# ---- block 1 ----
==> src/rtl/imem_dmem_arbiter_if.sv <==
// Pipeline-side request/response bundle for the shared memory arbiter.
// The fetch port is read-only; the data port also carries writes.
interface imem_dmem_arbiter_if #(
  parameter int AW = 12
) ();
  logic          if_req_valid;
  logic          if_req_ready;
  logic [AW-1:0] if_addr;
  logic          if_resp_valid;
  logic [31:0]   if_resp_data;
  logic          d_req_valid;
  logic          d_req_ready;
  logic          d_req_we;
  logic [AW-1:0] d_addr;
  logic [31:0]   d_wdata;
  logic [3:0]    d_wmask;
  logic          d_resp_valid;
  logic [31:0]   d_resp_data;

  modport master (
    output if_req_valid, if_addr,
    output d_req_valid, d_req_we, d_addr,
    output d_wdata, d_wmask,
    input  if_req_ready, if_resp_valid,
    input  if_resp_data,
    input  d_req_ready, d_resp_valid,
    input  d_resp_data
  );

  modport slave (
    input  if_req_valid, if_addr,
    input  d_req_valid, d_req_we, d_addr,
    input  d_wdata, d_wmask,
    output if_req_ready, if_resp_valid,
    output if_resp_data,
    output d_req_ready, d_resp_valid,
    output d_resp_data
  );
endinterface

==> src/rtl/imem_dmem_arbiter.sv <==
// Shares one single-port synchronous memory between fetch and data ports.
// Data wins by default; fetch overrides after MAX_STARVE denied cycles.
module imem_dmem_arbiter #(
  parameter int AW         = 12,
  parameter int MAX_STARVE = 4
) (
  input  logic              clk,
  input  logic              rst_n,
  imem_dmem_arbiter_if.slave bus,
  output logic              mem_en,
  output logic [3:0]        mem_we,
  output logic [AW-1:0]     mem_addr,
  output logic [31:0]       mem_din,
  input  logic [31:0]       mem_dout,
  output logic [31:0]       if_stall_cnt
);

  localparam int SW =
    (MAX_STARVE > 0) ? $clog2(MAX_STARVE + 1) : 1;
  localparam logic [SW-1:0] STARVE_MAX = SW'(MAX_STARVE);

  typedef enum logic [1:0] {
    RESP_NONE,
    RESP_IF,
    RESP_D
  } resp_e;

  resp_e         state;
  resp_e         state_nxt;
  logic [SW-1:0] starve;
  logic          starve_hit;
  logic          if_win;
  logic          d_win;

  assign starve_hit = (MAX_STARVE > 0)
                   && bus.if_req_valid
                   && (starve == STARVE_MAX);

  // one grant per cycle; nothing granted while reset is held
  always_comb begin
    if_win = 1'b0;
    d_win  = 1'b0;
    if (rst_n) begin
      unique case (1'b1)
        starve_hit:
          if_win = 1'b1;
        bus.d_req_valid && !starve_hit:
          d_win = 1'b1;
        bus.if_req_valid && !bus.d_req_valid:
          if_win = 1'b1;
        default: ;
      endcase
    end
  end

  assign bus.if_req_ready = if_win;
  assign bus.d_req_ready  = d_win;

  // drive the memory from whichever port holds the grant
  always_comb begin
    mem_en   = 1'b0;
    mem_we   = 4'b0;
    mem_addr = '0;
    mem_din  = 32'b0;
    if (d_win) begin
      mem_en   = 1'b1;
      mem_addr = bus.d_addr;
      if (bus.d_req_we) begin
        mem_we  = bus.d_wmask;
        mem_din = bus.d_wdata;
      end
    end else if (if_win) begin
      mem_en   = 1'b1;
      mem_addr = bus.if_addr;
    end
  end

  // count consecutive fetch denials, saturating at the override point
  always_ff @(posedge clk or negedge rst_n) begin
    if (!rst_n) begin
      starve <= '0;
    end else if (!bus.if_req_valid || if_win) begin
      starve <= '0;
    end else if (starve != STARVE_MAX) begin
      starve <= starve + 1'b1;
    end
  end

  // free-running fetch stall counter for performance monitoring
  always_ff @(posedge clk or negedge rst_n) begin
    if (!rst_n) begin
      if_stall_cnt <= 32'b0;
    end else if (bus.if_req_valid && !bus.if_req_ready) begin
      if_stall_cnt <= if_stall_cnt + 32'd1;
    end
  end

  // response owner register: who gets mem_dout next cycle
  always_ff @(posedge clk or negedge rst_n) begin
    if (!rst_n) begin
      state <= RESP_NONE;
    end else begin
      state <= state_nxt;
    end
  end

  // next owner from this cycle's grant; route read data to the owner
  always_comb begin
    state_nxt         = RESP_NONE;
    bus.if_resp_valid = 1'b0;
    bus.if_resp_data  = 32'b0;
    bus.d_resp_valid  = 1'b0;
    bus.d_resp_data   = 32'b0;
    if (if_win) begin
      state_nxt = RESP_IF;
    end else if (d_win && !bus.d_req_we) begin
      state_nxt = RESP_D;
    end
    unique case (state)
      RESP_IF: begin
        bus.if_resp_valid = 1'b1;
        bus.if_resp_data  = mem_dout;
      end
      RESP_D: begin
        bus.d_resp_valid = 1'b1;
        bus.d_resp_data  = mem_dout;
      end
      default: ;
    endcase
  end

endmodule
==> src/flat_wrapper.sv <==
// flat-port wrapper written by rule: the top's interface ports become plain ports
module imem_dmem_arbiter_flat 
#(
  parameter int AW         = 12,
  parameter int MAX_STARVE = 4
)
  (clk, rst_n, mem_en, mem_we, mem_addr, mem_din, mem_dout, if_stall_cnt, bus_if_req_valid, bus_if_addr, bus_d_req_valid, bus_d_req_we, bus_d_addr, bus_d_wdata, bus_d_wmask, bus_if_req_ready, bus_if_resp_valid, bus_if_resp_data, bus_d_req_ready, bus_d_resp_valid, bus_d_resp_data);
  imem_dmem_arbiter_if #(.AW(AW)) bus_i ();
  input  logic clk;
  input  logic rst_n;
  output logic mem_en;
  output logic [3:0] mem_we;
  output logic [AW-1:0] mem_addr;
  output logic [31:0] mem_din;
  input  logic [31:0] mem_dout;
  output logic [31:0] if_stall_cnt;
  input wire logic [$bits(bus_i.if_req_valid)-1:0] bus_if_req_valid;
  input wire logic [$bits(bus_i.if_addr)-1:0] bus_if_addr;
  input wire logic [$bits(bus_i.d_req_valid)-1:0] bus_d_req_valid;
  input wire logic [$bits(bus_i.d_req_we)-1:0] bus_d_req_we;
  input wire logic [$bits(bus_i.d_addr)-1:0] bus_d_addr;
  input wire logic [$bits(bus_i.d_wdata)-1:0] bus_d_wdata;
  input wire logic [$bits(bus_i.d_wmask)-1:0] bus_d_wmask;
  output wire logic [$bits(bus_i.if_req_ready)-1:0] bus_if_req_ready;
  output wire logic [$bits(bus_i.if_resp_valid)-1:0] bus_if_resp_valid;
  output wire logic [$bits(bus_i.if_resp_data)-1:0] bus_if_resp_data;
  output wire logic [$bits(bus_i.d_req_ready)-1:0] bus_d_req_ready;
  output wire logic [$bits(bus_i.d_resp_valid)-1:0] bus_d_resp_valid;
  output wire logic [$bits(bus_i.d_resp_data)-1:0] bus_d_resp_data;
  assign bus_i.if_req_valid = bus_if_req_valid;
  assign bus_i.if_addr = bus_if_addr;
  assign bus_i.d_req_valid = bus_d_req_valid;
  assign bus_i.d_req_we = bus_d_req_we;
  assign bus_i.d_addr = bus_d_addr;
  assign bus_i.d_wdata = bus_d_wdata;
  assign bus_i.d_wmask = bus_d_wmask;
  assign bus_if_req_ready = bus_i.if_req_ready;
  assign bus_if_resp_valid = bus_i.if_resp_valid;
  assign bus_if_resp_data = bus_i.if_resp_data;
  assign bus_d_req_ready = bus_i.d_req_ready;
  assign bus_d_resp_valid = bus_i.d_resp_valid;
  assign bus_d_resp_data = bus_i.d_resp_data;
  imem_dmem_arbiter #(.AW(AW), .MAX_STARVE(MAX_STARVE)) u_core (.clk(clk), .rst_n(rst_n), .bus(bus_i), .mem_en(mem_en), .mem_we(mem_we), .mem_addr(mem_addr), .mem_din(mem_din), .mem_dout(mem_dout), .if_stall_cnt(if_stall_cnt));
endmodule
==> config.mk <==
export PLATFORM = sky130hd
export DESIGN_NAME = imem_dmem_arbiter_flat
export DESIGN_NICKNAME = d
export VERILOG_FILES = /design/src/rtl/imem_dmem_arbiter_if.sv /design/src/rtl/imem_dmem_arbiter.sv /design/src/flat_wrapper.sv
export SDC_FILE = /design/constraint.sdc
export NUM_CORES = 1
export LEC_CHECK = 0
export ABC_AREA = 1
export CAP_MARGIN = 10
export CORE_MARGIN = 5
export CORE_UTILIZATION = 30
export DETAILED_ROUTE_END_ITERATION = 8
export PLACE_DENSITY_LB_ADDON = 0.2
export SLEW_MARGIN = 25
export SYNTH_ARGS = -nofsm -noshare
export SYNTH_HDL_FRONTEND = slang
export SYNTH_SLANG_ARGS = --single-unit
==> constraint.sdc <==
create_clock -name clk -period 1.4 [get_ports clk]
set_clock_uncertainty 0.1 [all_clocks]
set_input_delay 0.14 -clock clk [delete_from_list [all_inputs] [get_ports clk]]
set_output_delay 0.14 -clock clk [all_outputs]
set_load 0.01 [all_outputs]
# ---- block 2 ----
**config.mk**
```make
export PLATFORM = sky130hd
export DESIGN_NAME = inpkt_word_assembler
export DESIGN_NICKNAME = d
export VERILOG_FILES = /design/src/rtl/inpkt_word_assembler.sv
export SDC_FILE = /design/constraint.sdc
export NUM_CORES = 1
export LEC_CHECK = 0
export ABC_AREA = 0
export CORE_MARGIN = 4
export CORE_UTILIZATION = 48
export DETAILED_ROUTE_END_ITERATION = 10
export GPL_TIMING_DRIVEN = 1
export HOLD_SLACK_MARGIN = 0.03
export PLACE_DENSITY = 0.73
export SETUP_SLACK_MARGIN = 0.2
export SLEW_MARGIN = 10
export SYNTH_ARGS = -nofsm -noshare
export SYNTH_HDL_FRONTEND = slang
export SYNTH_SLANG_ARGS = --single-unit
```
**constraint.sdc**
```tcl
create_clock -name CLK -period 5.3 [get_ports CLK]
set_input_delay 1.06 -clock CLK [delete_from_list [all_inputs] [get_ports CLK]]
set_output_delay 1.06 -clock CLK [all_outputs]
set_load 0.005 [all_outputs]
```
**src/rtl/inpkt_word_assembler.sv**
```systemverilog
// inpkt_word_assembler
// Packs the data bytes of one packet type from the parser stream into
// fixed-length little-endian words and presents them to a consumer.
//
// Handshakes:
//   Upstream side: the parser cannot stall, so `full` is the flow control.
//   A byte is written by asserting `wr_en` for one cycle, and upstream
//   asserts it only while `full`=0.
//   Output side: a word moves from producer to consumer on every rising
//   clock edge where `out_valid` and `out_ready` are both high. While
//   `out_valid` is high and `out_ready` is low, `out_word`, `out_last` and
//   `out_pkt_id` hold their values.
module inpkt_word_assembler #(
    parameter int WORD_TYPE    = 1,
    parameter int WORD_LEN     = 8,
    parameter int PKT_TYPE_MSB = 2
) (
    input  logic                  CLK,
    input  logic                  RST,
    input  logic [7:0]            din,
    input  logic                  wr_en,
    input  logic                  pkt_data,
    input  logic                  pkt_end,
    input  logic [PKT_TYPE_MSB:0] pkt_type,
    input  logic [15:0]           pkt_id,
    input  logic                  err_in,
    output logic                  full,
    output logic [8*WORD_LEN-1:0] out_word,
    output logic                  out_last,
    output logic [15:0]           out_pkt_id,
    output logic                  out_valid,
    input  logic                  out_ready,
    output logic                  err_overflow,
    output logic                  err
);

    localparam int CNT_W = $clog2(WORD_LEN + 1);
    localparam logic [CNT_W-1:0] CNT_LAST = CNT_W'(WORD_LEN - 1);
    localparam logic [PKT_TYPE_MSB:0] TYPE_SEL = WORD_TYPE[PKT_TYPE_MSB:0];

    // Assembly register
    logic [8*WORD_LEN-1:0] asm_word;
    logic [CNT_W-1:0]      cnt;
    logic                  asm_last;
    logic [15:0]           asm_id;
    logic                  asm_full;

    logic type_match;
    logic wanted_byte;
    logic byte_acc;
    logic xfer;

    assign type_match  = (pkt_type == TYPE_SEL);
    assign wanted_byte = wr_en & pkt_data & type_match;
    // `full` already includes `err`, so this also blocks bytes after an error.
    assign byte_acc    = wanted_byte & ~full;
    // The output register is free when empty or when its word leaves this edge.
    assign xfer        = asm_full & (~out_valid | out_ready);

    // Both terms are flops, so `full` has no combinational path from out_ready.
    assign full = asm_full | err;

    // Assembly stage: collect accepted bytes, close the word on length or packet end.
    // byte_acc needs ~asm_full and xfer needs asm_full, so they never coincide.
    always_ff @(posedge CLK or posedge RST) begin
        if (RST) begin
            asm_word <= '0;
            cnt      <= '0;
            asm_last <= 1'b0;
            asm_id   <= '0;
            asm_full <= 1'b0;
        end else if (xfer) begin
            asm_word <= '0;
            cnt      <= '0;
            asm_full <= 1'b0;
        end else if (byte_acc) begin
            for (int i = 0; i < WORD_LEN; i++) begin
                if (cnt == CNT_W'(i)) begin
                    asm_word[8*i +: 8] <= din;
                end
            end
            cnt <= cnt + CNT_W'(1);
            if (cnt == '0) begin
                asm_id <= pkt_id;
            end
            if (cnt == CNT_LAST || pkt_end) begin
                asm_full <= 1'b1;
                asm_last <= pkt_end;
            end
        end
    end

    // Output stage: load a finished word, or retire the current one on handshake.
    always_ff @(posedge CLK or posedge RST) begin
        if (RST) begin
            out_word   <= '0;
            out_last   <= 1'b0;
            out_pkt_id <= '0;
            out_valid  <= 1'b0;
        end else if (xfer) begin
            out_word   <= asm_word;
            out_last   <= asm_last;
            out_pkt_id <= asm_id;
            out_valid  <= 1'b1;
        end else if (out_valid && out_ready) begin
            out_valid  <= 1'b0;
        end
    end

    // Sticky error flags; only reset clears them.
    always_ff @(posedge CLK or posedge RST) begin
        if (RST) begin
            err          <= 1'b0;
            err_overflow <= 1'b0;
        end else begin
            if (err_in) begin
                err <= 1'b1;
            end
            if (wanted_byte && full) begin
                err_overflow <= 1'b1;
            end
        end
    end

endmodule

```

## Gallery

Clock distribution.
Plate I
Bar = 50 um.
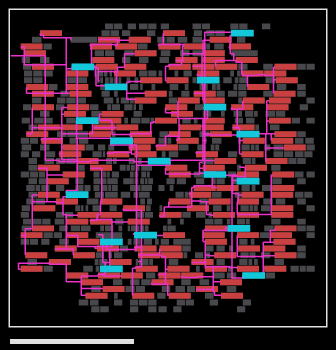
Plate II
Bar = 20 um.
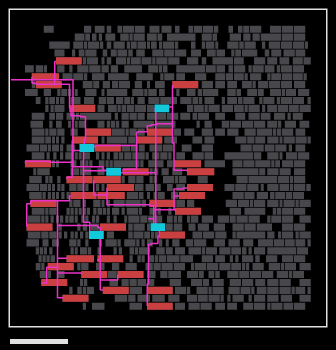
The one with the largest die is Plate I.
The one with the most sequential cells is Plate I.
block 2 -> Plate I
block 1 -> Plate II

Figure 1. Where the registers sit (block 2).
Bar = 50 um.
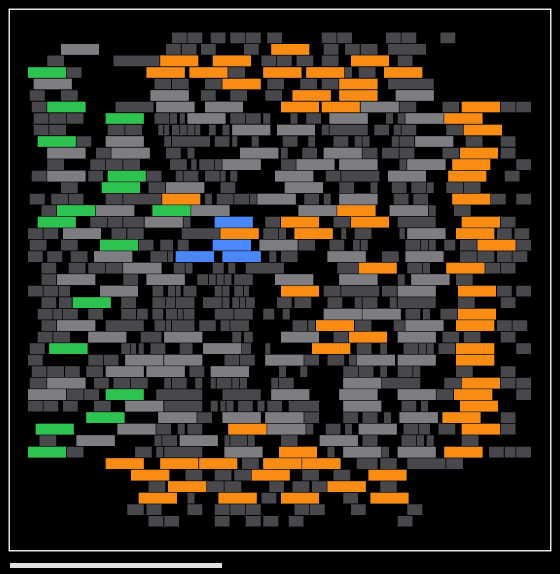
orange -> out_word  # placed flops 64
green -> out_pkt_id  # placed flops 16
blue -> cnt  # placed flops 4, where middle
not coloured = 86
Flop area: 4254 um^2
P_seq: 0.00130 W
sequential cell area share: 0.4826
Layout Utilization: 0.6326

Figure 2. The clock network (block 2).
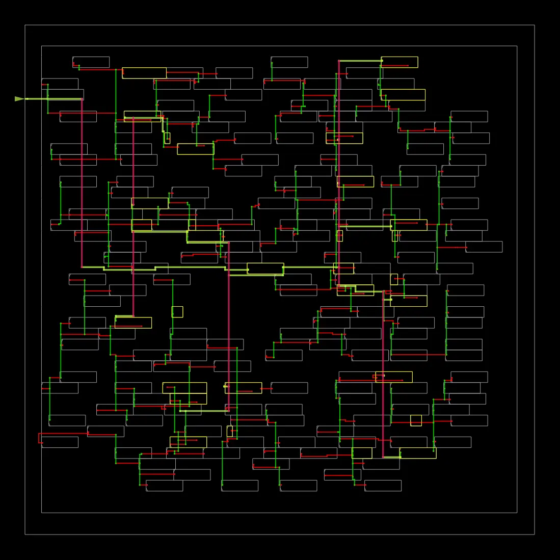
Num CTS Buffers: 17
clock network power: 0.00125 W
Final Skew: 0.007040 ns
Latency at later pin: 0.42 ns
clk sinks: 170

==> qor.txt, block 2 <==
Post-route DRC = 0
Syn Inst Count = 493
Die Y = 127.7 um
Root Buffer = clkbuf_16
Commonest Layout Cell = dfrtp_1
Fin Setup TNS = 0 ns
pwr dens = 298.4 nW/um^2
measured slew at the worst slew-check pin = 0.9657 ns
tool warning count = 31
combinational cell power = 0.0000778 W
fmax = 318.7 MHz
largest class = registers
Core ar. = 13,930 um^2
Final min period = 3.138 ns
Crit. End Element = flop
Leakage Power = 4.459 nW
via count = 4,375
Die Wd = 127.7 um
routed wl met2 = 6.981 mm
RSZ-0062 raised after global routing = no
Synth flops = 170
Hold WC Path Type = reg -> reg
clock power share = 0.475
GR peak layer = met2
via/cell ratio = 5.482
list of most frequent post-synthesis cells = dfrtp_1 (170), mux2_2 (97), o21ai_0 (66)
Top cells by area = dfrtp_1 (62%), mux2_2 (16%), mux2i_1 (9.3%)
status = finished, final reports clean
-- block 2: critical path, delay by kind of cell --
family	cells	cell delay, ns
buffers and inverters	1	0.50
multiplexers	1	0.58
AND/OR/NAND/NOR	2	1.29
-- block 2: state kept, by name (all words and copies together), names as in the netlist --
name,cells
out_last,1
asm_id,16
err_overflow,1
out_pkt_id,16
asm_full,1
out_valid,1
asm_word,64
cnt,4
out_word,64
asm_last,1
err,1
Figure 3. The clock network (block 1).
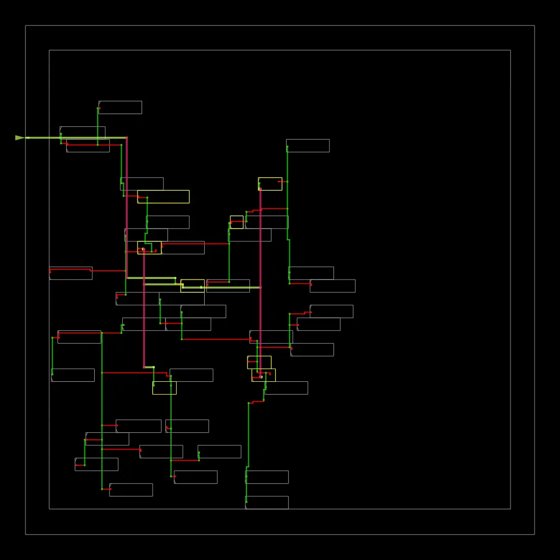
clk sinks: 37
clock network power: 0.00101 W
Flop Count: 37
Latency at later pin: 0.30 ns

==> qor.txt, block 1 <==
met1 wire length = 6.648 mm
Non-clock buffers, area share = 0.4777
PnR worst setup slack = -0.5424 ns
via count = 4,657
Post-Route WL = 19.13 mm
crit path DAT = 1.70 ns
Logic inverters = 64
met1 Usage GRT = 0.3249
grt met2 use = 0.4665
final HPWL from detailed placement = 12.71 mm
Core ar. = 9639 um^2
clock buffers = 6
Placer Congestion = 0.8525
n_diodes = 0
Top cells by area = dfrtp_1 (32%), nor2_1 (18%), nand2_1 (17%)
Ys Warns = 0
failing checks = negative setup slack
Post-route DRC = 0
reg-to-reg startpoint = u_core.starve[0]
first-pass GRT wire length = 24.96 mm
RSZ-0062 raised after global routing = yes
setup violators final = 152
wire length on met3 = 1.634 mm
MaxCap Viol Count = 0
WS Path Type = reg -> out
mux share = 0
status = finished, violations left
global route overflow = 0
area leader, netlist = dfrtp_1
most frequent cell after synthesis = nor2_1
Flop area = 934.6 um^2
vias in the first global route = 4,462
Setup Buffers After CTS = 26
r2r setup slk = -0.37 ns
Pre-Place Util = 0.3027
Well Taps = 133
H-tree levels = 2
row cnt = 36
Die Wd = 108.6 um
Sequential Power Share = 0.290
list of most frequent post-synthesis cells = nor2_1 (140), nand2_1 (134), inv_1 (64)
Critical Path Sink = mem_din[29]
simple share = 0.4605
Commonest Layout Cell = nand2_1
Main power group = combinational cells
[block 1: per-stage QoR]
stage	hold slack, ns	util	TNS [ns]	setup slack (ns)	total power [W]
final	0.3044	0.7809	-48.35	-0.5424	0.004603
after global routing	0.3062	0.7809	-54.84	-0.5960	0.004812
after CTS	0.2946	0.6700	-50.46	-0.5032	0.004310
after detailed placement	0.001073	0.6385	-54.30	-0.6905	0.003177
after global placement	0.003799	0.6385	-49.53	-0.6497	0.003146
after floorplan	-0.2556	-	-2.527	-0.1052	0.001958
[block 1: state kept, by name, summed over array words and instances, names as in the netlist]
register             count
u_core.if_stall_cnt     32
u_core.starve            3
u_core.state             2

# ---- block 3 ----
`src/rtl/bin2bcd_pkg.sv`:
```
// Shared types and constants for the sequential binary-to-BCD converter.
package bin2bcd_pkg;

  typedef enum logic [1:0] {
    IDLE  = 2'd0,
    SHIFT = 2'd1,
    DONE  = 2'd2
  } state_t;

  localparam int          BCD_W   = 4;
  localparam logic [3:0]  BCD_SAT = 4'h9;

endpackage

```
`src/rtl/bcd_digit_adj.sv`:
```
// Double-dabble digit correction: adds 3 to a BCD digit that is 5 or more,
// so the following left shift carries correctly into the next digit.
module bcd_digit_adj
  import bin2bcd_pkg::*;
(
  input  logic [BCD_W-1:0] digit,
  output logic [BCD_W-1:0] adjusted
);

  assign adjusted = (digit >= 4'd5) ? digit + 4'd3 : digit;

endmodule

```
`src/rtl/bin2bcd_seq.sv`:
```
// Iterative shift-and-add-3 binary-to-BCD converter, one input bit per clock.
// Optional leading-zero digit blanking is built when LEADING_ZERO_BLANK_EN is defined.
//
// state | meaning
// IDLE  | waiting for start
// SHIFT | one adjust+shift per cycle, BIN_W cycles
// DONE  | one-cycle result pulse; may accept a new start
module bin2bcd_seq
  import bin2bcd_pkg::*;
#(
  parameter int BIN_W  = 14,
  parameter int DIGITS = 4
) (
  input  logic                    clk,
  input  logic                    rst_n,
  input  logic                    start,
  input  logic [BIN_W-1:0]        bin_in,
  output logic                    busy,
  output logic                    done,
  output logic [BCD_W*DIGITS-1:0] bcd_out,
  output logic                    overflow,
  output logic [DIGITS-1:0]       digit_en
);

  localparam int SCR_W = BCD_W * DIGITS;
  localparam int CNT_W = $clog2(BIN_W + 1);
  localparam logic [CNT_W-1:0] LAST_CNT = CNT_W'(BIN_W - 1);

  state_t             state_q, state_nx;
  logic [BIN_W-1:0]   shift_q, shift_nx;
  logic [SCR_W-1:0]   scratch_q, scratch_nx, adj;
  logic [CNT_W-1:0]   cnt_q;
  logic               ovf_q, ovf_nx;
  logic               accept, shift_en, last;
  logic [SCR_W-1:0]   bcd_q;
  logic               ovf_out_q;

  for (genvar g = 0; g < DIGITS; g++) begin : g_adj
    bcd_digit_adj u_adj (
      .digit    (scratch_q[g*BCD_W +: BCD_W]),
      .adjusted (adj[g*BCD_W +: BCD_W])
    );
  end

  // The bit falling off the top digit means the value no longer fits.
  assign scratch_nx = {adj[SCR_W-2:0], shift_q[BIN_W-1]};
  assign shift_nx   = shift_q << 1;
  assign ovf_nx     = ovf_q | adj[SCR_W-1];
  assign last       = (cnt_q == LAST_CNT);

  always_comb begin
    state_nx = state_q;
    accept   = 1'b0;
    shift_en = 1'b0;
    unique case (state_q)
      IDLE: begin
        if (start) begin
          accept   = 1'b1;
          state_nx = SHIFT;
        end
      end
      SHIFT: begin
        shift_en = 1'b1;
        if (last) state_nx = DONE;
      end
      DONE: begin
        if (start) begin
          accept   = 1'b1;
          state_nx = SHIFT;
        end else begin
          state_nx = IDLE;
        end
      end
      default: state_nx = IDLE;
    endcase
  end

  always_ff @(posedge clk) begin
    if (!rst_n) begin
      state_q   <= IDLE;
      shift_q   <= '0;
      scratch_q <= '0;
      cnt_q     <= '0;
      ovf_q     <= 1'b0;
      bcd_q     <= '0;
      ovf_out_q <= 1'b0;
    end else begin
      state_q <= state_nx;
      if (accept) begin
        shift_q   <= bin_in;
        scratch_q <= '0;
        cnt_q     <= '0;
        ovf_q     <= 1'b0;
      end else if (shift_en) begin
        shift_q   <= shift_nx;
        scratch_q <= scratch_nx;
        cnt_q     <= cnt_q + CNT_W'(1);
        ovf_q     <= ovf_nx;
        if (last) begin
          bcd_q     <= ovf_nx ? {DIGITS{BCD_SAT}} : scratch_nx;
          ovf_out_q <= ovf_nx;
        end
      end
    end
  end

  assign busy     = (state_q == SHIFT);
  assign done     = (state_q == DONE);
  assign bcd_out  = bcd_q;
  assign overflow = ovf_out_q;

`ifdef LEADING_ZERO_BLANK_EN
  logic [DIGITS-1:0] en_q, en_nx;
  logic              nz;

  // A digit is shown once it or any more significant digit is non-zero.
  always_comb begin
    en_nx = '0;
    nz    = 1'b0;
    for (int i = DIGITS - 1; i >= 0; i--) begin
      nz       = nz | (scratch_nx[i*BCD_W +: BCD_W] != 4'h0);
      en_nx[i] = nz;
    end
    en_nx[0] = 1'b1;
  end

  always_ff @(posedge clk) begin
    if (!rst_n) begin
      en_q <= DIGITS'(1);
    end else if (shift_en && last) begin
      en_q <= ovf_nx ? '1 : en_nx;
    end
  end

  assign digit_en = en_q;
`else
  assign digit_en = '1;
`endif

endmodule

```
`config.mk`:
```
export PLATFORM = sky130hd
export DESIGN_NAME = bin2bcd_seq
export DESIGN_NICKNAME = d
export VERILOG_FILES = /design/src/rtl/bin2bcd_pkg.sv /design/src/rtl/bcd_digit_adj.sv /design/src/rtl/bin2bcd_seq.sv
export SDC_FILE = /design/constraint.sdc
export NUM_CORES = 1
export LEC_CHECK = 0
export CAP_MARGIN = 25
export CELL_PAD_IN_SITES_DETAIL_PLACEMENT = 1
export CELL_PAD_IN_SITES_GLOBAL_PLACEMENT = 2
export CORE_ASPECT_RATIO = 1.4
export CORE_MARGIN = 2
export CORE_UTILIZATION = 32
export DETAILED_ROUTE_END_ITERATION = 8
export HOLD_SLACK_MARGIN = 0.06
export PLACE_DENSITY = 0.8
export SLEW_MARGIN = 10
export SYNTH_ARGS = -nofsm -noshare
export SYNTH_HDL_FRONTEND = slang
export SYNTH_HIERARCHICAL = 1
export SYNTH_SLANG_ARGS = --single-unit
```
`constraint.sdc`:
```
create_clock -name clk -period 1.8 [get_ports clk]
set_input_delay 0.27 -clock clk [delete_from_list [all_inputs] [get_ports clk]]
set_output_delay 0.27 -clock clk [all_outputs]
set_load 0.02 [all_outputs]
```
# ---- block 4 ----
[config.mk]
export PLATFORM = sky130hd
export DESIGN_NAME = mux_bus_ctrl
export DESIGN_NICKNAME = d
export VERILOG_FILES = /design/src/rtl/mbc_pkg.sv /design/src/rtl/mbc_le_shaper.sv /design/src/rtl/mux_bus_ctrl.sv
export SDC_FILE = /design/constraint.sdc
export NUM_CORES = 1
export LEC_CHECK = 0
export ABC_AREA = 0
export CAP_MARGIN = 20
export CORE_MARGIN = 10
export CORE_UTILIZATION = 53
export CTS_CLUSTER_SIZE = 12
export DETAILED_ROUTE_END_ITERATION = 10
export GPL_TIMING_DRIVEN = 0
export PLACE_DENSITY = 0.81
export SYNTH_ARGS = -nofsm -noshare
export SYNTH_HDL_FRONTEND = slang
export SYNTH_HIERARCHICAL = 1
export SYNTH_SLANG_ARGS = --single-unit
[constraint.sdc]
create_clock -name clk -period 4 [get_ports clk]
set_clock_uncertainty 0.2 [all_clocks]
set_input_delay 0.4 -clock clk [delete_from_list [all_inputs] [get_ports clk]]
set_output_delay 0.4 -clock clk [all_outputs]
set_load 0.02 [all_outputs]
[src/rtl/mbc_pkg.sv]
// Shared types and bounds for the mux_bus_ctrl external-bus sequencer.
package mbc_pkg;

  typedef enum logic [1:0] {
    ST_IDLE,
    ST_LATCH,
    ST_ACCESS,
    ST_RECOVER
  } mbc_state_e;

  localparam int MBC_ADDR_BYTES_MIN = 2;
  localparam int MBC_ADDR_BYTES_MAX = 4;
  localparam int MBC_IDX_W          = 2;

endpackage

[src/rtl/mbc_le_shaper.sv]
// Turns posedge-registered latch strobes into half-cycle pulses that fall at the
// following negedge, using a negedge-registered clear mask (clk is never gated).
module mbc_le_shaper #(
  parameter int N = 2
) (
  input  logic         clk,
  input  logic         rst_n,
  input  logic [N-1:0] strobe,
  output logic [N-1:0] le
);

  logic [N-1:0] clr_q;

  always_ff @(negedge clk or negedge rst_n) begin
    if (!rst_n) clr_q <= '0;
    else        clr_q <= strobe;
  end

  // A bit is never strobed in two consecutive cycles, so the stale mask never hides a new pulse.
  assign le = strobe & ~clr_q;

endmodule

[src/rtl/mux_bus_ctrl.sv]
// Multiplexed address/data bus sequencer: address-latch phases, access with wait states, recovery.
// Optional MBC_HICACHE_EN skips re-latching upper address bytes that match the last latched ones.
//
// state      | meaning
// -----------+------------------------------------------------------------
// ST_IDLE    | req_ready high, waiting for a request
// ST_LATCH   | drive one address byte per cycle, pulse its le bit (high byte first)
// ST_ACCESS  | oe_n (read) or we_n (write) low for 1 + wait_cycles cycles
// ST_RECOVER | all strobes released, rsp_valid pulses
module mux_bus_ctrl
  import mbc_pkg::*;
#(
  parameter int ADDR_BYTES = 2,
  parameter int WAIT_W     = 3
) (
  input  logic                    clk,
  input  logic                    rst_n,
  input  logic                    req_valid,
  output logic                    req_ready,
  input  logic                    req_we,
  input  logic [8*ADDR_BYTES-1:0] req_addr,
  input  logic [7:0]              req_wdata,
  input  logic [WAIT_W-1:0]       wait_cycles,
  output logic                    rsp_valid,
  output logic [7:0]              rsp_rdata,
  output logic [7:0]              bus_out,
  output logic                    bus_oe,
  input  logic [7:0]              bus_in,
  output logic [ADDR_BYTES-1:0]   le,
  output logic                    oe_n,
  output logic                    we_n
);

  if (ADDR_BYTES < MBC_ADDR_BYTES_MIN || ADDR_BYTES > MBC_ADDR_BYTES_MAX) begin : g_bad_cfg
    $error("mux_bus_ctrl: ADDR_BYTES out of range");
  end

  mbc_state_e                  state_q, state_d;
  logic [MBC_IDX_W-1:0]        idx_q, idx_d;
  logic [WAIT_W-1:0]           cnt_q, cnt_d;
  logic [8*ADDR_BYTES-1:0]     addr_q, addr_d;
  logic                        we_q, we_d;
  logic [7:0]                  wdata_q, wdata_d;
  logic                        ready_d, rsp_valid_d, bus_oe_d, oe_n_d, we_n_d;
  logic [7:0]                  rdata_d, bus_out_d;
  logic [ADDR_BYTES-1:0]       strobe_q, strobe_d;
  logic                        accept, hit;

  function automatic logic [7:0] addr_byte(input logic [8*ADDR_BYTES-1:0] a,
                                           input logic [MBC_IDX_W-1:0] i);
    addr_byte = '0;
    for (int k = 0; k < ADDR_BYTES; k++)
      if (i == MBC_IDX_W'(k)) addr_byte = a[8*k +: 8];
  endfunction

  function automatic logic [ADDR_BYTES-1:0] onehot(input logic [MBC_IDX_W-1:0] i);
    onehot = '0;
    for (int k = 0; k < ADDR_BYTES; k++)
      onehot[k] = (i == MBC_IDX_W'(k));
  endfunction

  assign accept = req_valid && req_ready && (state_q == ST_IDLE);

`ifdef MBC_HICACHE_EN
  logic [8*ADDR_BYTES-9:0] hi_q;
  logic                    hi_vld_q;

  assign hit = hi_vld_q && (req_addr[8*ADDR_BYTES-1:8] == hi_q);

  always_ff @(posedge clk or negedge rst_n) begin
    if (!rst_n) begin
      hi_q     <= '0;
      hi_vld_q <= 1'b0;
    end else if (accept && !hit) begin
      hi_q     <= req_addr[8*ADDR_BYTES-1:8];
      hi_vld_q <= 1'b1;
    end
  end
`else
  assign hit = 1'b0;
`endif

  // Outputs are computed one cycle ahead and registered, so they reset asynchronously.
  always_comb begin
    state_d     = state_q;
    idx_d       = idx_q;
    cnt_d       = cnt_q;
    addr_d      = addr_q;
    we_d        = we_q;
    wdata_d     = wdata_q;
    ready_d     = 1'b0;
    rsp_valid_d = 1'b0;
    rdata_d     = rsp_rdata;
    bus_out_d   = 8'h00;
    bus_oe_d    = 1'b0;
    strobe_d    = '0;
    oe_n_d      = 1'b1;
    we_n_d      = 1'b1;
    case (state_q)
      ST_IDLE: begin
        ready_d = 1'b1;
        if (accept) begin
          addr_d    = req_addr;
          we_d      = req_we;
          wdata_d   = req_wdata;
          cnt_d     = wait_cycles;
          idx_d     = hit ? '0 : MBC_IDX_W'(ADDR_BYTES - 1);
          strobe_d  = onehot(idx_d);
          bus_out_d = addr_byte(req_addr, idx_d);
          bus_oe_d  = 1'b1;
          ready_d   = 1'b0;
          state_d   = ST_LATCH;
        end
      end
      ST_LATCH: begin
        if (idx_q == '0) begin
          state_d   = ST_ACCESS;
          oe_n_d    = we_q;
          we_n_d    = !we_q;
          bus_oe_d  = we_q;
          bus_out_d = we_q ? wdata_q : 8'h00;
        end else begin
          idx_d     = idx_q - 1'b1;
          strobe_d  = onehot(idx_d);
          bus_out_d = addr_byte(addr_q, idx_d);
          bus_oe_d  = 1'b1;
        end
      end
      ST_ACCESS: begin
        if (cnt_q == '0) begin
          state_d     = ST_RECOVER;
          rsp_valid_d = 1'b1;
          if (!we_q) rdata_d = bus_in;
        end else begin
          cnt_d     = cnt_q - 1'b1;
          oe_n_d    = we_q;
          we_n_d    = !we_q;
          bus_oe_d  = we_q;
          bus_out_d = we_q ? wdata_q : 8'h00;
        end
      end
      ST_RECOVER: begin
        state_d = ST_IDLE;
        ready_d = 1'b1;
      end
      default: state_d = ST_IDLE;
    endcase
  end

  always_ff @(posedge clk or negedge rst_n) begin
    if (!rst_n) begin
      state_q   <= ST_IDLE;
      idx_q     <= '0;
      cnt_q     <= '0;
      addr_q    <= '0;
      we_q      <= 1'b0;
      wdata_q   <= 8'h00;
      req_ready <= 1'b0;
      rsp_valid <= 1'b0;
      rsp_rdata <= 8'h00;
      bus_out   <= 8'h00;
      bus_oe    <= 1'b0;
      strobe_q  <= '0;
      oe_n      <= 1'b1;
      we_n      <= 1'b1;
    end else begin
      state_q   <= state_d;
      idx_q     <= idx_d;
      cnt_q     <= cnt_d;
      addr_q    <= addr_d;
      we_q      <= we_d;
      wdata_q   <= wdata_d;
      req_ready <= ready_d;
      rsp_valid <= rsp_valid_d;
      rsp_rdata <= rdata_d;
      bus_out   <= bus_out_d;
      bus_oe    <= bus_oe_d;
      strobe_q  <= strobe_d;
      oe_n      <= oe_n_d;
      we_n      <= we_n_d;
    end
  end

  mbc_le_shaper #(.N(ADDR_BYTES)) u_le_shaper (
    .clk    (clk),
    .rst_n  (rst_n),
    .strobe (strobe_q),
    .le     (le)
  );

endmodule

# ---- block 5 ----
### src/rtl/regfile_wb_arbiter.sv
// Writeback arbiter for the shared register-file write port, plus the per-register pending scoreboard.
// Define WB_ARB_ROUND_ROBIN_EN for round-robin arbitration; the default build is fixed priority (lowest index wins).
module regfile_wb_arbiter #(
  parameter int NREQ = 3,
  parameter int XLEN = 32,
  parameter int AW   = 5
) (
  input  logic                 clk,
  input  logic                 rst,
  input  logic [NREQ-1:0]      req_valid,
  output logic [NREQ-1:0]      req_ready,
  input  logic [NREQ*AW-1:0]   req_rd,
  input  logic [NREQ*XLEN-1:0] req_data,
  input  logic                 alloc_valid,
  input  logic [AW-1:0]        alloc_rd,
  output logic [2**AW-1:0]     busy,
  output logic                 regwrite,
  output logic [AW-1:0]        rd,
  output logic [XLEN-1:0]      rd_data
);

  localparam int NREG = 2**AW;
  localparam int IW   = (NREQ > 1) ? $clog2(NREQ) : 1;

  logic [IW-1:0]   grant_idx;
  logic            grant_any;
  logic            xfer;
  logic [AW-1:0]   win_rd;
  logic [XLEN-1:0] win_data;

`ifdef WB_ARB_ROUND_ROBIN_EN
  logic [IW-1:0] rr_ptr;
  logic [IW-1:0] idx;

  // Search starts one past the last winner and wraps, so the last winner has lowest priority.
  // NOTE: every always_comb output gets a default first so no path leaves it unassigned (no latch).
  always_comb begin
    grant_idx = '0;
    grant_any = 1'b0;
    idx       = '0;
    for (int k = 1; k <= NREQ; k++) begin
      idx = IW'((int'(rr_ptr) + k) % NREQ);
      if (!grant_any && req_valid[idx]) begin
        grant_any = 1'b1;
        grant_idx = idx;
      end
    end
  end

  // NOTE: sequential state uses non-blocking assignments so every flop samples pre-edge values.
  always_ff @(posedge clk or posedge rst) begin
    if (rst) begin
      rr_ptr <= IW'(NREQ - 1);
    end else if (xfer) begin
      rr_ptr <= grant_idx;
    end
  end
`else
  // Scanning downward lets the lowest valid index overwrite any higher one.
  // NOTE: every always_comb output gets a default first so no path leaves it unassigned (no latch).
  always_comb begin
    grant_idx = '0;
    grant_any = 1'b0;
    for (int i = NREQ - 1; i >= 0; i--) begin
      if (req_valid[i]) begin
        grant_any = 1'b1;
        grant_idx = IW'(i);
      end
    end
  end
`endif

  // Grants are suppressed while reset is held, so no transfer can be offered during reset.
  assign xfer = grant_any & ~rst;

  always_comb begin
    req_ready = '0;
    if (xfer) req_ready[grant_idx] = 1'b1;
  end

  assign win_rd   = req_rd[int'(grant_idx)*AW +: AW];
  assign win_data = req_data[int'(grant_idx)*XLEN +: XLEN];

`ifdef WB_ARB_ROUND_ROBIN_EN
  always_ff @(posedge clk or posedge rst) begin
`else
  // NOTE: sequential state uses non-blocking assignments so every flop samples pre-edge values.
  always_ff @(posedge clk or posedge rst) begin
`endif
    if (rst) begin
      regwrite <= 1'b0;
      rd       <= '0;
      rd_data  <= '0;
    end else if (xfer) begin
      regwrite <= (win_rd != '0);
      rd       <= win_rd;
      rd_data  <= win_data;
    end else begin
      regwrite <= 1'b0;
    end
  end

  logic [NREG-1:0] sb;
  logic [NREG-1:0] sb_next;
  logic [NREG-1:0] wr_mask;
  logic [NREG-1:0] alloc_mask;

  always_comb begin
    wr_mask    = '0;
    alloc_mask = '0;
    if (regwrite) wr_mask[rd] = 1'b1;
    if (alloc_valid && (alloc_rd != '0)) alloc_mask[alloc_rd] = 1'b1;
    // Set is applied after clear so a new producer of the register being written stays pending.
    sb_next    = ((sb & ~wr_mask) | alloc_mask) & ~NREG'(1);
  end

  always_ff @(posedge clk or posedge rst) begin
    if (rst) sb <= '0;
    else     sb <= sb_next;
  end

  // The register file forwards rd_data in the write cycle, so that register is not reported busy.
  assign busy = sb & ~wr_mask;

endmodule

### config.mk
export PLATFORM = sky130hd
export DESIGN_NAME = regfile_wb_arbiter
export DESIGN_NICKNAME = d
export VERILOG_FILES = /design/src/rtl/regfile_wb_arbiter.sv
export SDC_FILE = /design/constraint.sdc
export NUM_CORES = 1
export LEC_CHECK = 0
export ABC_CLOCK_PERIOD_IN_PS = 6300
export CAP_MARGIN = 20
export CORE_ASPECT_RATIO = 1.4
export CORE_MARGIN = 1.5
export CORE_UTILIZATION = 28
export DETAILED_ROUTE_END_ITERATION = 6
export PLACE_DENSITY = 0.62
export RECOVER_POWER = 100
export SLEW_MARGIN = 0
export SYNTH_ARGS = -nofsm -noshare
export SYNTH_HDL_FRONTEND = slang
export SYNTH_SLANG_ARGS = --single-unit
export TNS_END_PERCENT = 100
### constraint.sdc
create_clock -name clk -period 6.3 [get_ports clk]
set_input_delay 1.26 -clock clk [delete_from_list [all_inputs] [get_ports clk]]
set_output_delay 1.26 -clock clk [all_outputs]
set_load 0.02 [all_outputs]
# ---- block 6 ----
### src/rtl/axis_dwidth_64_32_tx.sv
// AXI4-Stream 64->32 downsizer: each input word leaves as one or two 32-bit beats.
// Define AXIS_DW_HI_FIRST_EN to emit the upper half of each word first.
module axis_dwidth_64_32_tx #(
  parameter int OUT_W  = 32,
  parameter int KEEP_W = OUT_W / 8
) (
  input  logic                  aclk,
  input  logic                  aresetn,
  input  logic [2*OUT_W-1:0]    s_axis_tdata,
  input  logic [2*KEEP_W-1:0]   s_axis_tkeep,
  input  logic                  s_axis_tlast,
  input  logic                  s_axis_tvalid,
  output logic                  s_axis_tready,
  output logic [OUT_W-1:0]      m_axis_tdata,
  output logic [KEEP_W-1:0]     m_axis_tkeep,
  output logic                  m_axis_tlast,
  output logic                  m_axis_tvalid,
  input  logic                  m_axis_tready
);

  localparam logic [1:0] ST_EMPTY  = 2'd0;
  localparam logic [1:0] ST_FIRST  = 2'd1;
  localparam logic [1:0] ST_SECOND = 2'd2;

  logic [1:0]            r_state;
  logic [2*OUT_W-1:0]    r_bufData;
  logic [2*KEEP_W-1:0]   r_bufKeep;
  logic                  r_bufLast;
  logic                  r_active;

  logic [OUT_W-1:0]      w_firstData;
  logic [OUT_W-1:0]      w_secondData;
  logic [KEEP_W-1:0]     w_firstKeep;
  logic [KEEP_W-1:0]     w_secondKeep;
  logic                  w_skip;
  logic                  w_accept;

`ifdef AXIS_DW_HI_FIRST_EN
  assign w_firstData  = r_bufData[2*OUT_W-1:OUT_W];
  assign w_firstKeep  = r_bufKeep[2*KEEP_W-1:KEEP_W];
  assign w_secondData = r_bufData[OUT_W-1:0];
  assign w_secondKeep = r_bufKeep[KEEP_W-1:0];
`else
  assign w_firstData  = r_bufData[OUT_W-1:0];
  assign w_firstKeep  = r_bufKeep[KEEP_W-1:0];
  assign w_secondData = r_bufData[2*OUT_W-1:OUT_W];
  assign w_secondKeep = r_bufKeep[2*KEEP_W-1:KEEP_W];
`endif

  // An empty second half means the word is finished after its first beat.
  assign w_skip = (w_secondKeep == '0);

  assign m_axis_tvalid = (r_state == ST_FIRST) || (r_state == ST_SECOND);

  // r_active holds ready low during reset and until the first edge after release.
  assign s_axis_tready = r_active &&
                         ((r_state == ST_EMPTY) ||
                          (m_axis_tready && (r_state == ST_SECOND)) ||
                          (m_axis_tready && (r_state == ST_FIRST) && w_skip));

  assign w_accept = s_axis_tvalid && s_axis_tready;

  always_comb begin
    m_axis_tdata = '0;
    m_axis_tkeep = '0;
    m_axis_tlast = 1'b0;
    case (r_state)
      ST_FIRST: begin
        m_axis_tdata = w_firstData;
        m_axis_tkeep = w_firstKeep;
        m_axis_tlast = r_bufLast && w_skip;
      end
      ST_SECOND: begin
        m_axis_tdata = w_secondData;
        m_axis_tkeep = w_secondKeep;
        m_axis_tlast = r_bufLast;
      end
      default: ;
    endcase
  end

  always_ff @(posedge aclk or negedge aresetn) begin
    if (!aresetn) begin
      r_active <= 1'b0;
    end else begin
      r_active <= 1'b1;
    end
  end

  // A capture always restarts at FIRST; it may coincide with the last beat leaving.
  always_ff @(posedge aclk or negedge aresetn) begin
    if (!aresetn) begin
      r_state   <= ST_EMPTY;
      r_bufData <= '0;
      r_bufKeep <= '0;
      r_bufLast <= 1'b0;
    end else if (w_accept) begin
      r_state   <= ST_FIRST;
      r_bufData <= s_axis_tdata;
      r_bufKeep <= s_axis_tkeep;
      r_bufLast <= s_axis_tlast;
    end else begin
      case (r_state)
        ST_EMPTY: r_state <= ST_EMPTY;
        ST_FIRST: begin
          if (m_axis_tready) begin
            r_state <= w_skip ? ST_EMPTY : ST_SECOND;
          end
        end
        ST_SECOND: begin
          if (m_axis_tready) begin
            r_state <= ST_EMPTY;
          end
        end
        default: r_state <= ST_EMPTY;
      endcase
    end
  end

endmodule
### config.mk
export PLATFORM = sky130hd
export DESIGN_NAME = axis_dwidth_64_32_tx
export DESIGN_NICKNAME = d
export VERILOG_FILES = /design/src/rtl/axis_dwidth_64_32_tx.sv
export SDC_FILE = /design/constraint.sdc
export NUM_CORES = 1
export LEC_CHECK = 0
export CAP_MARGIN = 20
export CORE_ASPECT_RATIO = 1.75
export CORE_MARGIN = 2
export CORE_UTILIZATION = 25
export CTS_CLUSTER_DIAMETER = 100
export DETAILED_ROUTE_END_ITERATION = 6
export GPL_TIMING_DRIVEN = 1
export HOLD_SLACK_MARGIN = 0.02
export SKIP_CTS_REPAIR_TIMING = 1
export SLEW_MARGIN = 20
export SYNTH_ARGS = -nofsm -noshare
export SYNTH_HDL_FRONTEND = slang
export SYNTH_SLANG_ARGS = --single-unit
export TNS_END_PERCENT = 30
### constraint.sdc
create_clock -name aclk -period 3.85 [get_ports aclk]
set_clock_uncertainty 0.1 [all_clocks]
set_input_delay 0.5775 -clock aclk [delete_from_list [all_inputs] [get_ports aclk]]
set_output_delay 0.5775 -clock aclk [all_outputs]
set_load 0.005 [all_outputs]
Figure 4. The clock network (block 4).
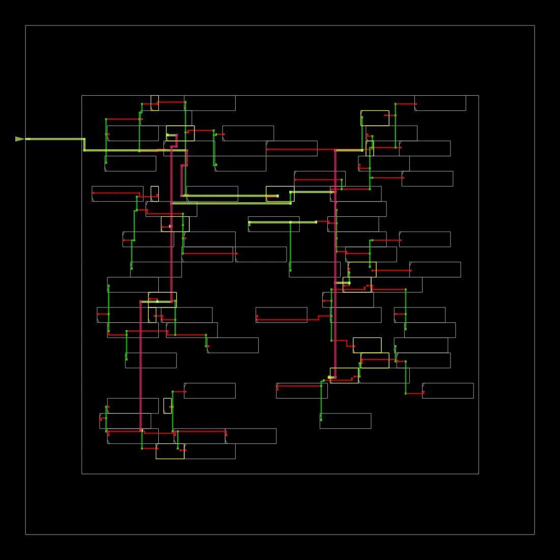
Flop Count: 57
clock buffers: 16

==> qor.txt, block 4 <==
status = finished, final reports clean
Post-DP Area = 3416 um^2
Logic inverters = 8
RSZ-0062 raised after global routing = no
Main power group = combinational cells
PnR worst setup slack = 0.2768 ns
XORs/XNORs by Area = 0
Startpoint Class = flop
largest class = registers
WP data required = 3.40 ns
Root Buffer = clkbuf_8
Num CTS Buffers = 9
largest net degree at the start of global routing = 39
Fin Setup TNS = 0 ns
Die Wd = 91.46 um
Post-synth seq share = 0.5280
Layout Utilization = 0.7419
final tally of max-slew violations = 0
final HPWL from detailed placement = 4.662 mm
Rel. slew slack = 0.6458
Final nets = 411
switching part of the total = 0.3845
net count after synthesis = 337
Synth flops = 57
Psw = 0.001024 W
final std cells w/o fill = 433
via/cell ratio = 5.171
Comb gates = 207
post_cts resized = 1
worst slack, placed = 0.3329 ns
critical path's slowest cell = dfrtn_1
clk tree area frac = 0.04730
VDD IR max = 0.0003583 V
sequential cell area share = 0.3972
Die Y = 91.46 um
internal power = 0.001640 W
Gate Area = 1160 um^2
measured slew at the worst slew-check pin = 0.5314 ns
Setup Buffers After CTS = 0
Antenna Nets Post-Route = 0
clock power share = 0.175
[block 4: sequential cells by signal, indices dropped and copies added, names as in the netlist]
register and cells:
req_ready 1, we_n 1, we_q 1, strobe_q 2, cnt_q 3, state_q 2, u_le_shaper/clr_q 2, oe_n 1
rsp_rdata 8, bus_oe 1, bus_out 8, idx_q 2, wdata_q 8, rsp_valid 1, addr_q 16
[block 4: per-layer routing]
metal	vias to the layer above	GRT usage	routed length [um]	share of wire
met5	-	0	0	0
met4	0	0.06919	126	0.019
met3	14	0.04609	391	0.060
li1	1106	-	-	-
met1	1051	0.2025	2993	0.46
met2	68	0.2524	3005	0.46
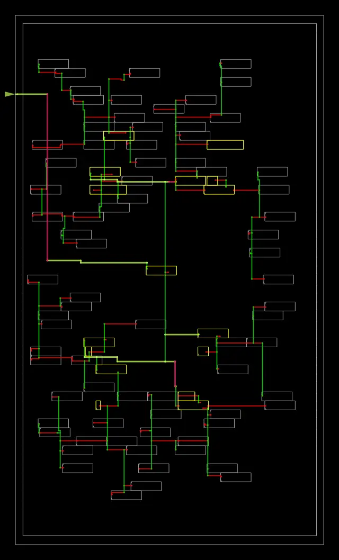
Figure 5: block 6, the clock network.
clk sinks: 76
Flop Count: 76

Figure 6. Clock distribution (block 6).
Bar = 20 um.
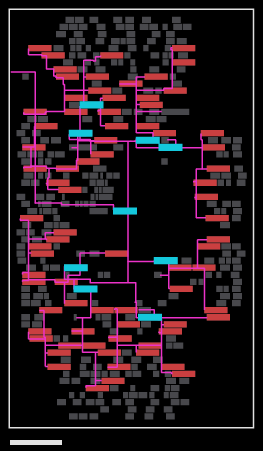
red -> flip-flops  # count 76
magenta -> clock wires  # length 965 um
cyan -> clock-net drivers  # count 9
routed clock nets = 10
clock network power: 0.000899 W
clock power share: 0.356

==> qor.txt, block 6 <==
status = finished, final reports clean
final tally of max-slew violations = 0
Final Hold Viols = 0
WS Path Type = reg -> out
MaxCap Viol Count = 0
Largest stage delay, worst path = 0.51 ns
share of cells above drive strength 1 = 0.1342
Core ar. = 13,760 um^2
reg-to-reg startpoint = r_state[0]
CTS tree = built
comb area leader = multiplexers
simple share = 0.07753
area delta synth->final = 46.88%
Num CTS Buffers = 9
measured slew at the worst slew-check pin = 0.9680 ns
Critical Path Sink = m_axis_tkeep[2]
Syn Inst Count = 263
Die Y = 160.2 um
max reg flops = 64
Well Taps = 177
fin area = 5120 um^2
Fin Setup TNS = 0 ns
Top FF cell, synth = dfrtp_1
DR WL/cell = 15.50 um
first-pass GRT wire length = 14.15 mm
Flop area = 1902 um^2
CP bufs+invs = 3
Final nets = 455
Gate Area = 1470 um^2
Root Buffer = clkbuf_16
crit path DAT = 2.48 ns
VDD IR max = 0.0002030 V
Crit. End Element = primary output
Ys Warns = 0
block 6: per-layer routing:
metal	track usage	vias to the layer above	routed length, um
met2	0.2158	81	4703
li1	-	1165	-
met3	0.02925	14	430
met5	0	-	0
met1	0.1367	1243	3306
met4	0.05348	0	196
block 6: power groups by stage:
stage          logic (W)  clock network [W]  registers (W)
6_report        0.000513           0.000899        0.00112
5_1_grt         0.000567           0.000972        0.00115
4_1_cts         0.000524           0.000941        0.00112
3_5_place_dp    0.000523                  0        0.00113
3_3_place_gp    0.000509                  0        0.00112
2_1_floorplan   0.000315                  0        0.00109
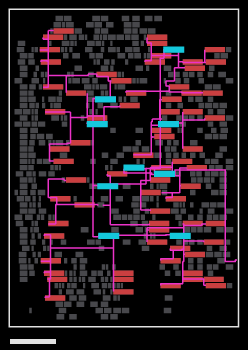
Figure 7: block 5, clock distribution.
Bar = 20 um.
red -> flip-flops  # count 69
magenta -> clock wires  # length 1,020 um
cyan -> clock-net drivers  # count 9
routed clock nets = 10
flops lie = all over the die

Figure 8. Routed metal, one colour a layer (block 5).
Bar = 20 um. Only two layers are drawn.
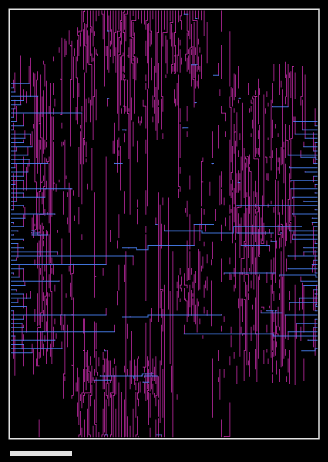
magenta -> M2  # wire length 6,470 um
blue -> M3  # wire length 964 um

==> qor.txt, block 5 <==
Comb gates = 293
Async S/R FF share, synth = 1.000
comb area leader = AND-OR/OR-AND gates
clk sinks = 69
WS Path Type = in -> reg
CP startpoint = req_valid[2]
Clock Tree Buf Depth = 2
CP max FO = 48
# Cells Yosys = 395
final hold slack = 0.4714 ns
setup violators final = 0
Placer Congestion = 0.8118
final HPWL from detailed placement = 9.898 mm
Area leader share = 0.4710
pwr dens = 282.5 nW/um^2
final tally of max-slew violations = 29
MaxCap Viol Count = 1
via/cell ratio = 5.138
Top cells by area = dfrtp_1 (47%), nand3b_1 (6.8%), o21bai_1 (6.6%)
Post-Route WL = 13.06 mm
Final Skew = 0.007409 ns
Filler Cell Count = 1,250
Buffers on Ports = 193
XORs/XNORs by Area = 0
Well Taps = 153
failing checks = max-capacitance violations, max-slew violations
worst reg2reg endpoint = sb[20]
Logic inverters = 1
clk tree area frac = 0.04653
YS chip area = 3666 um^2
critical path's slowest cell = o31ai_1
Flop Count = 69
R2R depth = 3
worst path cell trace = clkdlybuf4s50_1 -> buf_4 -> o31ai_1 -> buf_4 -> o21ai_0
Design Power = 0.001679 W
largest net degree at the start of global routing = 66
Top Layout Cells = clkdlybuf4s50_1 (116), dlygate4sd3_1 (75), dfrtp_1 (69), nand2_1 (62), a21oi_1 (46)
row cnt = 49
DR WL/cell = 17.84 um
area delta synth->final = 62.12%
reg-to-reg startpoint = rd[0]
via count = 3,761
PnR worst setup slack = 1.679 ns
CP bufs+invs = 3
Hold WC Path Type = reg -> reg
fin area = 5943 um^2
Setup Buffers After CTS = 0
Final Hold Viols = 0
Final min period = 4.621 ns
fmax = 216.4 MHz
Layout Utilization = 0.4638
WP data required = 6.49 ns
Min-Delay Path Depth = 2
Ys Warns = 0
RSZ-0062 raised after global routing = no
status = finished, violations left
first-pass GRT wire length = 20.20 mm
mux share = 0
met1 Usage GRT = 0.2128
area leader, netlist = dfrtp_1
Hold EP = rd_data[24]
largest class = non-clock buffers
VDD IR max = 0.0001168 V
Gate Area = 1770 um^2
Antenna Nets Post-Route = 0
Critical Path Sink = rd_data[20]
Crit path depth = 5
grt met2 use = 0.3251
cell mode on critical path = buf_4
## block 5: per-layer routing
| layer | routed length, um | part of all wire | vias up |
|---|---|---|---|
| met5 | 0 | 0 | - |
| met2 | 6467 | 0.50 | 176 |
| li1 | - | - | 1793 |
| met4 | 471 | 0.036 | 0 |
| met3 | 963 | 0.074 | 28 |
| met1 | 5160 | 0.40 | 1764 |
## block 5: where the power goes
group	total, W	switching, W	internal [W]
registers	0.000582	0.0000423	0.000540
clock network	0.000470	0.000201	0.000269
logic	0.000626	0.000316	0.000311
## block 5: sequential cells by signal (all words and copies together), names as in the netlist
name,cells
regwrite,1
sb,31
rd,5
rd_data,32
Figure 9. Cell classes on the final placement (block 3).
Fill, decap, tap and diode cells in grey.
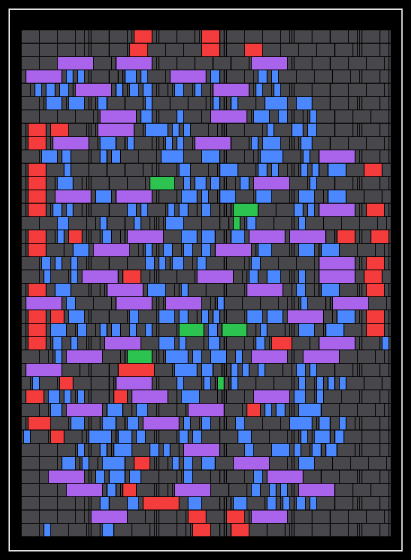
green -> clock drivers and dummy loads  # cells 7
blue -> remaining logic cells  # cells 234
purple -> sequential cells  # cells 54
red -> remaining buffers and delay cells  # cells 45
row cnt: 38
Core ar.: 7797 um^2
fin area: 3102 um^2
Layout Utilization: 0.3978

==> qor.txt, block 3 <==
clk sinks = 54
status = finished, final reports clean
Final Hold Viols = 0
initial antenna violation count = 0
Top Family by Delay on Critical Path = flip-flops
adder share = 0.04859
reg-to-reg startpoint = scratch_q[12]
Ys Warns = 6
Async S/R FF share, synth = 0
Post-synth seq share = 0.4198
worst slack, placed = 0.1090 ns
R2R depth = 9
aoi share = 0.1939
Top cells by area = dfxtp_1 (42%), nand2_1 (8.6%), ha_1 (4.9%)
Synth flops = 54
gr usage total = 0.1502
setup violators final = 0
most frequent cell after synthesis = nand2_1
VDD IR max = 0.0004359 V
global route overflow = 0
via/cell ratio = 5.202
final tally of max-slew violations = 0
area delta synth->final = 20.46%
clock buffers = 7
vias in the first global route = 2,206
MaxCap Viol Count = 0
met1 wire length = 2.666 mm
# Cells Yosys = 310
comb area leader = simple AND/OR/NAND/NOR gates
mux share = 0.01555
Syn Area/Cell = 8.306 um^2
PnR worst setup slack = 0.1447 ns
Post-DP Area = 3019 um^2
routed wl met2 = 3.258 mm
Root Buffer = clkbuf_8
## block 3: cells in the final DEF, fill, tap and decap left out, types with 9 or more instances in the layout
master	instances
a21oi_1	19
dfxtp_1	54
nand2_1	59
o21ai_0	17
nor3_1	10
clkdlybuf4s50_1	33
o211a_1	9
nand2b_1	10
o221ai_1	10
nor2_1	18
inv_1	9
ha_1	10
nand3_1	10
## block 3: where the power goes
part	internal, W	switching, W	leakage (nW)	total [W]
Clock	0.000270	0.000382	0.0383	0.000652
Combinational	0.000101	0.000143	0.739	0.000245
Sequential	0.00123	0.0000227	0.439	0.00125

# ---- block 7 ----
Figure 10. Where the registers sit (block 7).
Bar = 20 um.
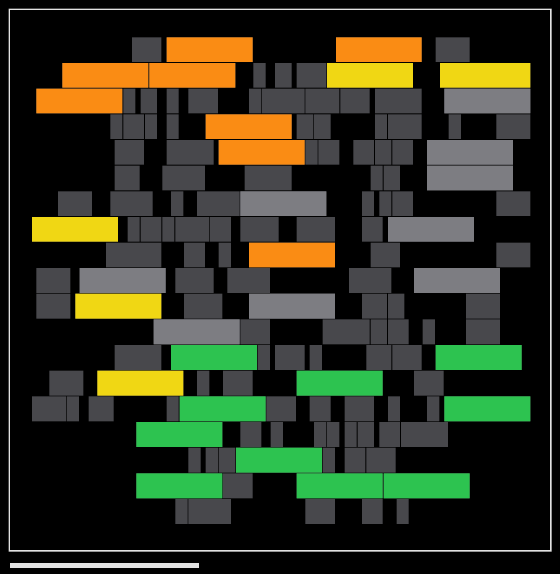

File: config.mk
export PLATFORM = sky130hd
export DESIGN_NAME = mc_hbridge_driver
export DESIGN_NICKNAME = d
export VERILOG_FILES = /design/src/rtl/mc_pkg.sv /design/src/rtl/mc_pwm_gen.sv /design/src/rtl/mc_hbridge_driver.sv
export SDC_FILE = /design/constraint.sdc
export NUM_CORES = 1
export LEC_CHECK = 0
export CAP_MARGIN = 20
export CORE_MARGIN = 2
export CORE_UTILIZATION = 50
export CTS_BUF_LIST = sky130_fd_sc_hd__clkbuf_8
export DETAILED_ROUTE_END_ITERATION = 8
export PLACE_DENSITY = 0.71
export SLEW_MARGIN = 15
export SYNTH_ARGS = -nofsm -noshare
export SYNTH_HDL_FRONTEND = slang
export SYNTH_SLANG_ARGS = --single-unit
export TNS_END_PERCENT = 10
File: constraint.sdc
create_clock -name CLK -period 7.5 [get_ports CLK]
set_input_delay 1.5 -clock CLK [delete_from_list [all_inputs] [get_ports CLK]]
set_output_delay 1.5 -clock CLK [all_outputs]
set_load 0.005 [all_outputs]
File: src/rtl/mc_pkg.sv
// Shared encodings for the motor-control word and the H-bridge FSM.
// Field positions follow the navigation controller's 5-bit word layout.
package mc_pkg;

  localparam logic [1:0] DIR_FWD = 2'b00;
  localparam logic [1:0] DIR_NEU = 2'b01;
  localparam logic [1:0] DIR_REV = 2'b10;

  localparam int MC_DIR_LSB = 0;
  localparam int MC_DIR_MSB = 1;
  localparam int MC_PWR_LSB = 2;
  localparam int MC_PWR_MSB = 4;

  typedef enum logic [1:0] {
    ST_COAST = 2'b00,
    ST_FWD   = 2'b01,
    ST_REV   = 2'b10,
    ST_DEAD  = 2'b11
  } mc_state_e;

endpackage

File: src/rtl/mc_pwm_gen.sv
// Free-running PWM counter with period tick and registered duty compare.
// The compare uses next-cycle values so PWM lines up with the counter.
module mc_pwm_gen #(
  parameter int PWM_BITS = 8
) (
  input  logic       CLK,
  input  logic       RST,
  input  logic       en,
  input  logic [2:0] code,
  output logic       boundary,
  output logic       PERIOD_TICK,
  output logic       PWM
);

  logic [PWM_BITS-1:0] cnt;
  logic [PWM_BITS-1:0] cnt_nx;
  logic [PWM_BITS:0]   thr;

  assign cnt_nx   = cnt + PWM_BITS'(1);
  assign boundary = &cnt;
  assign thr      = ((PWM_BITS+1)'(code) + (PWM_BITS+1)'(1))
                    << (PWM_BITS - 3);

  always_ff @(posedge CLK or posedge RST) begin
    if (RST) begin
      cnt         <= '0;
      PERIOD_TICK <= 1'b0;
      PWM         <= 1'b0;
    end else begin
      cnt         <= cnt_nx;
      PERIOD_TICK <= boundary;
      PWM         <= en && ({1'b0, cnt_nx} < thr);
    end
  end

endmodule

File: src/rtl/mc_hbridge_driver.sv
// Motor-word decoder for one H-bridge with forced dead time on drive exit.
// Define MC_SOFTSTART_EN for a stepped duty ramp after entering a drive state.
module mc_hbridge_driver
  import mc_pkg::*;
#(
  parameter int PWM_BITS     = 8,
  parameter int DEAD_CYCLES  = 1000,
  parameter int RAMP_PERIODS = 4
) (
  input  logic       CLK,
  input  logic       RST,
  input  logic [4:0] MC,
  output logic       IN_A,
  output logic       IN_B,
  output logic       PWM,
  output logic [1:0] STATE,
  output logic       PERIOD_TICK
);

  localparam int DW = (DEAD_CYCLES > 1) ? $clog2(DEAD_CYCLES) : 1;

  if (PWM_BITS < 3 || DEAD_CYCLES < 1 || RAMP_PERIODS < 1) begin : g_bad
    $error("mc_hbridge_driver: illegal parameter set");
  end

  mc_state_e     state;
  mc_state_e     state_nx;
  logic [4:0]    mc_q;
  logic [4:0]    cmd_q;
  logic [4:0]    cmd_nx;
  logic [1:0]    dir_nx;
  logic [2:0]    code_nx;
  logic [DW-1:0] dead_cnt;
  logic          dead_done;
  logic          boundary;
  logic          drive_nx;
  logic          in_a_nx;
  logic          in_b_nx;

  // Commands only take effect at a period boundary to keep PWM glitch-free
  assign cmd_nx    = boundary ? mc_q : cmd_q;
  assign dir_nx    = cmd_nx[MC_DIR_MSB:MC_DIR_LSB];
  assign dead_done = dead_cnt == DW'(DEAD_CYCLES - 1);
  assign STATE     = state;

  always_ff @(posedge CLK or posedge RST) begin
    if (RST) begin
      mc_q     <= {3'b000, DIR_NEU};
      cmd_q    <= {3'b000, DIR_NEU};
      dead_cnt <= '0;
    end else begin
      mc_q     <= MC;
      cmd_q    <= cmd_nx;
      if (state == ST_DEAD && !dead_done)
        dead_cnt <= dead_cnt + DW'(1);
      else
        dead_cnt <= '0;
    end
  end

  always_ff @(posedge CLK or posedge RST) begin
    if (RST) state <= ST_COAST;
    else     state <= state_nx;
  end

  always_comb begin
    state_nx = state;
    unique case (state)
      ST_COAST: begin
        if (boundary && dir_nx == DIR_FWD)
          state_nx = ST_FWD;
        else if (boundary && dir_nx == DIR_REV)
          state_nx = ST_REV;
      end
      ST_FWD: begin
        if (boundary && dir_nx != DIR_FWD)
          state_nx = ST_DEAD;
      end
      ST_REV: begin
        if (boundary && dir_nx != DIR_REV)
          state_nx = ST_DEAD;
      end
      ST_DEAD: begin
        if (dead_done)
          state_nx = ST_COAST;
      end
      default: state_nx = ST_COAST;
    endcase
  end

  always_comb begin
    in_a_nx  = 1'b0;
    in_b_nx  = 1'b0;
    drive_nx = 1'b0;
    unique case (1'b1)
      state_nx == ST_FWD: begin
        in_a_nx  = 1'b1;
        drive_nx = 1'b1;
      end
      state_nx == ST_REV: begin
        in_b_nx  = 1'b1;
        drive_nx = 1'b1;
      end
      default: ;
    endcase
  end

  always_ff @(posedge CLK or posedge RST) begin
    if (RST) begin
      IN_A <= 1'b0;
      IN_B <= 1'b0;
    end else begin
      IN_A <= in_a_nx;
      IN_B <= in_b_nx;
    end
  end

`ifdef MC_SOFTSTART_EN
  localparam int RW = (RAMP_PERIODS > 1) ? $clog2(RAMP_PERIODS) : 1;

  logic [2:0]    app_q;
  logic [2:0]    tgt;
  logic [RW-1:0] ramp_q;
  logic [RW-1:0] ramp_nx;

  assign tgt = cmd_nx[MC_PWR_MSB:MC_PWR_LSB];

  // Duty restarts from code 0 whenever the bridge was not already driving
  always_comb begin
    code_nx = app_q;
    ramp_nx = ramp_q;
    if (!drive_nx || state == ST_COAST) begin
      code_nx = 3'd0;
      ramp_nx = '0;
    end else if (boundary) begin
      if (ramp_q == RW'(RAMP_PERIODS - 1)) begin
        ramp_nx = '0;
        if (app_q < tgt)
          code_nx = app_q + 3'd1;
        else if (app_q > tgt)
          code_nx = app_q - 3'd1;
      end else begin
        ramp_nx = ramp_q + RW'(1);
      end
    end
  end

  always_ff @(posedge CLK or posedge RST) begin
    if (RST) begin
      app_q  <= 3'd0;
      ramp_q <= '0;
    end else begin
      app_q  <= code_nx;
      ramp_q <= ramp_nx;
    end
  end
`else
  assign code_nx = cmd_nx[MC_PWR_MSB:MC_PWR_LSB];
`endif

  mc_pwm_gen #(
    .PWM_BITS (PWM_BITS)
  ) u_pwm (
    .CLK         (CLK),
    .RST         (RST),
    .en          (drive_nx),
    .code        (code_nx),
    .boundary    (boundary),
    .PERIOD_TICK (PERIOD_TICK),
    .PWM         (PWM)
  );

endmodule

# ---- block 8 ----
<file path="src/rtl/serial_subtractor_if.sv">
// Start/busy/done handshake and operand/result bus for the bit-serial subtractor.
// The master drives the request and operands, and the slave returns the status and the result.
interface serial_subtractor_if #(
    parameter int WIDTH = 8
);
    logic             start;
    logic [WIDTH-1:0] a;
    logic [WIDTH-1:0] b;
    logic             busy;
    logic             done;
    logic [WIDTH-1:0] diff;
    logic             bout;

    modport master (
        output start, a, b,
        input  busy, done, diff, bout
    );

    modport slave (
        input  start, a, b,
        output busy, done, diff, bout
    );
endinterface

</file>
<file path="src/rtl/serial_subtractor.sv">
// Bit-serial unsigned subtractor that computes diff = a - b, LSB first.
// It uses one full-subtractor cell, a borrow flop and a start/busy/done frame.
//
// state  | meaning
// S_IDLE | waiting for start; result registers hold the last completion
// S_RUN  | one difference bit per edge, WIDTH edges total
module serial_subtractor #(
    parameter int WIDTH = 8
) (
    input  logic                clk,
    input  logic                rst_n,
    serial_subtractor_if.slave  bus
);
    localparam int CW = (WIDTH <= 2) ? 1 : $clog2(WIDTH);

    typedef enum logic {S_IDLE, S_RUN} state_t;

    state_t           r_state;
    logic [WIDTH-1:0] r_a;
    logic [WIDTH-1:0] r_b;
    logic [WIDTH-1:0] r_r;
    logic             r_borrow;
    logic [CW-1:0]    r_cnt;
    logic             r_busy;
    logic             r_done;
    logic [WIDTH-1:0] r_diff;
    logic             r_bout;

    logic             w_a0;
    logic             w_b0;
    logic             w_d;
    logic             w_borrow_nxt;
    logic             w_last;

    assign w_a0         = r_a[0];
    assign w_b0         = r_b[0];
    assign w_d          = w_a0 ^ w_b0 ^ r_borrow;
    assign w_borrow_nxt = (~w_a0 & w_b0) | (~(w_a0 ^ w_b0) & r_borrow);
    assign w_last       = (r_cnt == CW'(WIDTH - 1));

    always_ff @(posedge clk or negedge rst_n) begin
        if (!rst_n) begin
            r_state  <= S_IDLE;
            r_a      <= '0;
            r_b      <= '0;
            r_r      <= '0;
            r_borrow <= 1'b0;
            r_cnt    <= '0;
            r_busy   <= 1'b0;
            r_done   <= 1'b0;
            r_diff   <= '0;
            r_bout   <= 1'b0;
        end else begin
            r_done <= 1'b0;
            case (r_state)
                S_IDLE: begin
                    if (bus.start) begin
                        r_a      <= bus.a;
                        r_b      <= bus.b;
                        r_borrow <= 1'b0;
                        r_cnt    <= '0;
                        r_busy   <= 1'b1;
                        r_state  <= S_RUN;
                    end
                end
                S_RUN: begin
                    r_r      <= {w_d, r_r[WIDTH-1:1]};
                    r_a      <= r_a >> 1;
                    r_b      <= r_b >> 1;
                    r_borrow <= w_borrow_nxt;
                    r_cnt    <= r_cnt + 1'b1;
                    // The last bit goes straight into diff, so it never shows a partial value.
                    if (w_last) begin
                        r_diff  <= {w_d, r_r[WIDTH-1:1]};
                        r_bout  <= w_borrow_nxt;
                        r_done  <= 1'b1;
                        r_busy  <= 1'b0;
                        r_state <= S_IDLE;
                    end
                end
                default: r_state <= S_IDLE;
            endcase
        end
    end

    assign bus.busy = r_busy;
    assign bus.done = r_done;
    assign bus.diff = r_diff;
    assign bus.bout = r_bout;
endmodule

</file>
<file path="src/flat_wrapper.sv">
// flat-port wrapper written by rule: the top's interface ports become plain ports
module serial_subtractor_flat 
#(
    parameter int WIDTH = 8
)
  (clk, rst_n, bus_start, bus_a, bus_b, bus_busy, bus_done, bus_diff, bus_bout);
  serial_subtractor_if #(.WIDTH(WIDTH)) bus_i ();
  input  logic clk;
  input  logic rst_n;
  input wire logic [$bits(bus_i.start)-1:0] bus_start;
  input wire logic [$bits(bus_i.a)-1:0] bus_a;
  input wire logic [$bits(bus_i.b)-1:0] bus_b;
  output wire logic [$bits(bus_i.busy)-1:0] bus_busy;
  output wire logic [$bits(bus_i.done)-1:0] bus_done;
  output wire logic [$bits(bus_i.diff)-1:0] bus_diff;
  output wire logic [$bits(bus_i.bout)-1:0] bus_bout;
  assign bus_i.start = bus_start;
  assign bus_i.a = bus_a;
  assign bus_i.b = bus_b;
  assign bus_busy = bus_i.busy;
  assign bus_done = bus_i.done;
  assign bus_diff = bus_i.diff;
  assign bus_bout = bus_i.bout;
  serial_subtractor #(.WIDTH(WIDTH)) u_core (.clk(clk), .rst_n(rst_n), .bus(bus_i));
endmodule
</file>
<file path="config.mk">
export PLATFORM = sky130hd
export DESIGN_NAME = serial_subtractor_flat
export DESIGN_NICKNAME = d
export VERILOG_FILES = /design/src/rtl/serial_subtractor_if.sv /design/src/rtl/serial_subtractor.sv /design/src/flat_wrapper.sv
export SDC_FILE = /design/constraint.sdc
export NUM_CORES = 1
export LEC_CHECK = 0
export ABC_AREA = 1
export CAP_MARGIN = 10
export CORE_MARGIN = 3
export CORE_UTILIZATION = 50
export DETAILED_ROUTE_END_ITERATION = 10
export GPL_TIMING_DRIVEN = 0
export PLACE_DENSITY = 0.8
export SLEW_MARGIN = 25
export SYNTH_ARGS = -nofsm -noshare
export SYNTH_HDL_FRONTEND = slang
export SYNTH_SLANG_ARGS = --single-unit
</file>
<file path="constraint.sdc">
create_clock -name clk -period 2.2 [get_ports clk]
set_input_delay 0.44 -clock clk [delete_from_list [all_inputs] [get_ports clk]]
set_output_delay 0.44 -clock clk [all_outputs]
set_load 0.02 [all_outputs]
</file>
# ---- block 9 ----
## src/rtl/ldm_stm_sequencer.sv

```systemverilog
`default_nettype none
// ============================================================================
//  Module   : ldm_stm_sequencer
//  Purpose  : Multi-cycle LDM/STM block-transfer engine. Reads the base
//             register, issues one memory beat per listed register (lowest
//             register at lowest address), writes loaded data back to the
//             register file and optionally updates the base register.
//  Ports    : clk / reset           - clock, synchronous active-low reset
//             start, is_load, pre_index, up, writeback, base_reg, reg_list
//                                   - instruction decode, sampled in IDLE
//             busy, done            - status to the control unit
//             read_reg_sel/_data    - register file read port (comb. data)
//             reg_write_enable, write_reg_sel, write_reg_data
//                                   - register file write port
//             mem_req, mem_we, mem_addr, mem_wdata, mem_ack, mem_rdata
//                                   - req/ack memory beat interface
//  Revision : 1.0 - initial release
// ============================================================================
module ldm_stm_sequencer #(
    parameter int ADDR_W = 32,
    parameter int DATA_W = 32
) (
    input  logic              clk,
    input  logic              reset,
    input  logic              start,
    input  logic              is_load,
    input  logic              pre_index,
    input  logic              up,
    input  logic              writeback,
    input  logic [3:0]        base_reg,
    input  logic [15:0]       reg_list,
    output logic              busy,
    output logic              done,
    output logic [3:0]        read_reg_sel,
    input  logic [DATA_W-1:0] read_reg_data,
    output logic              reg_write_enable,
    output logic [3:0]        write_reg_sel,
    output logic [DATA_W-1:0] write_reg_data,
    output logic              mem_req,
    output logic              mem_we,
    output logic [ADDR_W-1:0] mem_addr,
    output logic [DATA_W-1:0] mem_wdata,
    input  logic              mem_ack,
    input  logic [DATA_W-1:0] mem_rdata
);

    localparam logic [2:0] c_IDLE = 3'd0;
    localparam logic [2:0] c_BASE = 3'd1;
    localparam logic [2:0] c_XFER = 3'd2;
    localparam logic [2:0] c_LWR  = 3'd3;
    localparam logic [2:0] c_WB   = 3'd4;
    localparam logic [2:0] c_DONE = 3'd5;

    // Index of the lowest set bit (0 when the vector is empty).
    function automatic logic [3:0] f_lowest(input logic [15:0] v);
        logic [3:0] idx;
        idx = 4'd0;
        for (int i = 15; i >= 0; i--) begin
            if (v[i]) idx = 4'(i);
        end
        return idx;
    endfunction

    function automatic logic [4:0] f_popcount(input logic [15:0] v);
        logic [4:0] cnt;
        cnt = 5'd0;
        for (int i = 0; i < 16; i++) begin
            cnt = cnt + 5'(v[i]);
        end
        return cnt;
    endfunction

    logic [2:0]        r_state;
    logic [2:0]        w_next_state;
    logic              r_is_load;
    logic              r_pre;
    logic              r_up;
    logic              r_wb;
    logic [3:0]        r_base_reg;
    logic              r_base_in_list;
    // Registers still to transfer; the current one stays set until its
    // beat (STM) or its register write (LDM) has completed.
    logic [15:0]       r_list;
    logic [3:0]        r_cur;
    logic [ADDR_W-1:0] r_addr;
    logic [DATA_W-1:0] r_final_base;
    logic [DATA_W-1:0] r_ldata;

    logic [4:0]        w_n;
    logic [ADDR_W-1:0] w_span_a;
    logic [DATA_W-1:0] w_span_d;
    logic [ADDR_W-1:0] w_base_a;
    logic [ADDR_W-1:0] w_first_addr;
    logic [DATA_W-1:0] w_final_base;
    logic [15:0]       w_rem_list;
    logic [3:0]        w_rem_next;
    logic              w_more;
    logic [2:0]        w_end_state;

    // Base-relative arithmetic; all of it wraps silently.
    always_comb begin
        w_n          = f_popcount(r_list);
        w_span_a     = ADDR_W'({w_n, 2'b00});
        w_span_d     = DATA_W'({w_n, 2'b00});
        w_base_a     = ADDR_W'(read_reg_data);
        w_final_base = r_up ? (read_reg_data + w_span_d) : (read_reg_data - w_span_d);
        case ({r_up, r_pre})
            2'b10:   w_first_addr = w_base_a;
            2'b11:   w_first_addr = w_base_a + ADDR_W'(4);
            2'b00:   w_first_addr = w_base_a - w_span_a + ADDR_W'(4);
            default: w_first_addr = w_base_a - w_span_a;
        endcase
    end

    // Remaining list once the current register is retired.
    always_comb begin
        w_rem_list  = r_list & ~(16'd1 << r_cur);
        w_rem_next  = f_lowest(w_rem_list);
        w_more      = |w_rem_list;
        // A loaded base register wins over the writeback value.
        w_end_state = (r_wb && !(r_is_load && r_base_in_list)) ? c_WB : c_DONE;
    end

    // Next state and outputs; everything defaults to 0 so IDLE is all-zero.
    always_comb begin
        w_next_state     = r_state;
        busy             = 1'b0;
        done             = 1'b0;
        read_reg_sel     = 4'd0;
        reg_write_enable = 1'b0;
        write_reg_sel    = 4'd0;
        write_reg_data   = '0;
        mem_req          = 1'b0;
        mem_we           = 1'b0;
        mem_addr         = '0;
        mem_wdata        = '0;
        case (r_state)
            c_IDLE: begin
                if (start) w_next_state = c_BASE;
            end
            c_BASE: begin
                busy         = 1'b1;
                read_reg_sel = r_base_reg;
                w_next_state = (w_n == 5'd0) ? c_DONE : c_XFER;
            end
            c_XFER: begin
                busy     = 1'b1;
                mem_req  = 1'b1;
                mem_addr = r_addr;
                mem_we   = ~r_is_load;
                if (!r_is_load) begin
                    read_reg_sel = r_cur;
                    mem_wdata    = read_reg_data;
                end
                if (mem_ack) begin
                    if (r_is_load) w_next_state = c_LWR;
                    else           w_next_state = w_more ? c_XFER : w_end_state;
                end
            end
            c_LWR: begin
                busy             = 1'b1;
                reg_write_enable = 1'b1;
                write_reg_sel    = r_cur;
                write_reg_data   = r_ldata;
                w_next_state     = w_more ? c_XFER : w_end_state;
            end
            c_WB: begin
                busy             = 1'b1;
                reg_write_enable = 1'b1;
                write_reg_sel    = r_base_reg;
                write_reg_data   = r_final_base;
                w_next_state     = c_DONE;
            end
            c_DONE: begin
                busy         = 1'b1;
                done         = 1'b1;
                w_next_state = c_IDLE;
            end
            default: w_next_state = c_IDLE;
        endcase
    end

    always_ff @(posedge clk) begin
        if (!reset) begin
            r_state        <= c_IDLE;
            r_is_load      <= 1'b0;
            r_pre          <= 1'b0;
            r_up           <= 1'b0;
            r_wb           <= 1'b0;
            r_base_reg     <= 4'd0;
            r_base_in_list <= 1'b0;
            r_list         <= 16'd0;
            r_cur          <= 4'd0;
            r_addr         <= '0;
            r_final_base   <= '0;
            r_ldata        <= '0;
        end else begin
            r_state <= w_next_state;
            case (r_state)
                c_IDLE: begin
                    if (start) begin
                        r_is_load      <= is_load;
                        r_pre          <= pre_index;
                        r_up           <= up;
                        r_wb           <= writeback;
                        r_base_reg     <= base_reg;
                        r_base_in_list <= reg_list[base_reg];
                        r_list         <= reg_list;
                    end
                end
                c_BASE: begin
                    r_addr       <= w_first_addr;
                    r_final_base <= w_final_base;
                    r_cur        <= f_lowest(r_list);
                end
                c_XFER: begin
                    if (mem_ack) begin
                        r_addr <= r_addr + ADDR_W'(4);
                        if (r_is_load) begin
                            r_ldata <= mem_rdata;
                        end else begin
                            r_list <= w_rem_list;
                            r_cur  <= w_rem_next;
                        end
                    end
                end
                c_LWR: begin
                    r_list <= w_rem_list;
                    r_cur  <= w_rem_next;
                end
                default: ;
            endcase
        end
    end

endmodule
`default_nettype wire

```

## config.mk

```make
export PLATFORM = sky130hd
export DESIGN_NAME = ldm_stm_sequencer
export DESIGN_NICKNAME = d
export VERILOG_FILES = /design/src/rtl/ldm_stm_sequencer.sv
export SDC_FILE = /design/constraint.sdc
export NUM_CORES = 1
export LEC_CHECK = 0
export CAP_MARGIN = 20
export CORE_MARGIN = 2
export CORE_UTILIZATION = 50
export CTS_BUF_LIST = sky130_fd_sc_hd__clkbuf_8
export DETAILED_ROUTE_END_ITERATION = 16
export HOLD_SLACK_MARGIN = 0.06
export PLACE_DENSITY_LB_ADDON = 0.25
export SLEW_MARGIN = 20
export SYNTH_ARGS = -nofsm -noshare
export SYNTH_HDL_FRONTEND = slang
export SYNTH_SLANG_ARGS = --single-unit
export TNS_END_PERCENT = 1
```

## constraint.sdc

```tcl
create_clock -name clk -period 6.9 [get_ports clk]
set_input_delay 1.035 -clock clk [delete_from_list [all_inputs] [get_ports clk]]
set_output_delay 1.035 -clock clk [all_outputs]
set_load 0.02 [all_outputs]
```

# ---- block 10 ----
===== src/rtl/cpu_isa_pkg.sv =====
// Shared ISA definitions: opcode encodings, default field widths and the
// loadable instruction memory FSM encoding.
package cpu_isa_pkg;

   localparam int OPC_W_DEF   = 5;
   localparam int INSTR_W_DEF = 9;

   localparam logic [4:0] OPC_ADD         = 5'b00000;
   localparam logic [4:0] OPC_SUB         = 5'b00001;
   localparam logic [4:0] OPC_AND         = 5'b00010;
   localparam logic [4:0] OPC_OR          = 5'b00011;
   localparam logic [4:0] OPC_XOR         = 5'b00100;
   localparam logic [4:0] OPC_NOT         = 5'b00101;
   localparam logic [4:0] OPC_SETI        = 5'b00110;
   localparam logic [4:0] OPC_MOV         = 5'b00111;
   localparam logic [4:0] OPC_LOAD        = 5'b01000;
   localparam logic [4:0] OPC_STORE       = 5'b01001;
   localparam logic [4:0] OPC_JMP         = 5'b01010;
   localparam logic [4:0] OPC_JZ          = 5'b01011;
   localparam logic [4:0] OPC_JNZ         = 5'b01100;
   localparam logic [4:0] OPC_CMP         = 5'b01101;
   localparam logic [4:0] OPC_SHL         = 5'b01110;
   localparam logic [4:0] OPC_SHR         = 5'b01111;
   localparam logic [4:0] OPC_INC         = 5'b10000;
   localparam logic [4:0] OPC_DEC         = 5'b10001;
   localparam logic [4:0] OPC_MATHTOADR   = 5'b10010;
   localparam logic [4:0] OPC_ADRTOMATH   = 5'b10011;
   localparam logic [4:0] OPC_PUSH        = 5'b10100;
   localparam logic [4:0] OPC_POP         = 5'b10101;
   localparam logic [4:0] OPC_CALL        = 5'b10110;
   localparam logic [4:0] OPC_RET         = 5'b10111;
   localparam logic [4:0] OPC_IN          = 5'b11000;
   localparam logic [4:0] OPC_OUT         = 5'b11001;
   localparam logic [4:0] OPC_HALT        = 5'b11010;
   localparam logic [4:0] OPC_TOBEDEFINED = 5'b11011;

   typedef enum logic [1:0] {
      ST_IDLE = 2'd0,
      ST_LOAD = 2'd1,
      ST_RUN  = 2'd2
   } imem_state_e;

endpackage


===== src/rtl/instr_mem_array.sv =====
// DEPTH x W synchronous RAM: one write port, one registered read port, plus a
// per-word loaded flag that can be cleared in a single cycle.
module instr_mem_array
   import cpu_isa_pkg::*;
#(
   parameter int W     = INSTR_W_DEF,
   parameter int DEPTH = 64,
   parameter int AW    = $clog2(DEPTH)
) (
   input  logic          i_clk,
   input  logic          i_rst_n,
   input  logic          i_clr,
   input  logic          i_we,
   input  logic [AW-1:0] i_waddr,
   input  logic [W-1:0]  i_wdata,
   input  logic          i_re,
   input  logic [AW-1:0] i_raddr,
   output logic [W-1:0]  o_rdata,
   output logic          o_loaded
);

   logic [W-1:0]     r_mem [DEPTH];
   logic [DEPTH-1:0] r_loaded;
   logic [W-1:0]     r_rdata;
   logic             w_raddr_ok;

   // Guards non-power-of-two depths where the index can exceed the array.
   assign w_raddr_ok = ({1'b0, i_raddr} < (AW+1)'(DEPTH));

   always_ff @(posedge i_clk) begin
      if (i_we) r_mem[i_waddr] <= i_wdata;
   end

   always_ff @(posedge i_clk or negedge i_rst_n) begin
      if (!i_rst_n) begin
         r_rdata <= '0;
      end else if (i_re) begin
         r_rdata <= w_raddr_ok ? r_mem[i_raddr] : '0;
      end
   end

   always_ff @(posedge i_clk or negedge i_rst_n) begin
      if (!i_rst_n) begin
         r_loaded <= '0;
      end else if (i_clr) begin
         r_loaded <= '0;
      end else if (i_we) begin
         r_loaded[i_waddr] <= 1'b1;
      end
   end

   assign o_rdata  = r_rdata;
   assign o_loaded = w_raddr_ok && r_loaded[i_raddr];

endmodule


===== src/rtl/instr_mem_loadable.sv =====
// Run-time loadable instruction memory: host streams a program in through a
// ready/valid port, the fetch stage reads it with one-cycle latency and stall.
module instr_mem_loadable
   import cpu_isa_pkg::*;
#(
   parameter int               INSTR_W  = INSTR_W_DEF,
   parameter int               OPC_W    = OPC_W_DEF,
   parameter int               ADDR_W   = 16,
   parameter int               DEPTH    = 64,
   parameter int               BASE_PC  = 1,
   parameter logic [OPC_W-1:0] HALT_OPC = OPC_HALT
) (
   input  logic               i_clk,
   input  logic               i_rst_n,
   input  logic               i_load_start,
   input  logic               i_load_valid,
   input  logic               i_load_last,
   input  logic [INSTR_W-1:0] i_load_data,
   output logic               o_load_ready,
   input  logic               i_fetch_req,
   input  logic [ADDR_W-1:0]  i_fetch_pc,
   input  logic               i_stall,
   output logic               o_instr_valid,
   output logic [INSTR_W-1:0] o_instr,
   output logic [ADDR_W-1:0]  o_pc_out,
   output logic               o_fault,
   output logic               o_halted,
   output logic               o_ready
);

   localparam int AW = $clog2(DEPTH);

   imem_state_e        r_state, w_state_nxt;
   logic [AW-1:0]      r_wptr;
   logic               r_instr_valid, r_fault, r_halted;
   logic [ADDR_W-1:0]  r_pc;

   logic               w_load_acc, w_load_end;
   logic               w_fetch_acc, w_in_range, w_loaded_bit, w_hit, w_halt_now;
   logic [ADDR_W-1:0]  w_idx;
   logic [INSTR_W-1:0] w_rdata;

   always_ff @(posedge i_clk or negedge i_rst_n) begin
      if (!i_rst_n) r_state <= ST_IDLE;
      else          r_state <= w_state_nxt;
   end

   always_comb begin
      w_state_nxt  = r_state;
      o_load_ready = 1'b0;
      o_ready      = 1'b0;
      case (r_state)
         ST_IDLE: begin
            if (i_load_start) w_state_nxt = ST_LOAD;
         end
         ST_LOAD: begin
            o_load_ready = 1'b1;
            if (i_load_start)                  w_state_nxt = ST_LOAD;
            else if (w_load_acc && w_load_end) w_state_nxt = ST_RUN;
         end
         ST_RUN: begin
            o_ready = 1'b1;
            if (i_load_start) w_state_nxt = ST_LOAD;
         end
         default: w_state_nxt = ST_IDLE;
      endcase
   end

   // A restart pulse discards any word offered in the same cycle.
   assign w_load_acc = o_load_ready && i_load_valid && !i_load_start;
   assign w_load_end = i_load_last || (r_wptr == AW'(DEPTH-1));

   always_ff @(posedge i_clk or negedge i_rst_n) begin
      if (!i_rst_n) begin
         r_wptr <= '0;
      end else if (i_load_start) begin
         r_wptr <= '0;
      end else if (w_load_acc) begin
         r_wptr <= w_load_end ? '0 : r_wptr + AW'(1);
      end
   end

   assign w_idx      = i_fetch_pc - ADDR_W'(BASE_PC);
   assign w_in_range = (i_fetch_pc >= ADDR_W'(BASE_PC)) && (w_idx < ADDR_W'(DEPTH));
   assign w_hit      = w_in_range && w_loaded_bit;

   instr_mem_array #(
      .W     (INSTR_W),
      .DEPTH (DEPTH),
      .AW    (AW)
   ) u_array (
      .i_clk    (i_clk),
      .i_rst_n  (i_rst_n),
      .i_clr    (i_load_start),
      .i_we     (w_load_acc),
      .i_waddr  (r_wptr),
      .i_wdata  (i_load_data),
      .i_re     (w_fetch_acc),
      .i_raddr  (w_idx[AW-1:0]),
      .o_rdata  (w_rdata),
      .o_loaded (w_loaded_bit)
   );

   // Halt is visible in the delivery cycle, then held by the sticky flag.
   assign w_halt_now  = r_instr_valid && !r_fault && (w_rdata[INSTR_W-1 -: OPC_W] == HALT_OPC);
   assign o_halted    = r_halted || w_halt_now;
   assign w_fetch_acc = i_fetch_req && !i_stall && o_ready && !o_halted && !i_load_start;

   always_ff @(posedge i_clk or negedge i_rst_n) begin
      if (!i_rst_n) begin
         r_instr_valid <= 1'b0;
         r_pc          <= '0;
         r_fault       <= 1'b0;
      end else if (i_load_start) begin
         r_instr_valid <= 1'b0;
      end else if (w_fetch_acc) begin
         r_instr_valid <= 1'b1;
         r_pc          <= i_fetch_pc;
         r_fault       <= !w_hit;
      end else if (!i_stall) begin
         r_instr_valid <= 1'b0;
      end
   end

   always_ff @(posedge i_clk or negedge i_rst_n) begin
      if (!i_rst_n)         r_halted <= 1'b0;
      else if (i_load_start) r_halted <= 1'b0;
      else if (w_halt_now)   r_halted <= 1'b1;
   end

   assign o_instr_valid = r_instr_valid;
   assign o_instr       = r_fault ? '0 : w_rdata;
   assign o_pc_out      = r_pc;
   assign o_fault       = r_fault;

endmodule


===== config.mk =====
export PLATFORM = sky130hd
export DESIGN_NAME = instr_mem_loadable
export DESIGN_NICKNAME = d
export VERILOG_FILES = /design/src/rtl/cpu_isa_pkg.sv /design/src/rtl/instr_mem_array.sv /design/src/rtl/instr_mem_loadable.sv
export SDC_FILE = /design/constraint.sdc
export NUM_CORES = 1
export LEC_CHECK = 0
export ABC_AREA = 0
export ABC_CLOCK_PERIOD_IN_PS = 2300
export CORE_MARGIN = 2
export CORE_UTILIZATION = 56
export DETAILED_ROUTE_END_ITERATION = 10
export PLACE_DENSITY = 0.74
export SLEW_MARGIN = 20
export SYNTH_ARGS = -nofsm -noshare
export SYNTH_HDL_FRONTEND = slang
export SYNTH_SLANG_ARGS = --single-unit

===== constraint.sdc =====
create_clock -name i_clk -period 2.3 [get_ports i_clk]
set_clock_uncertainty 0.05 [all_clocks]
set_input_delay 0.46 -clock i_clk [delete_from_list [all_inputs] [get_ports i_clk]]
set_output_delay 0.46 -clock i_clk [all_outputs]
set_load 0.005 [all_outputs]

Figure 11. Cell classes on the final placement (block 9).
Fill, decap, tap and diode cells in grey.
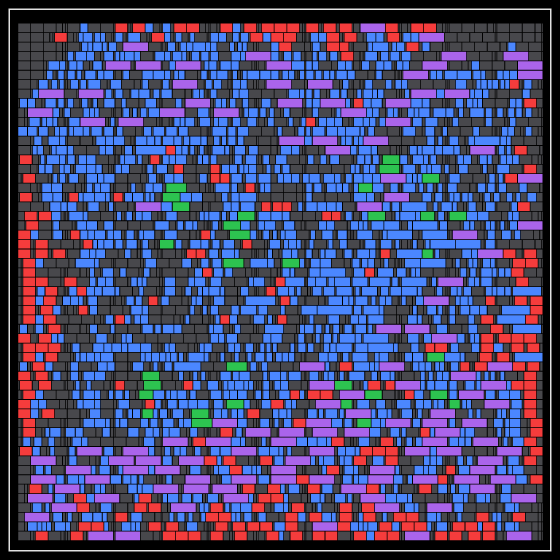
purple -> sequential cells  # cells 128
red -> remaining buffers and delay cells  # cells 247
blue -> remaining logic cells  # cells 1,359
green -> clock drivers and dummy loads  # cells 32

==> qor.txt, block 9 <==
status = finished, final reports clean
wire length on met3 = 3.290 mm
clock network power = 0.000711 W
Syn Inst Count = 1,619
pwr dens = 376.8 nW/um^2
via count = 13,309
Sequential Power Share = 0.209
MaxCap Viol Count = 0
DRT iter0 DRCs = 1,402
share of cells above drive strength 1 = 0.07644
met1 Usage GRT = 0.4476
DR WL/cell = 22.14 um
final hold slack = 0.4717 ns
Top Layout Cells = nand2_1 (214), clkdlybuf4s50_1 (199), dfxtp_1 (128), o21ai_0 (105), a21oi_1 (99)
CP max FO = 8
combinational cell power = 0.00354 W
Post-Route WL = 45.41 mm
routed wl met2 = 21.30 mm
[block 9: path summary, 6_finish.rpt]
kind / start / endpoint / slack [ns] / depth (start not counted)
max: r_list[5] / r_addr[30] / 0.22 / 21
min: r_addr[0] / r_addr[0] / 0.47 / 2
max reg2reg: r_list[5] / r_addr[30] / 0.22 / 21
min reg2reg: r_addr[0] / r_addr[0] / 0.47 / 2
[block 9: layout make-up]
type	count	area [um^2]
fillers	2131	8437
multi-input cells	1308	8387
flip-flops and latches	128	2562
repair buffers	247	2352
well taps	285	356.6
clock buffers	17	234.0
inverters	51	191.4
clock inverters	15	188.9
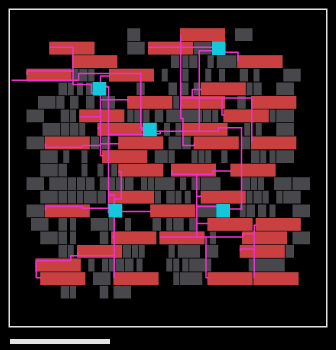
Figure 12: block 8, clock distribution.
Bar = 20 um.
red -> flip-flops  # count 39
magenta -> clock wires  # length 435 um
cyan -> clock-net drivers  # count 5
flops lie = all over the die
routed clock nets = 6
clock network power: 0.000326 W
Latency at later pin: 0.34 ns
Final Skew: 0.002747 ns
clock power share: 0.126

==> qor.txt, block 8 <==
Fin Setup TNS = 0 ns
H-tree levels = 2
hold path start = bus_start
Layout Utilization = 0.6605
status = finished, final reports clean
Area leader share = 0.5923
Die Y = 63.41 um
first-pass GRT wire length = 5.554 mm
PnR worst setup slack = 0.4284 ns
RSZ-0062 raised after global routing = no
Crit. End Element = primary output
Num CTS Buffers = 5
combinational fraction of the cell area = 0.2692
Hold WC Path Type = in -> reg
largest net degree at the start of global routing = 30
vias in the first global route = 1,289
Synth flops = 39
CP startpoint = u_core.bus.diff[7]
Core ar. = 3103 um^2
Main power group = registers
# Cells Yosys = 176
global routing usage on met3 = 0.04456
tool warning count = 27
Setup Buffers After CTS = 0
gr usage total = 0.1775
met1 wire length = 1.366 mm
switching part of the total = 0.3799
block 8: kinds of logic (layout without fill, tap and decap cells):
kind of cell | Yosys count | after routing | share of synthesized area
and+or+nand+nor | 93 | 93 | 0.2437
AOI/OAI and AO/OA | 18 | 18 | 0.05619
DFF | 39 | 39 | 0.5923
buffers and inverters | 22 | 58 | 0.07290
adders and majority gates | 4 | 4 | 0.03493
block 8: worst min-delay path, stage by stage:
cell     delay, ns
buf_4         0.15
nand3_1       0.08
nand3_1       0.06
Figure 13. Cell classes on the final placement (block 7).
Fill, decap, tap and diode cells in grey.
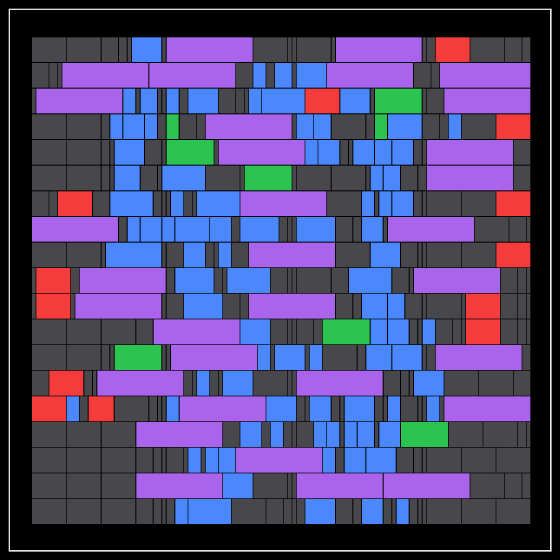
red -> remaining buffers and delay cells  # cells 13
purple -> sequential cells  # cells 32
green -> clock drivers and dummy loads  # cells 8
blue -> remaining logic cells  # cells 90
row cnt: 19
sequential cell area share: 0.4849
Layout Utilization: 0.6050

About Figure 10:
green -> dead_cnt  # placed flops 10
orange -> u_pwm.cnt  # placed flops 8
yellow -> mc_q  # placed flops 5
not coloured = 9
P_seq: 0.000175 W
Flop area: 802.0 um^2

==> qor.txt, block 7 <==
worst path cell trace = ha_1 -> nand3_1 -> nor2_2 -> mux2_2 -> ha_1 -> xnor2_1 -> ha_1 -> nor2_1 -> a31oi_1 -> mux2_2 -> o32ai_2
Pre-Place Util = 0.5185
die area = 3277 um^2
Sequential Power Share = 0.559
n_diodes = 0
Min-Delay Path Depth = 1
reg-to-reg startpoint = u_pwm.cnt[0]
Die Wd = 57.25 um
tool warning count = 26
final std cells w/o fill = 174
CP max FO = 10
Hold WC Path Type = reg -> reg
area leader, netlist = dfrtp_1
measured slew at the worst slew-check pin = 0.4901 ns
met1 Usage GRT = 0.2267
crit share post-route = 0.3778
CP startpoint = u_pwm.cnt[0]
area delta synth->final = 16.68%
YS chip area = 1418 um^2
WS Path Type = reg -> reg
Top FF cell, synth = dfrtp_1
Fin Setup TNS = 0 ns
Rel. slew slack = 0.6729
r2r setup slk = 4.67 ns
Placer Congestion = 0.8328
routed wl met2 = 1.124 mm
Hold EP = u_pwm.cnt[0]
Die Y = 57.25 um
Top Layout Cells = dfrtp_1 (31), nor2_1 (17), clkdlybuf4s50_1 (12), nand2_1 (11), xnor2_1 (8)
PnR worst setup slack = 4.667 ns
final hold slack = 0.4590 ns
Num CTS Buffers = 5
met1 wire length = 1.162 mm
clock network power = 0.000131 W
Critical Path Sink = u_pwm.PWM
cell mode on critical path = ha_1
pwr dens = 189.5 nW/um^2
Post-route DRC = 0
worst reg2reg endpoint = u_pwm.PWM
DP Cell Count = 166
global route overflow = 0
clock slew at reported path FFs = 0.06 ns
via count = 947
Post-synth seq share = 0.5658
setup violators final = 0
Syn Area/Cell = 11.34 um^2
clk sinks = 32
switching part of the total = 0.2030
simple share = 0.1712
CP bufs+invs = 0
hold path start = u_pwm.cnt[0]
MaxCap Viol Count = 0
Post-DP Area = 1564 um^2
via/cell ratio = 5.443
CTS tree = built
status = finished, final reports clean
Final Hold Viols = 0
iteration tally of the first detailed-router pass = 4
share of cells above drive strength 1 = 0.1049
Top cells by area = dfrtp_1 (55%), ha_1 (5.3%), xnor2_1 (4.9%)
Post-synth EDFFs = 0
combinational cell power = 0.00000760 W
largest net degree at the start of global routing = 33
Largest stage delay, worst path = 0.42 ns
Clock Tree Buf Depth = 2
## block 7: area by class of cell
cell class,count,area (um^2),area share
clock inverter,2,7.507,0.004539
multi-input combinational,86,580.6,0.3510
inverter,4,15.01,0.009077
sequential,32,802.0,0.4849
clock buffer,6,82.58,0.04992
timing repair buffer,13,127.6,0.07716
tap,31,38.79,0.02345
## block 7: synthesized netlist by cell type (2+ instances only)
master and n:
a31oi_1 4, nand3_1 6, inv_1 4, nand2_1 11
dfrtp_1 31, nor4_1 2, nor2_1 17, xnor2_1 8
mux2i_1 2, nor3_1 2, ha_1 6, mux2_2 4
xor2_1 6, nand4_1 3, or3_1 2
Figure 14. Cell classes on the final placement (block 10).
Fill, decap, tap and diode cells in grey.
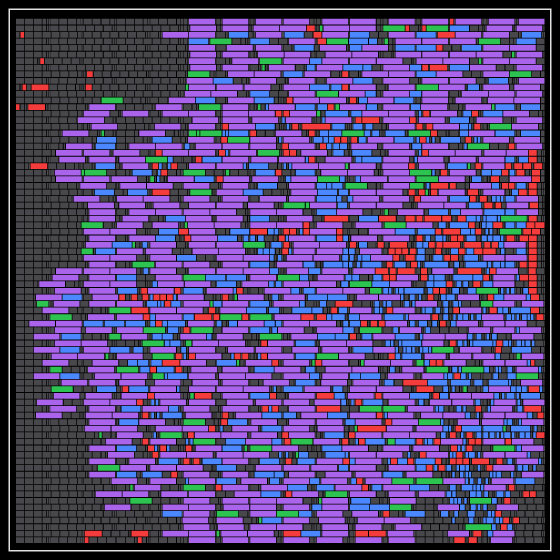
red -> remaining buffers and delay cells  # cells 319
purple -> sequential cells  # cells 676
blue -> remaining logic cells  # cells 660
green -> clock drivers and dummy loads  # cells 127

Figure 15. Where the registers sit (block 10).
Bar = 50 um.
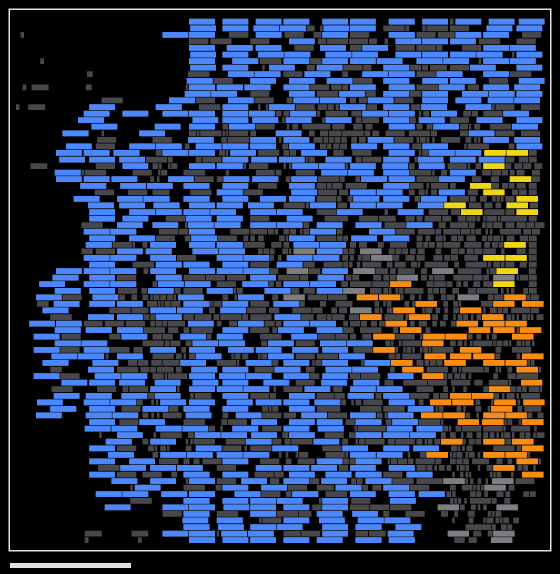
blue -> u_array.r_mem  # placed flops 576, where all over the die
yellow -> o_pc_out  # placed flops 16
orange -> u_array.r_loaded  # placed flops 64
sequential cell area share: 0.5997
Flop area: 19,800 um^2

==> qor.txt, block 10 <==
Buffers on Ports = 61
Final min period = 2.286 ns
combinational cell power = 0.00229 W
DR WL/cell = 28.25 um
Placer Congestion = 0.8754
global route overflow = 0
Hold WC Path Type = in -> reg
P_seq = 0.0134 W
met1 Usage GRT = 0.3852
Startpoint Class = flop
crit path DAT = 1.78 ns
critical path's slowest cell = dfrtp_1
Root Buffer = clkbuf_16
list of most frequent post-synthesis cells = edfxtp_1 (576), mux4_2 (160), dfrtp_1 (100)
pwr dens = 805.1 nW/um^2
CP bufs+invs = 3
via/cell ratio = 6.398
initial antenna violation count = 0
final hold slack = 0.2447 ns
status = finished, final reports clean
-- block 10: area by class of cell --
class,instances,area share
inverter,70,0.008186
clock inverter,29,0.007011
sequential,676,0.5997
timing repair buffer,319,0.09209
clock buffer,98,0.05965
multi-input combinational,590,0.2101
tap,615,0.02331
-- block 10: cells by family after synthesis --
logic type               Yosys count  synth area share
buffers and inverters            167           0.02705
AND-OR/OR-AND                    160           0.04143
adder cells (fa/ha/maj)            2         0.0009247
flip-flops                       676            0.7317
AND/OR/NAND/NOR                  198           0.03820
multiplexers                     223            0.1584
XOR/XNOR                           6          0.002220


==> screenshots <==
Cell classes on the final placement.
Fill, decap, tap and diode cells in grey.
image #1
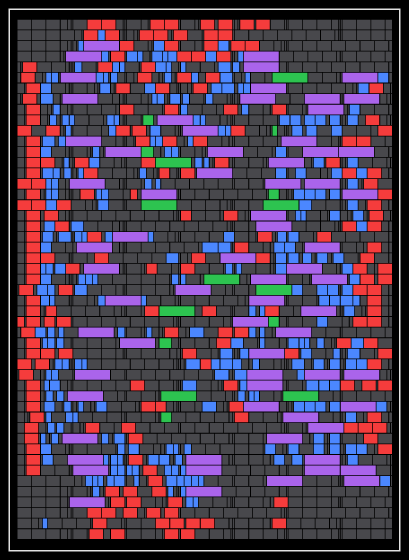
image #2
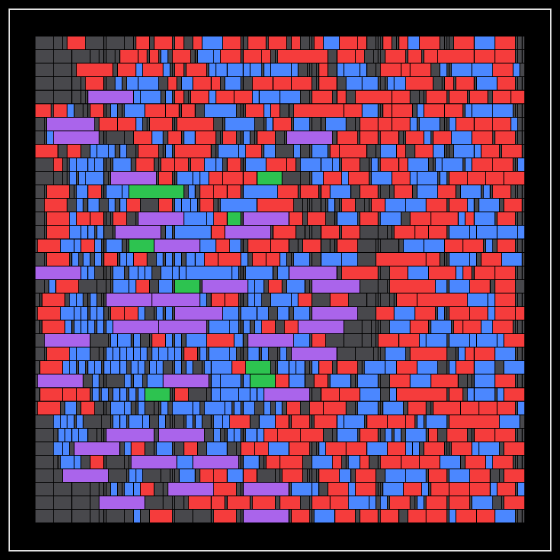
image #3
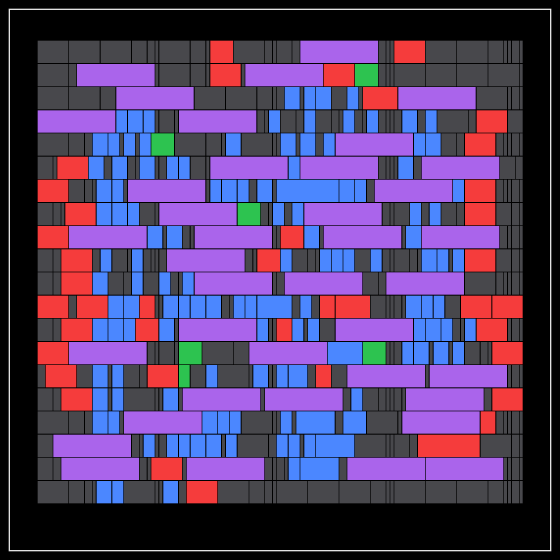
image #4
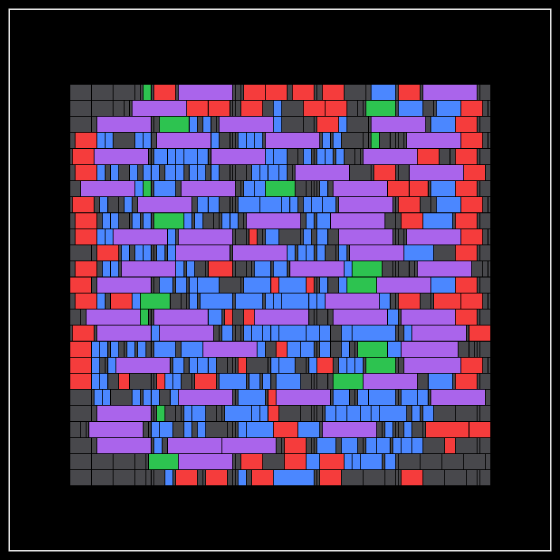
image #5
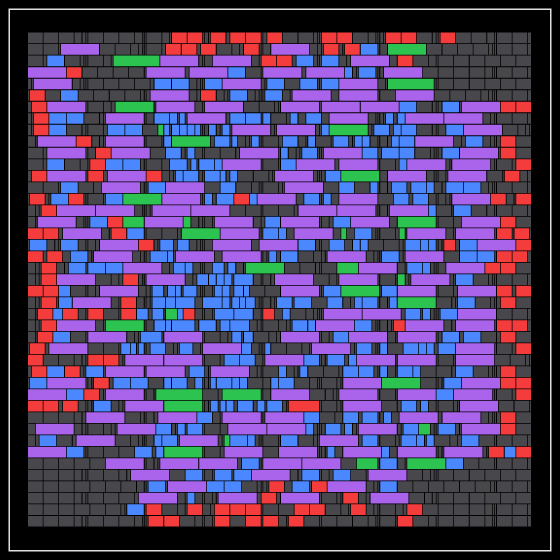
image #6
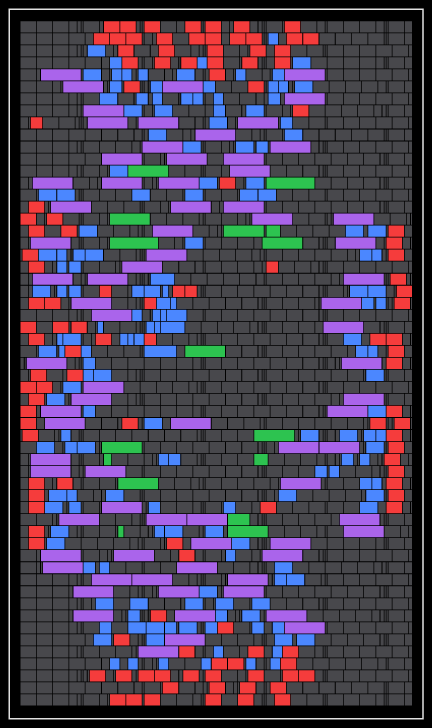
| picture | from |
|---|---|
| image #2 | block 1 |
| image #5 | block 2 |
| image #6 | block 6 |
| image #1 | block 5 |
| image #4 | block 4 |
| image #3 | block 8 |
The one with the fewest cells is image #3.
The one with the most sequential cells is image #5.


==> screenshots <==
Clock distribution.
panel A
Bar = 20 um.
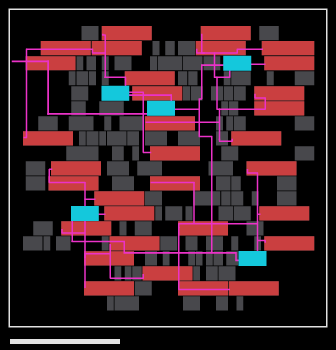
panel B
Bar = 20 um.
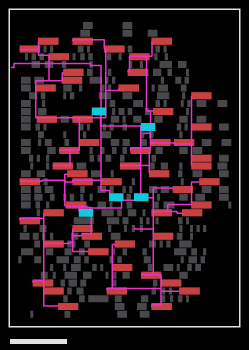
panel C
Bar = 50 um.
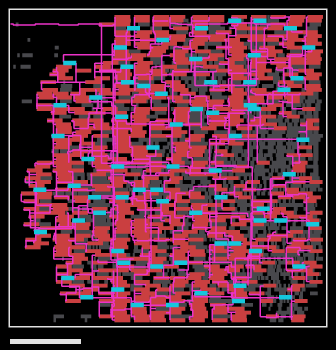
panel D
Bar = 20 um.
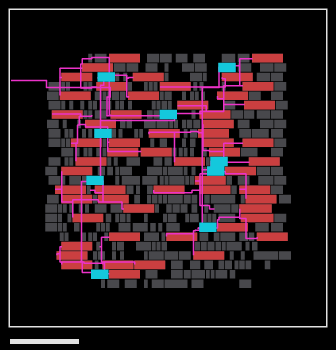
panel E
Bar = 50 um.
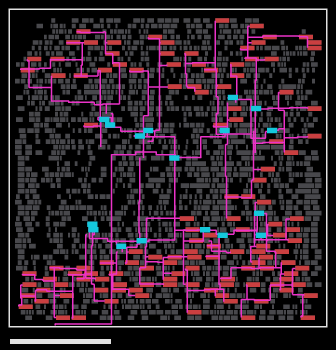
block 9 -> panel E
block 10 -> panel C
block 3 -> panel B
block 7 -> panel A
block 4 -> panel D
The one with the most sequential cells is panel C.
The one with the fewest sequential cells is panel A.

Key to panel B:
magenta -> clock wires  # length 714 um
cyan -> clock-net drivers  # count 5
red -> flip-flops  # count 54
flops lie = all over the die

Power is estimated from default activity; no workload was simulated.
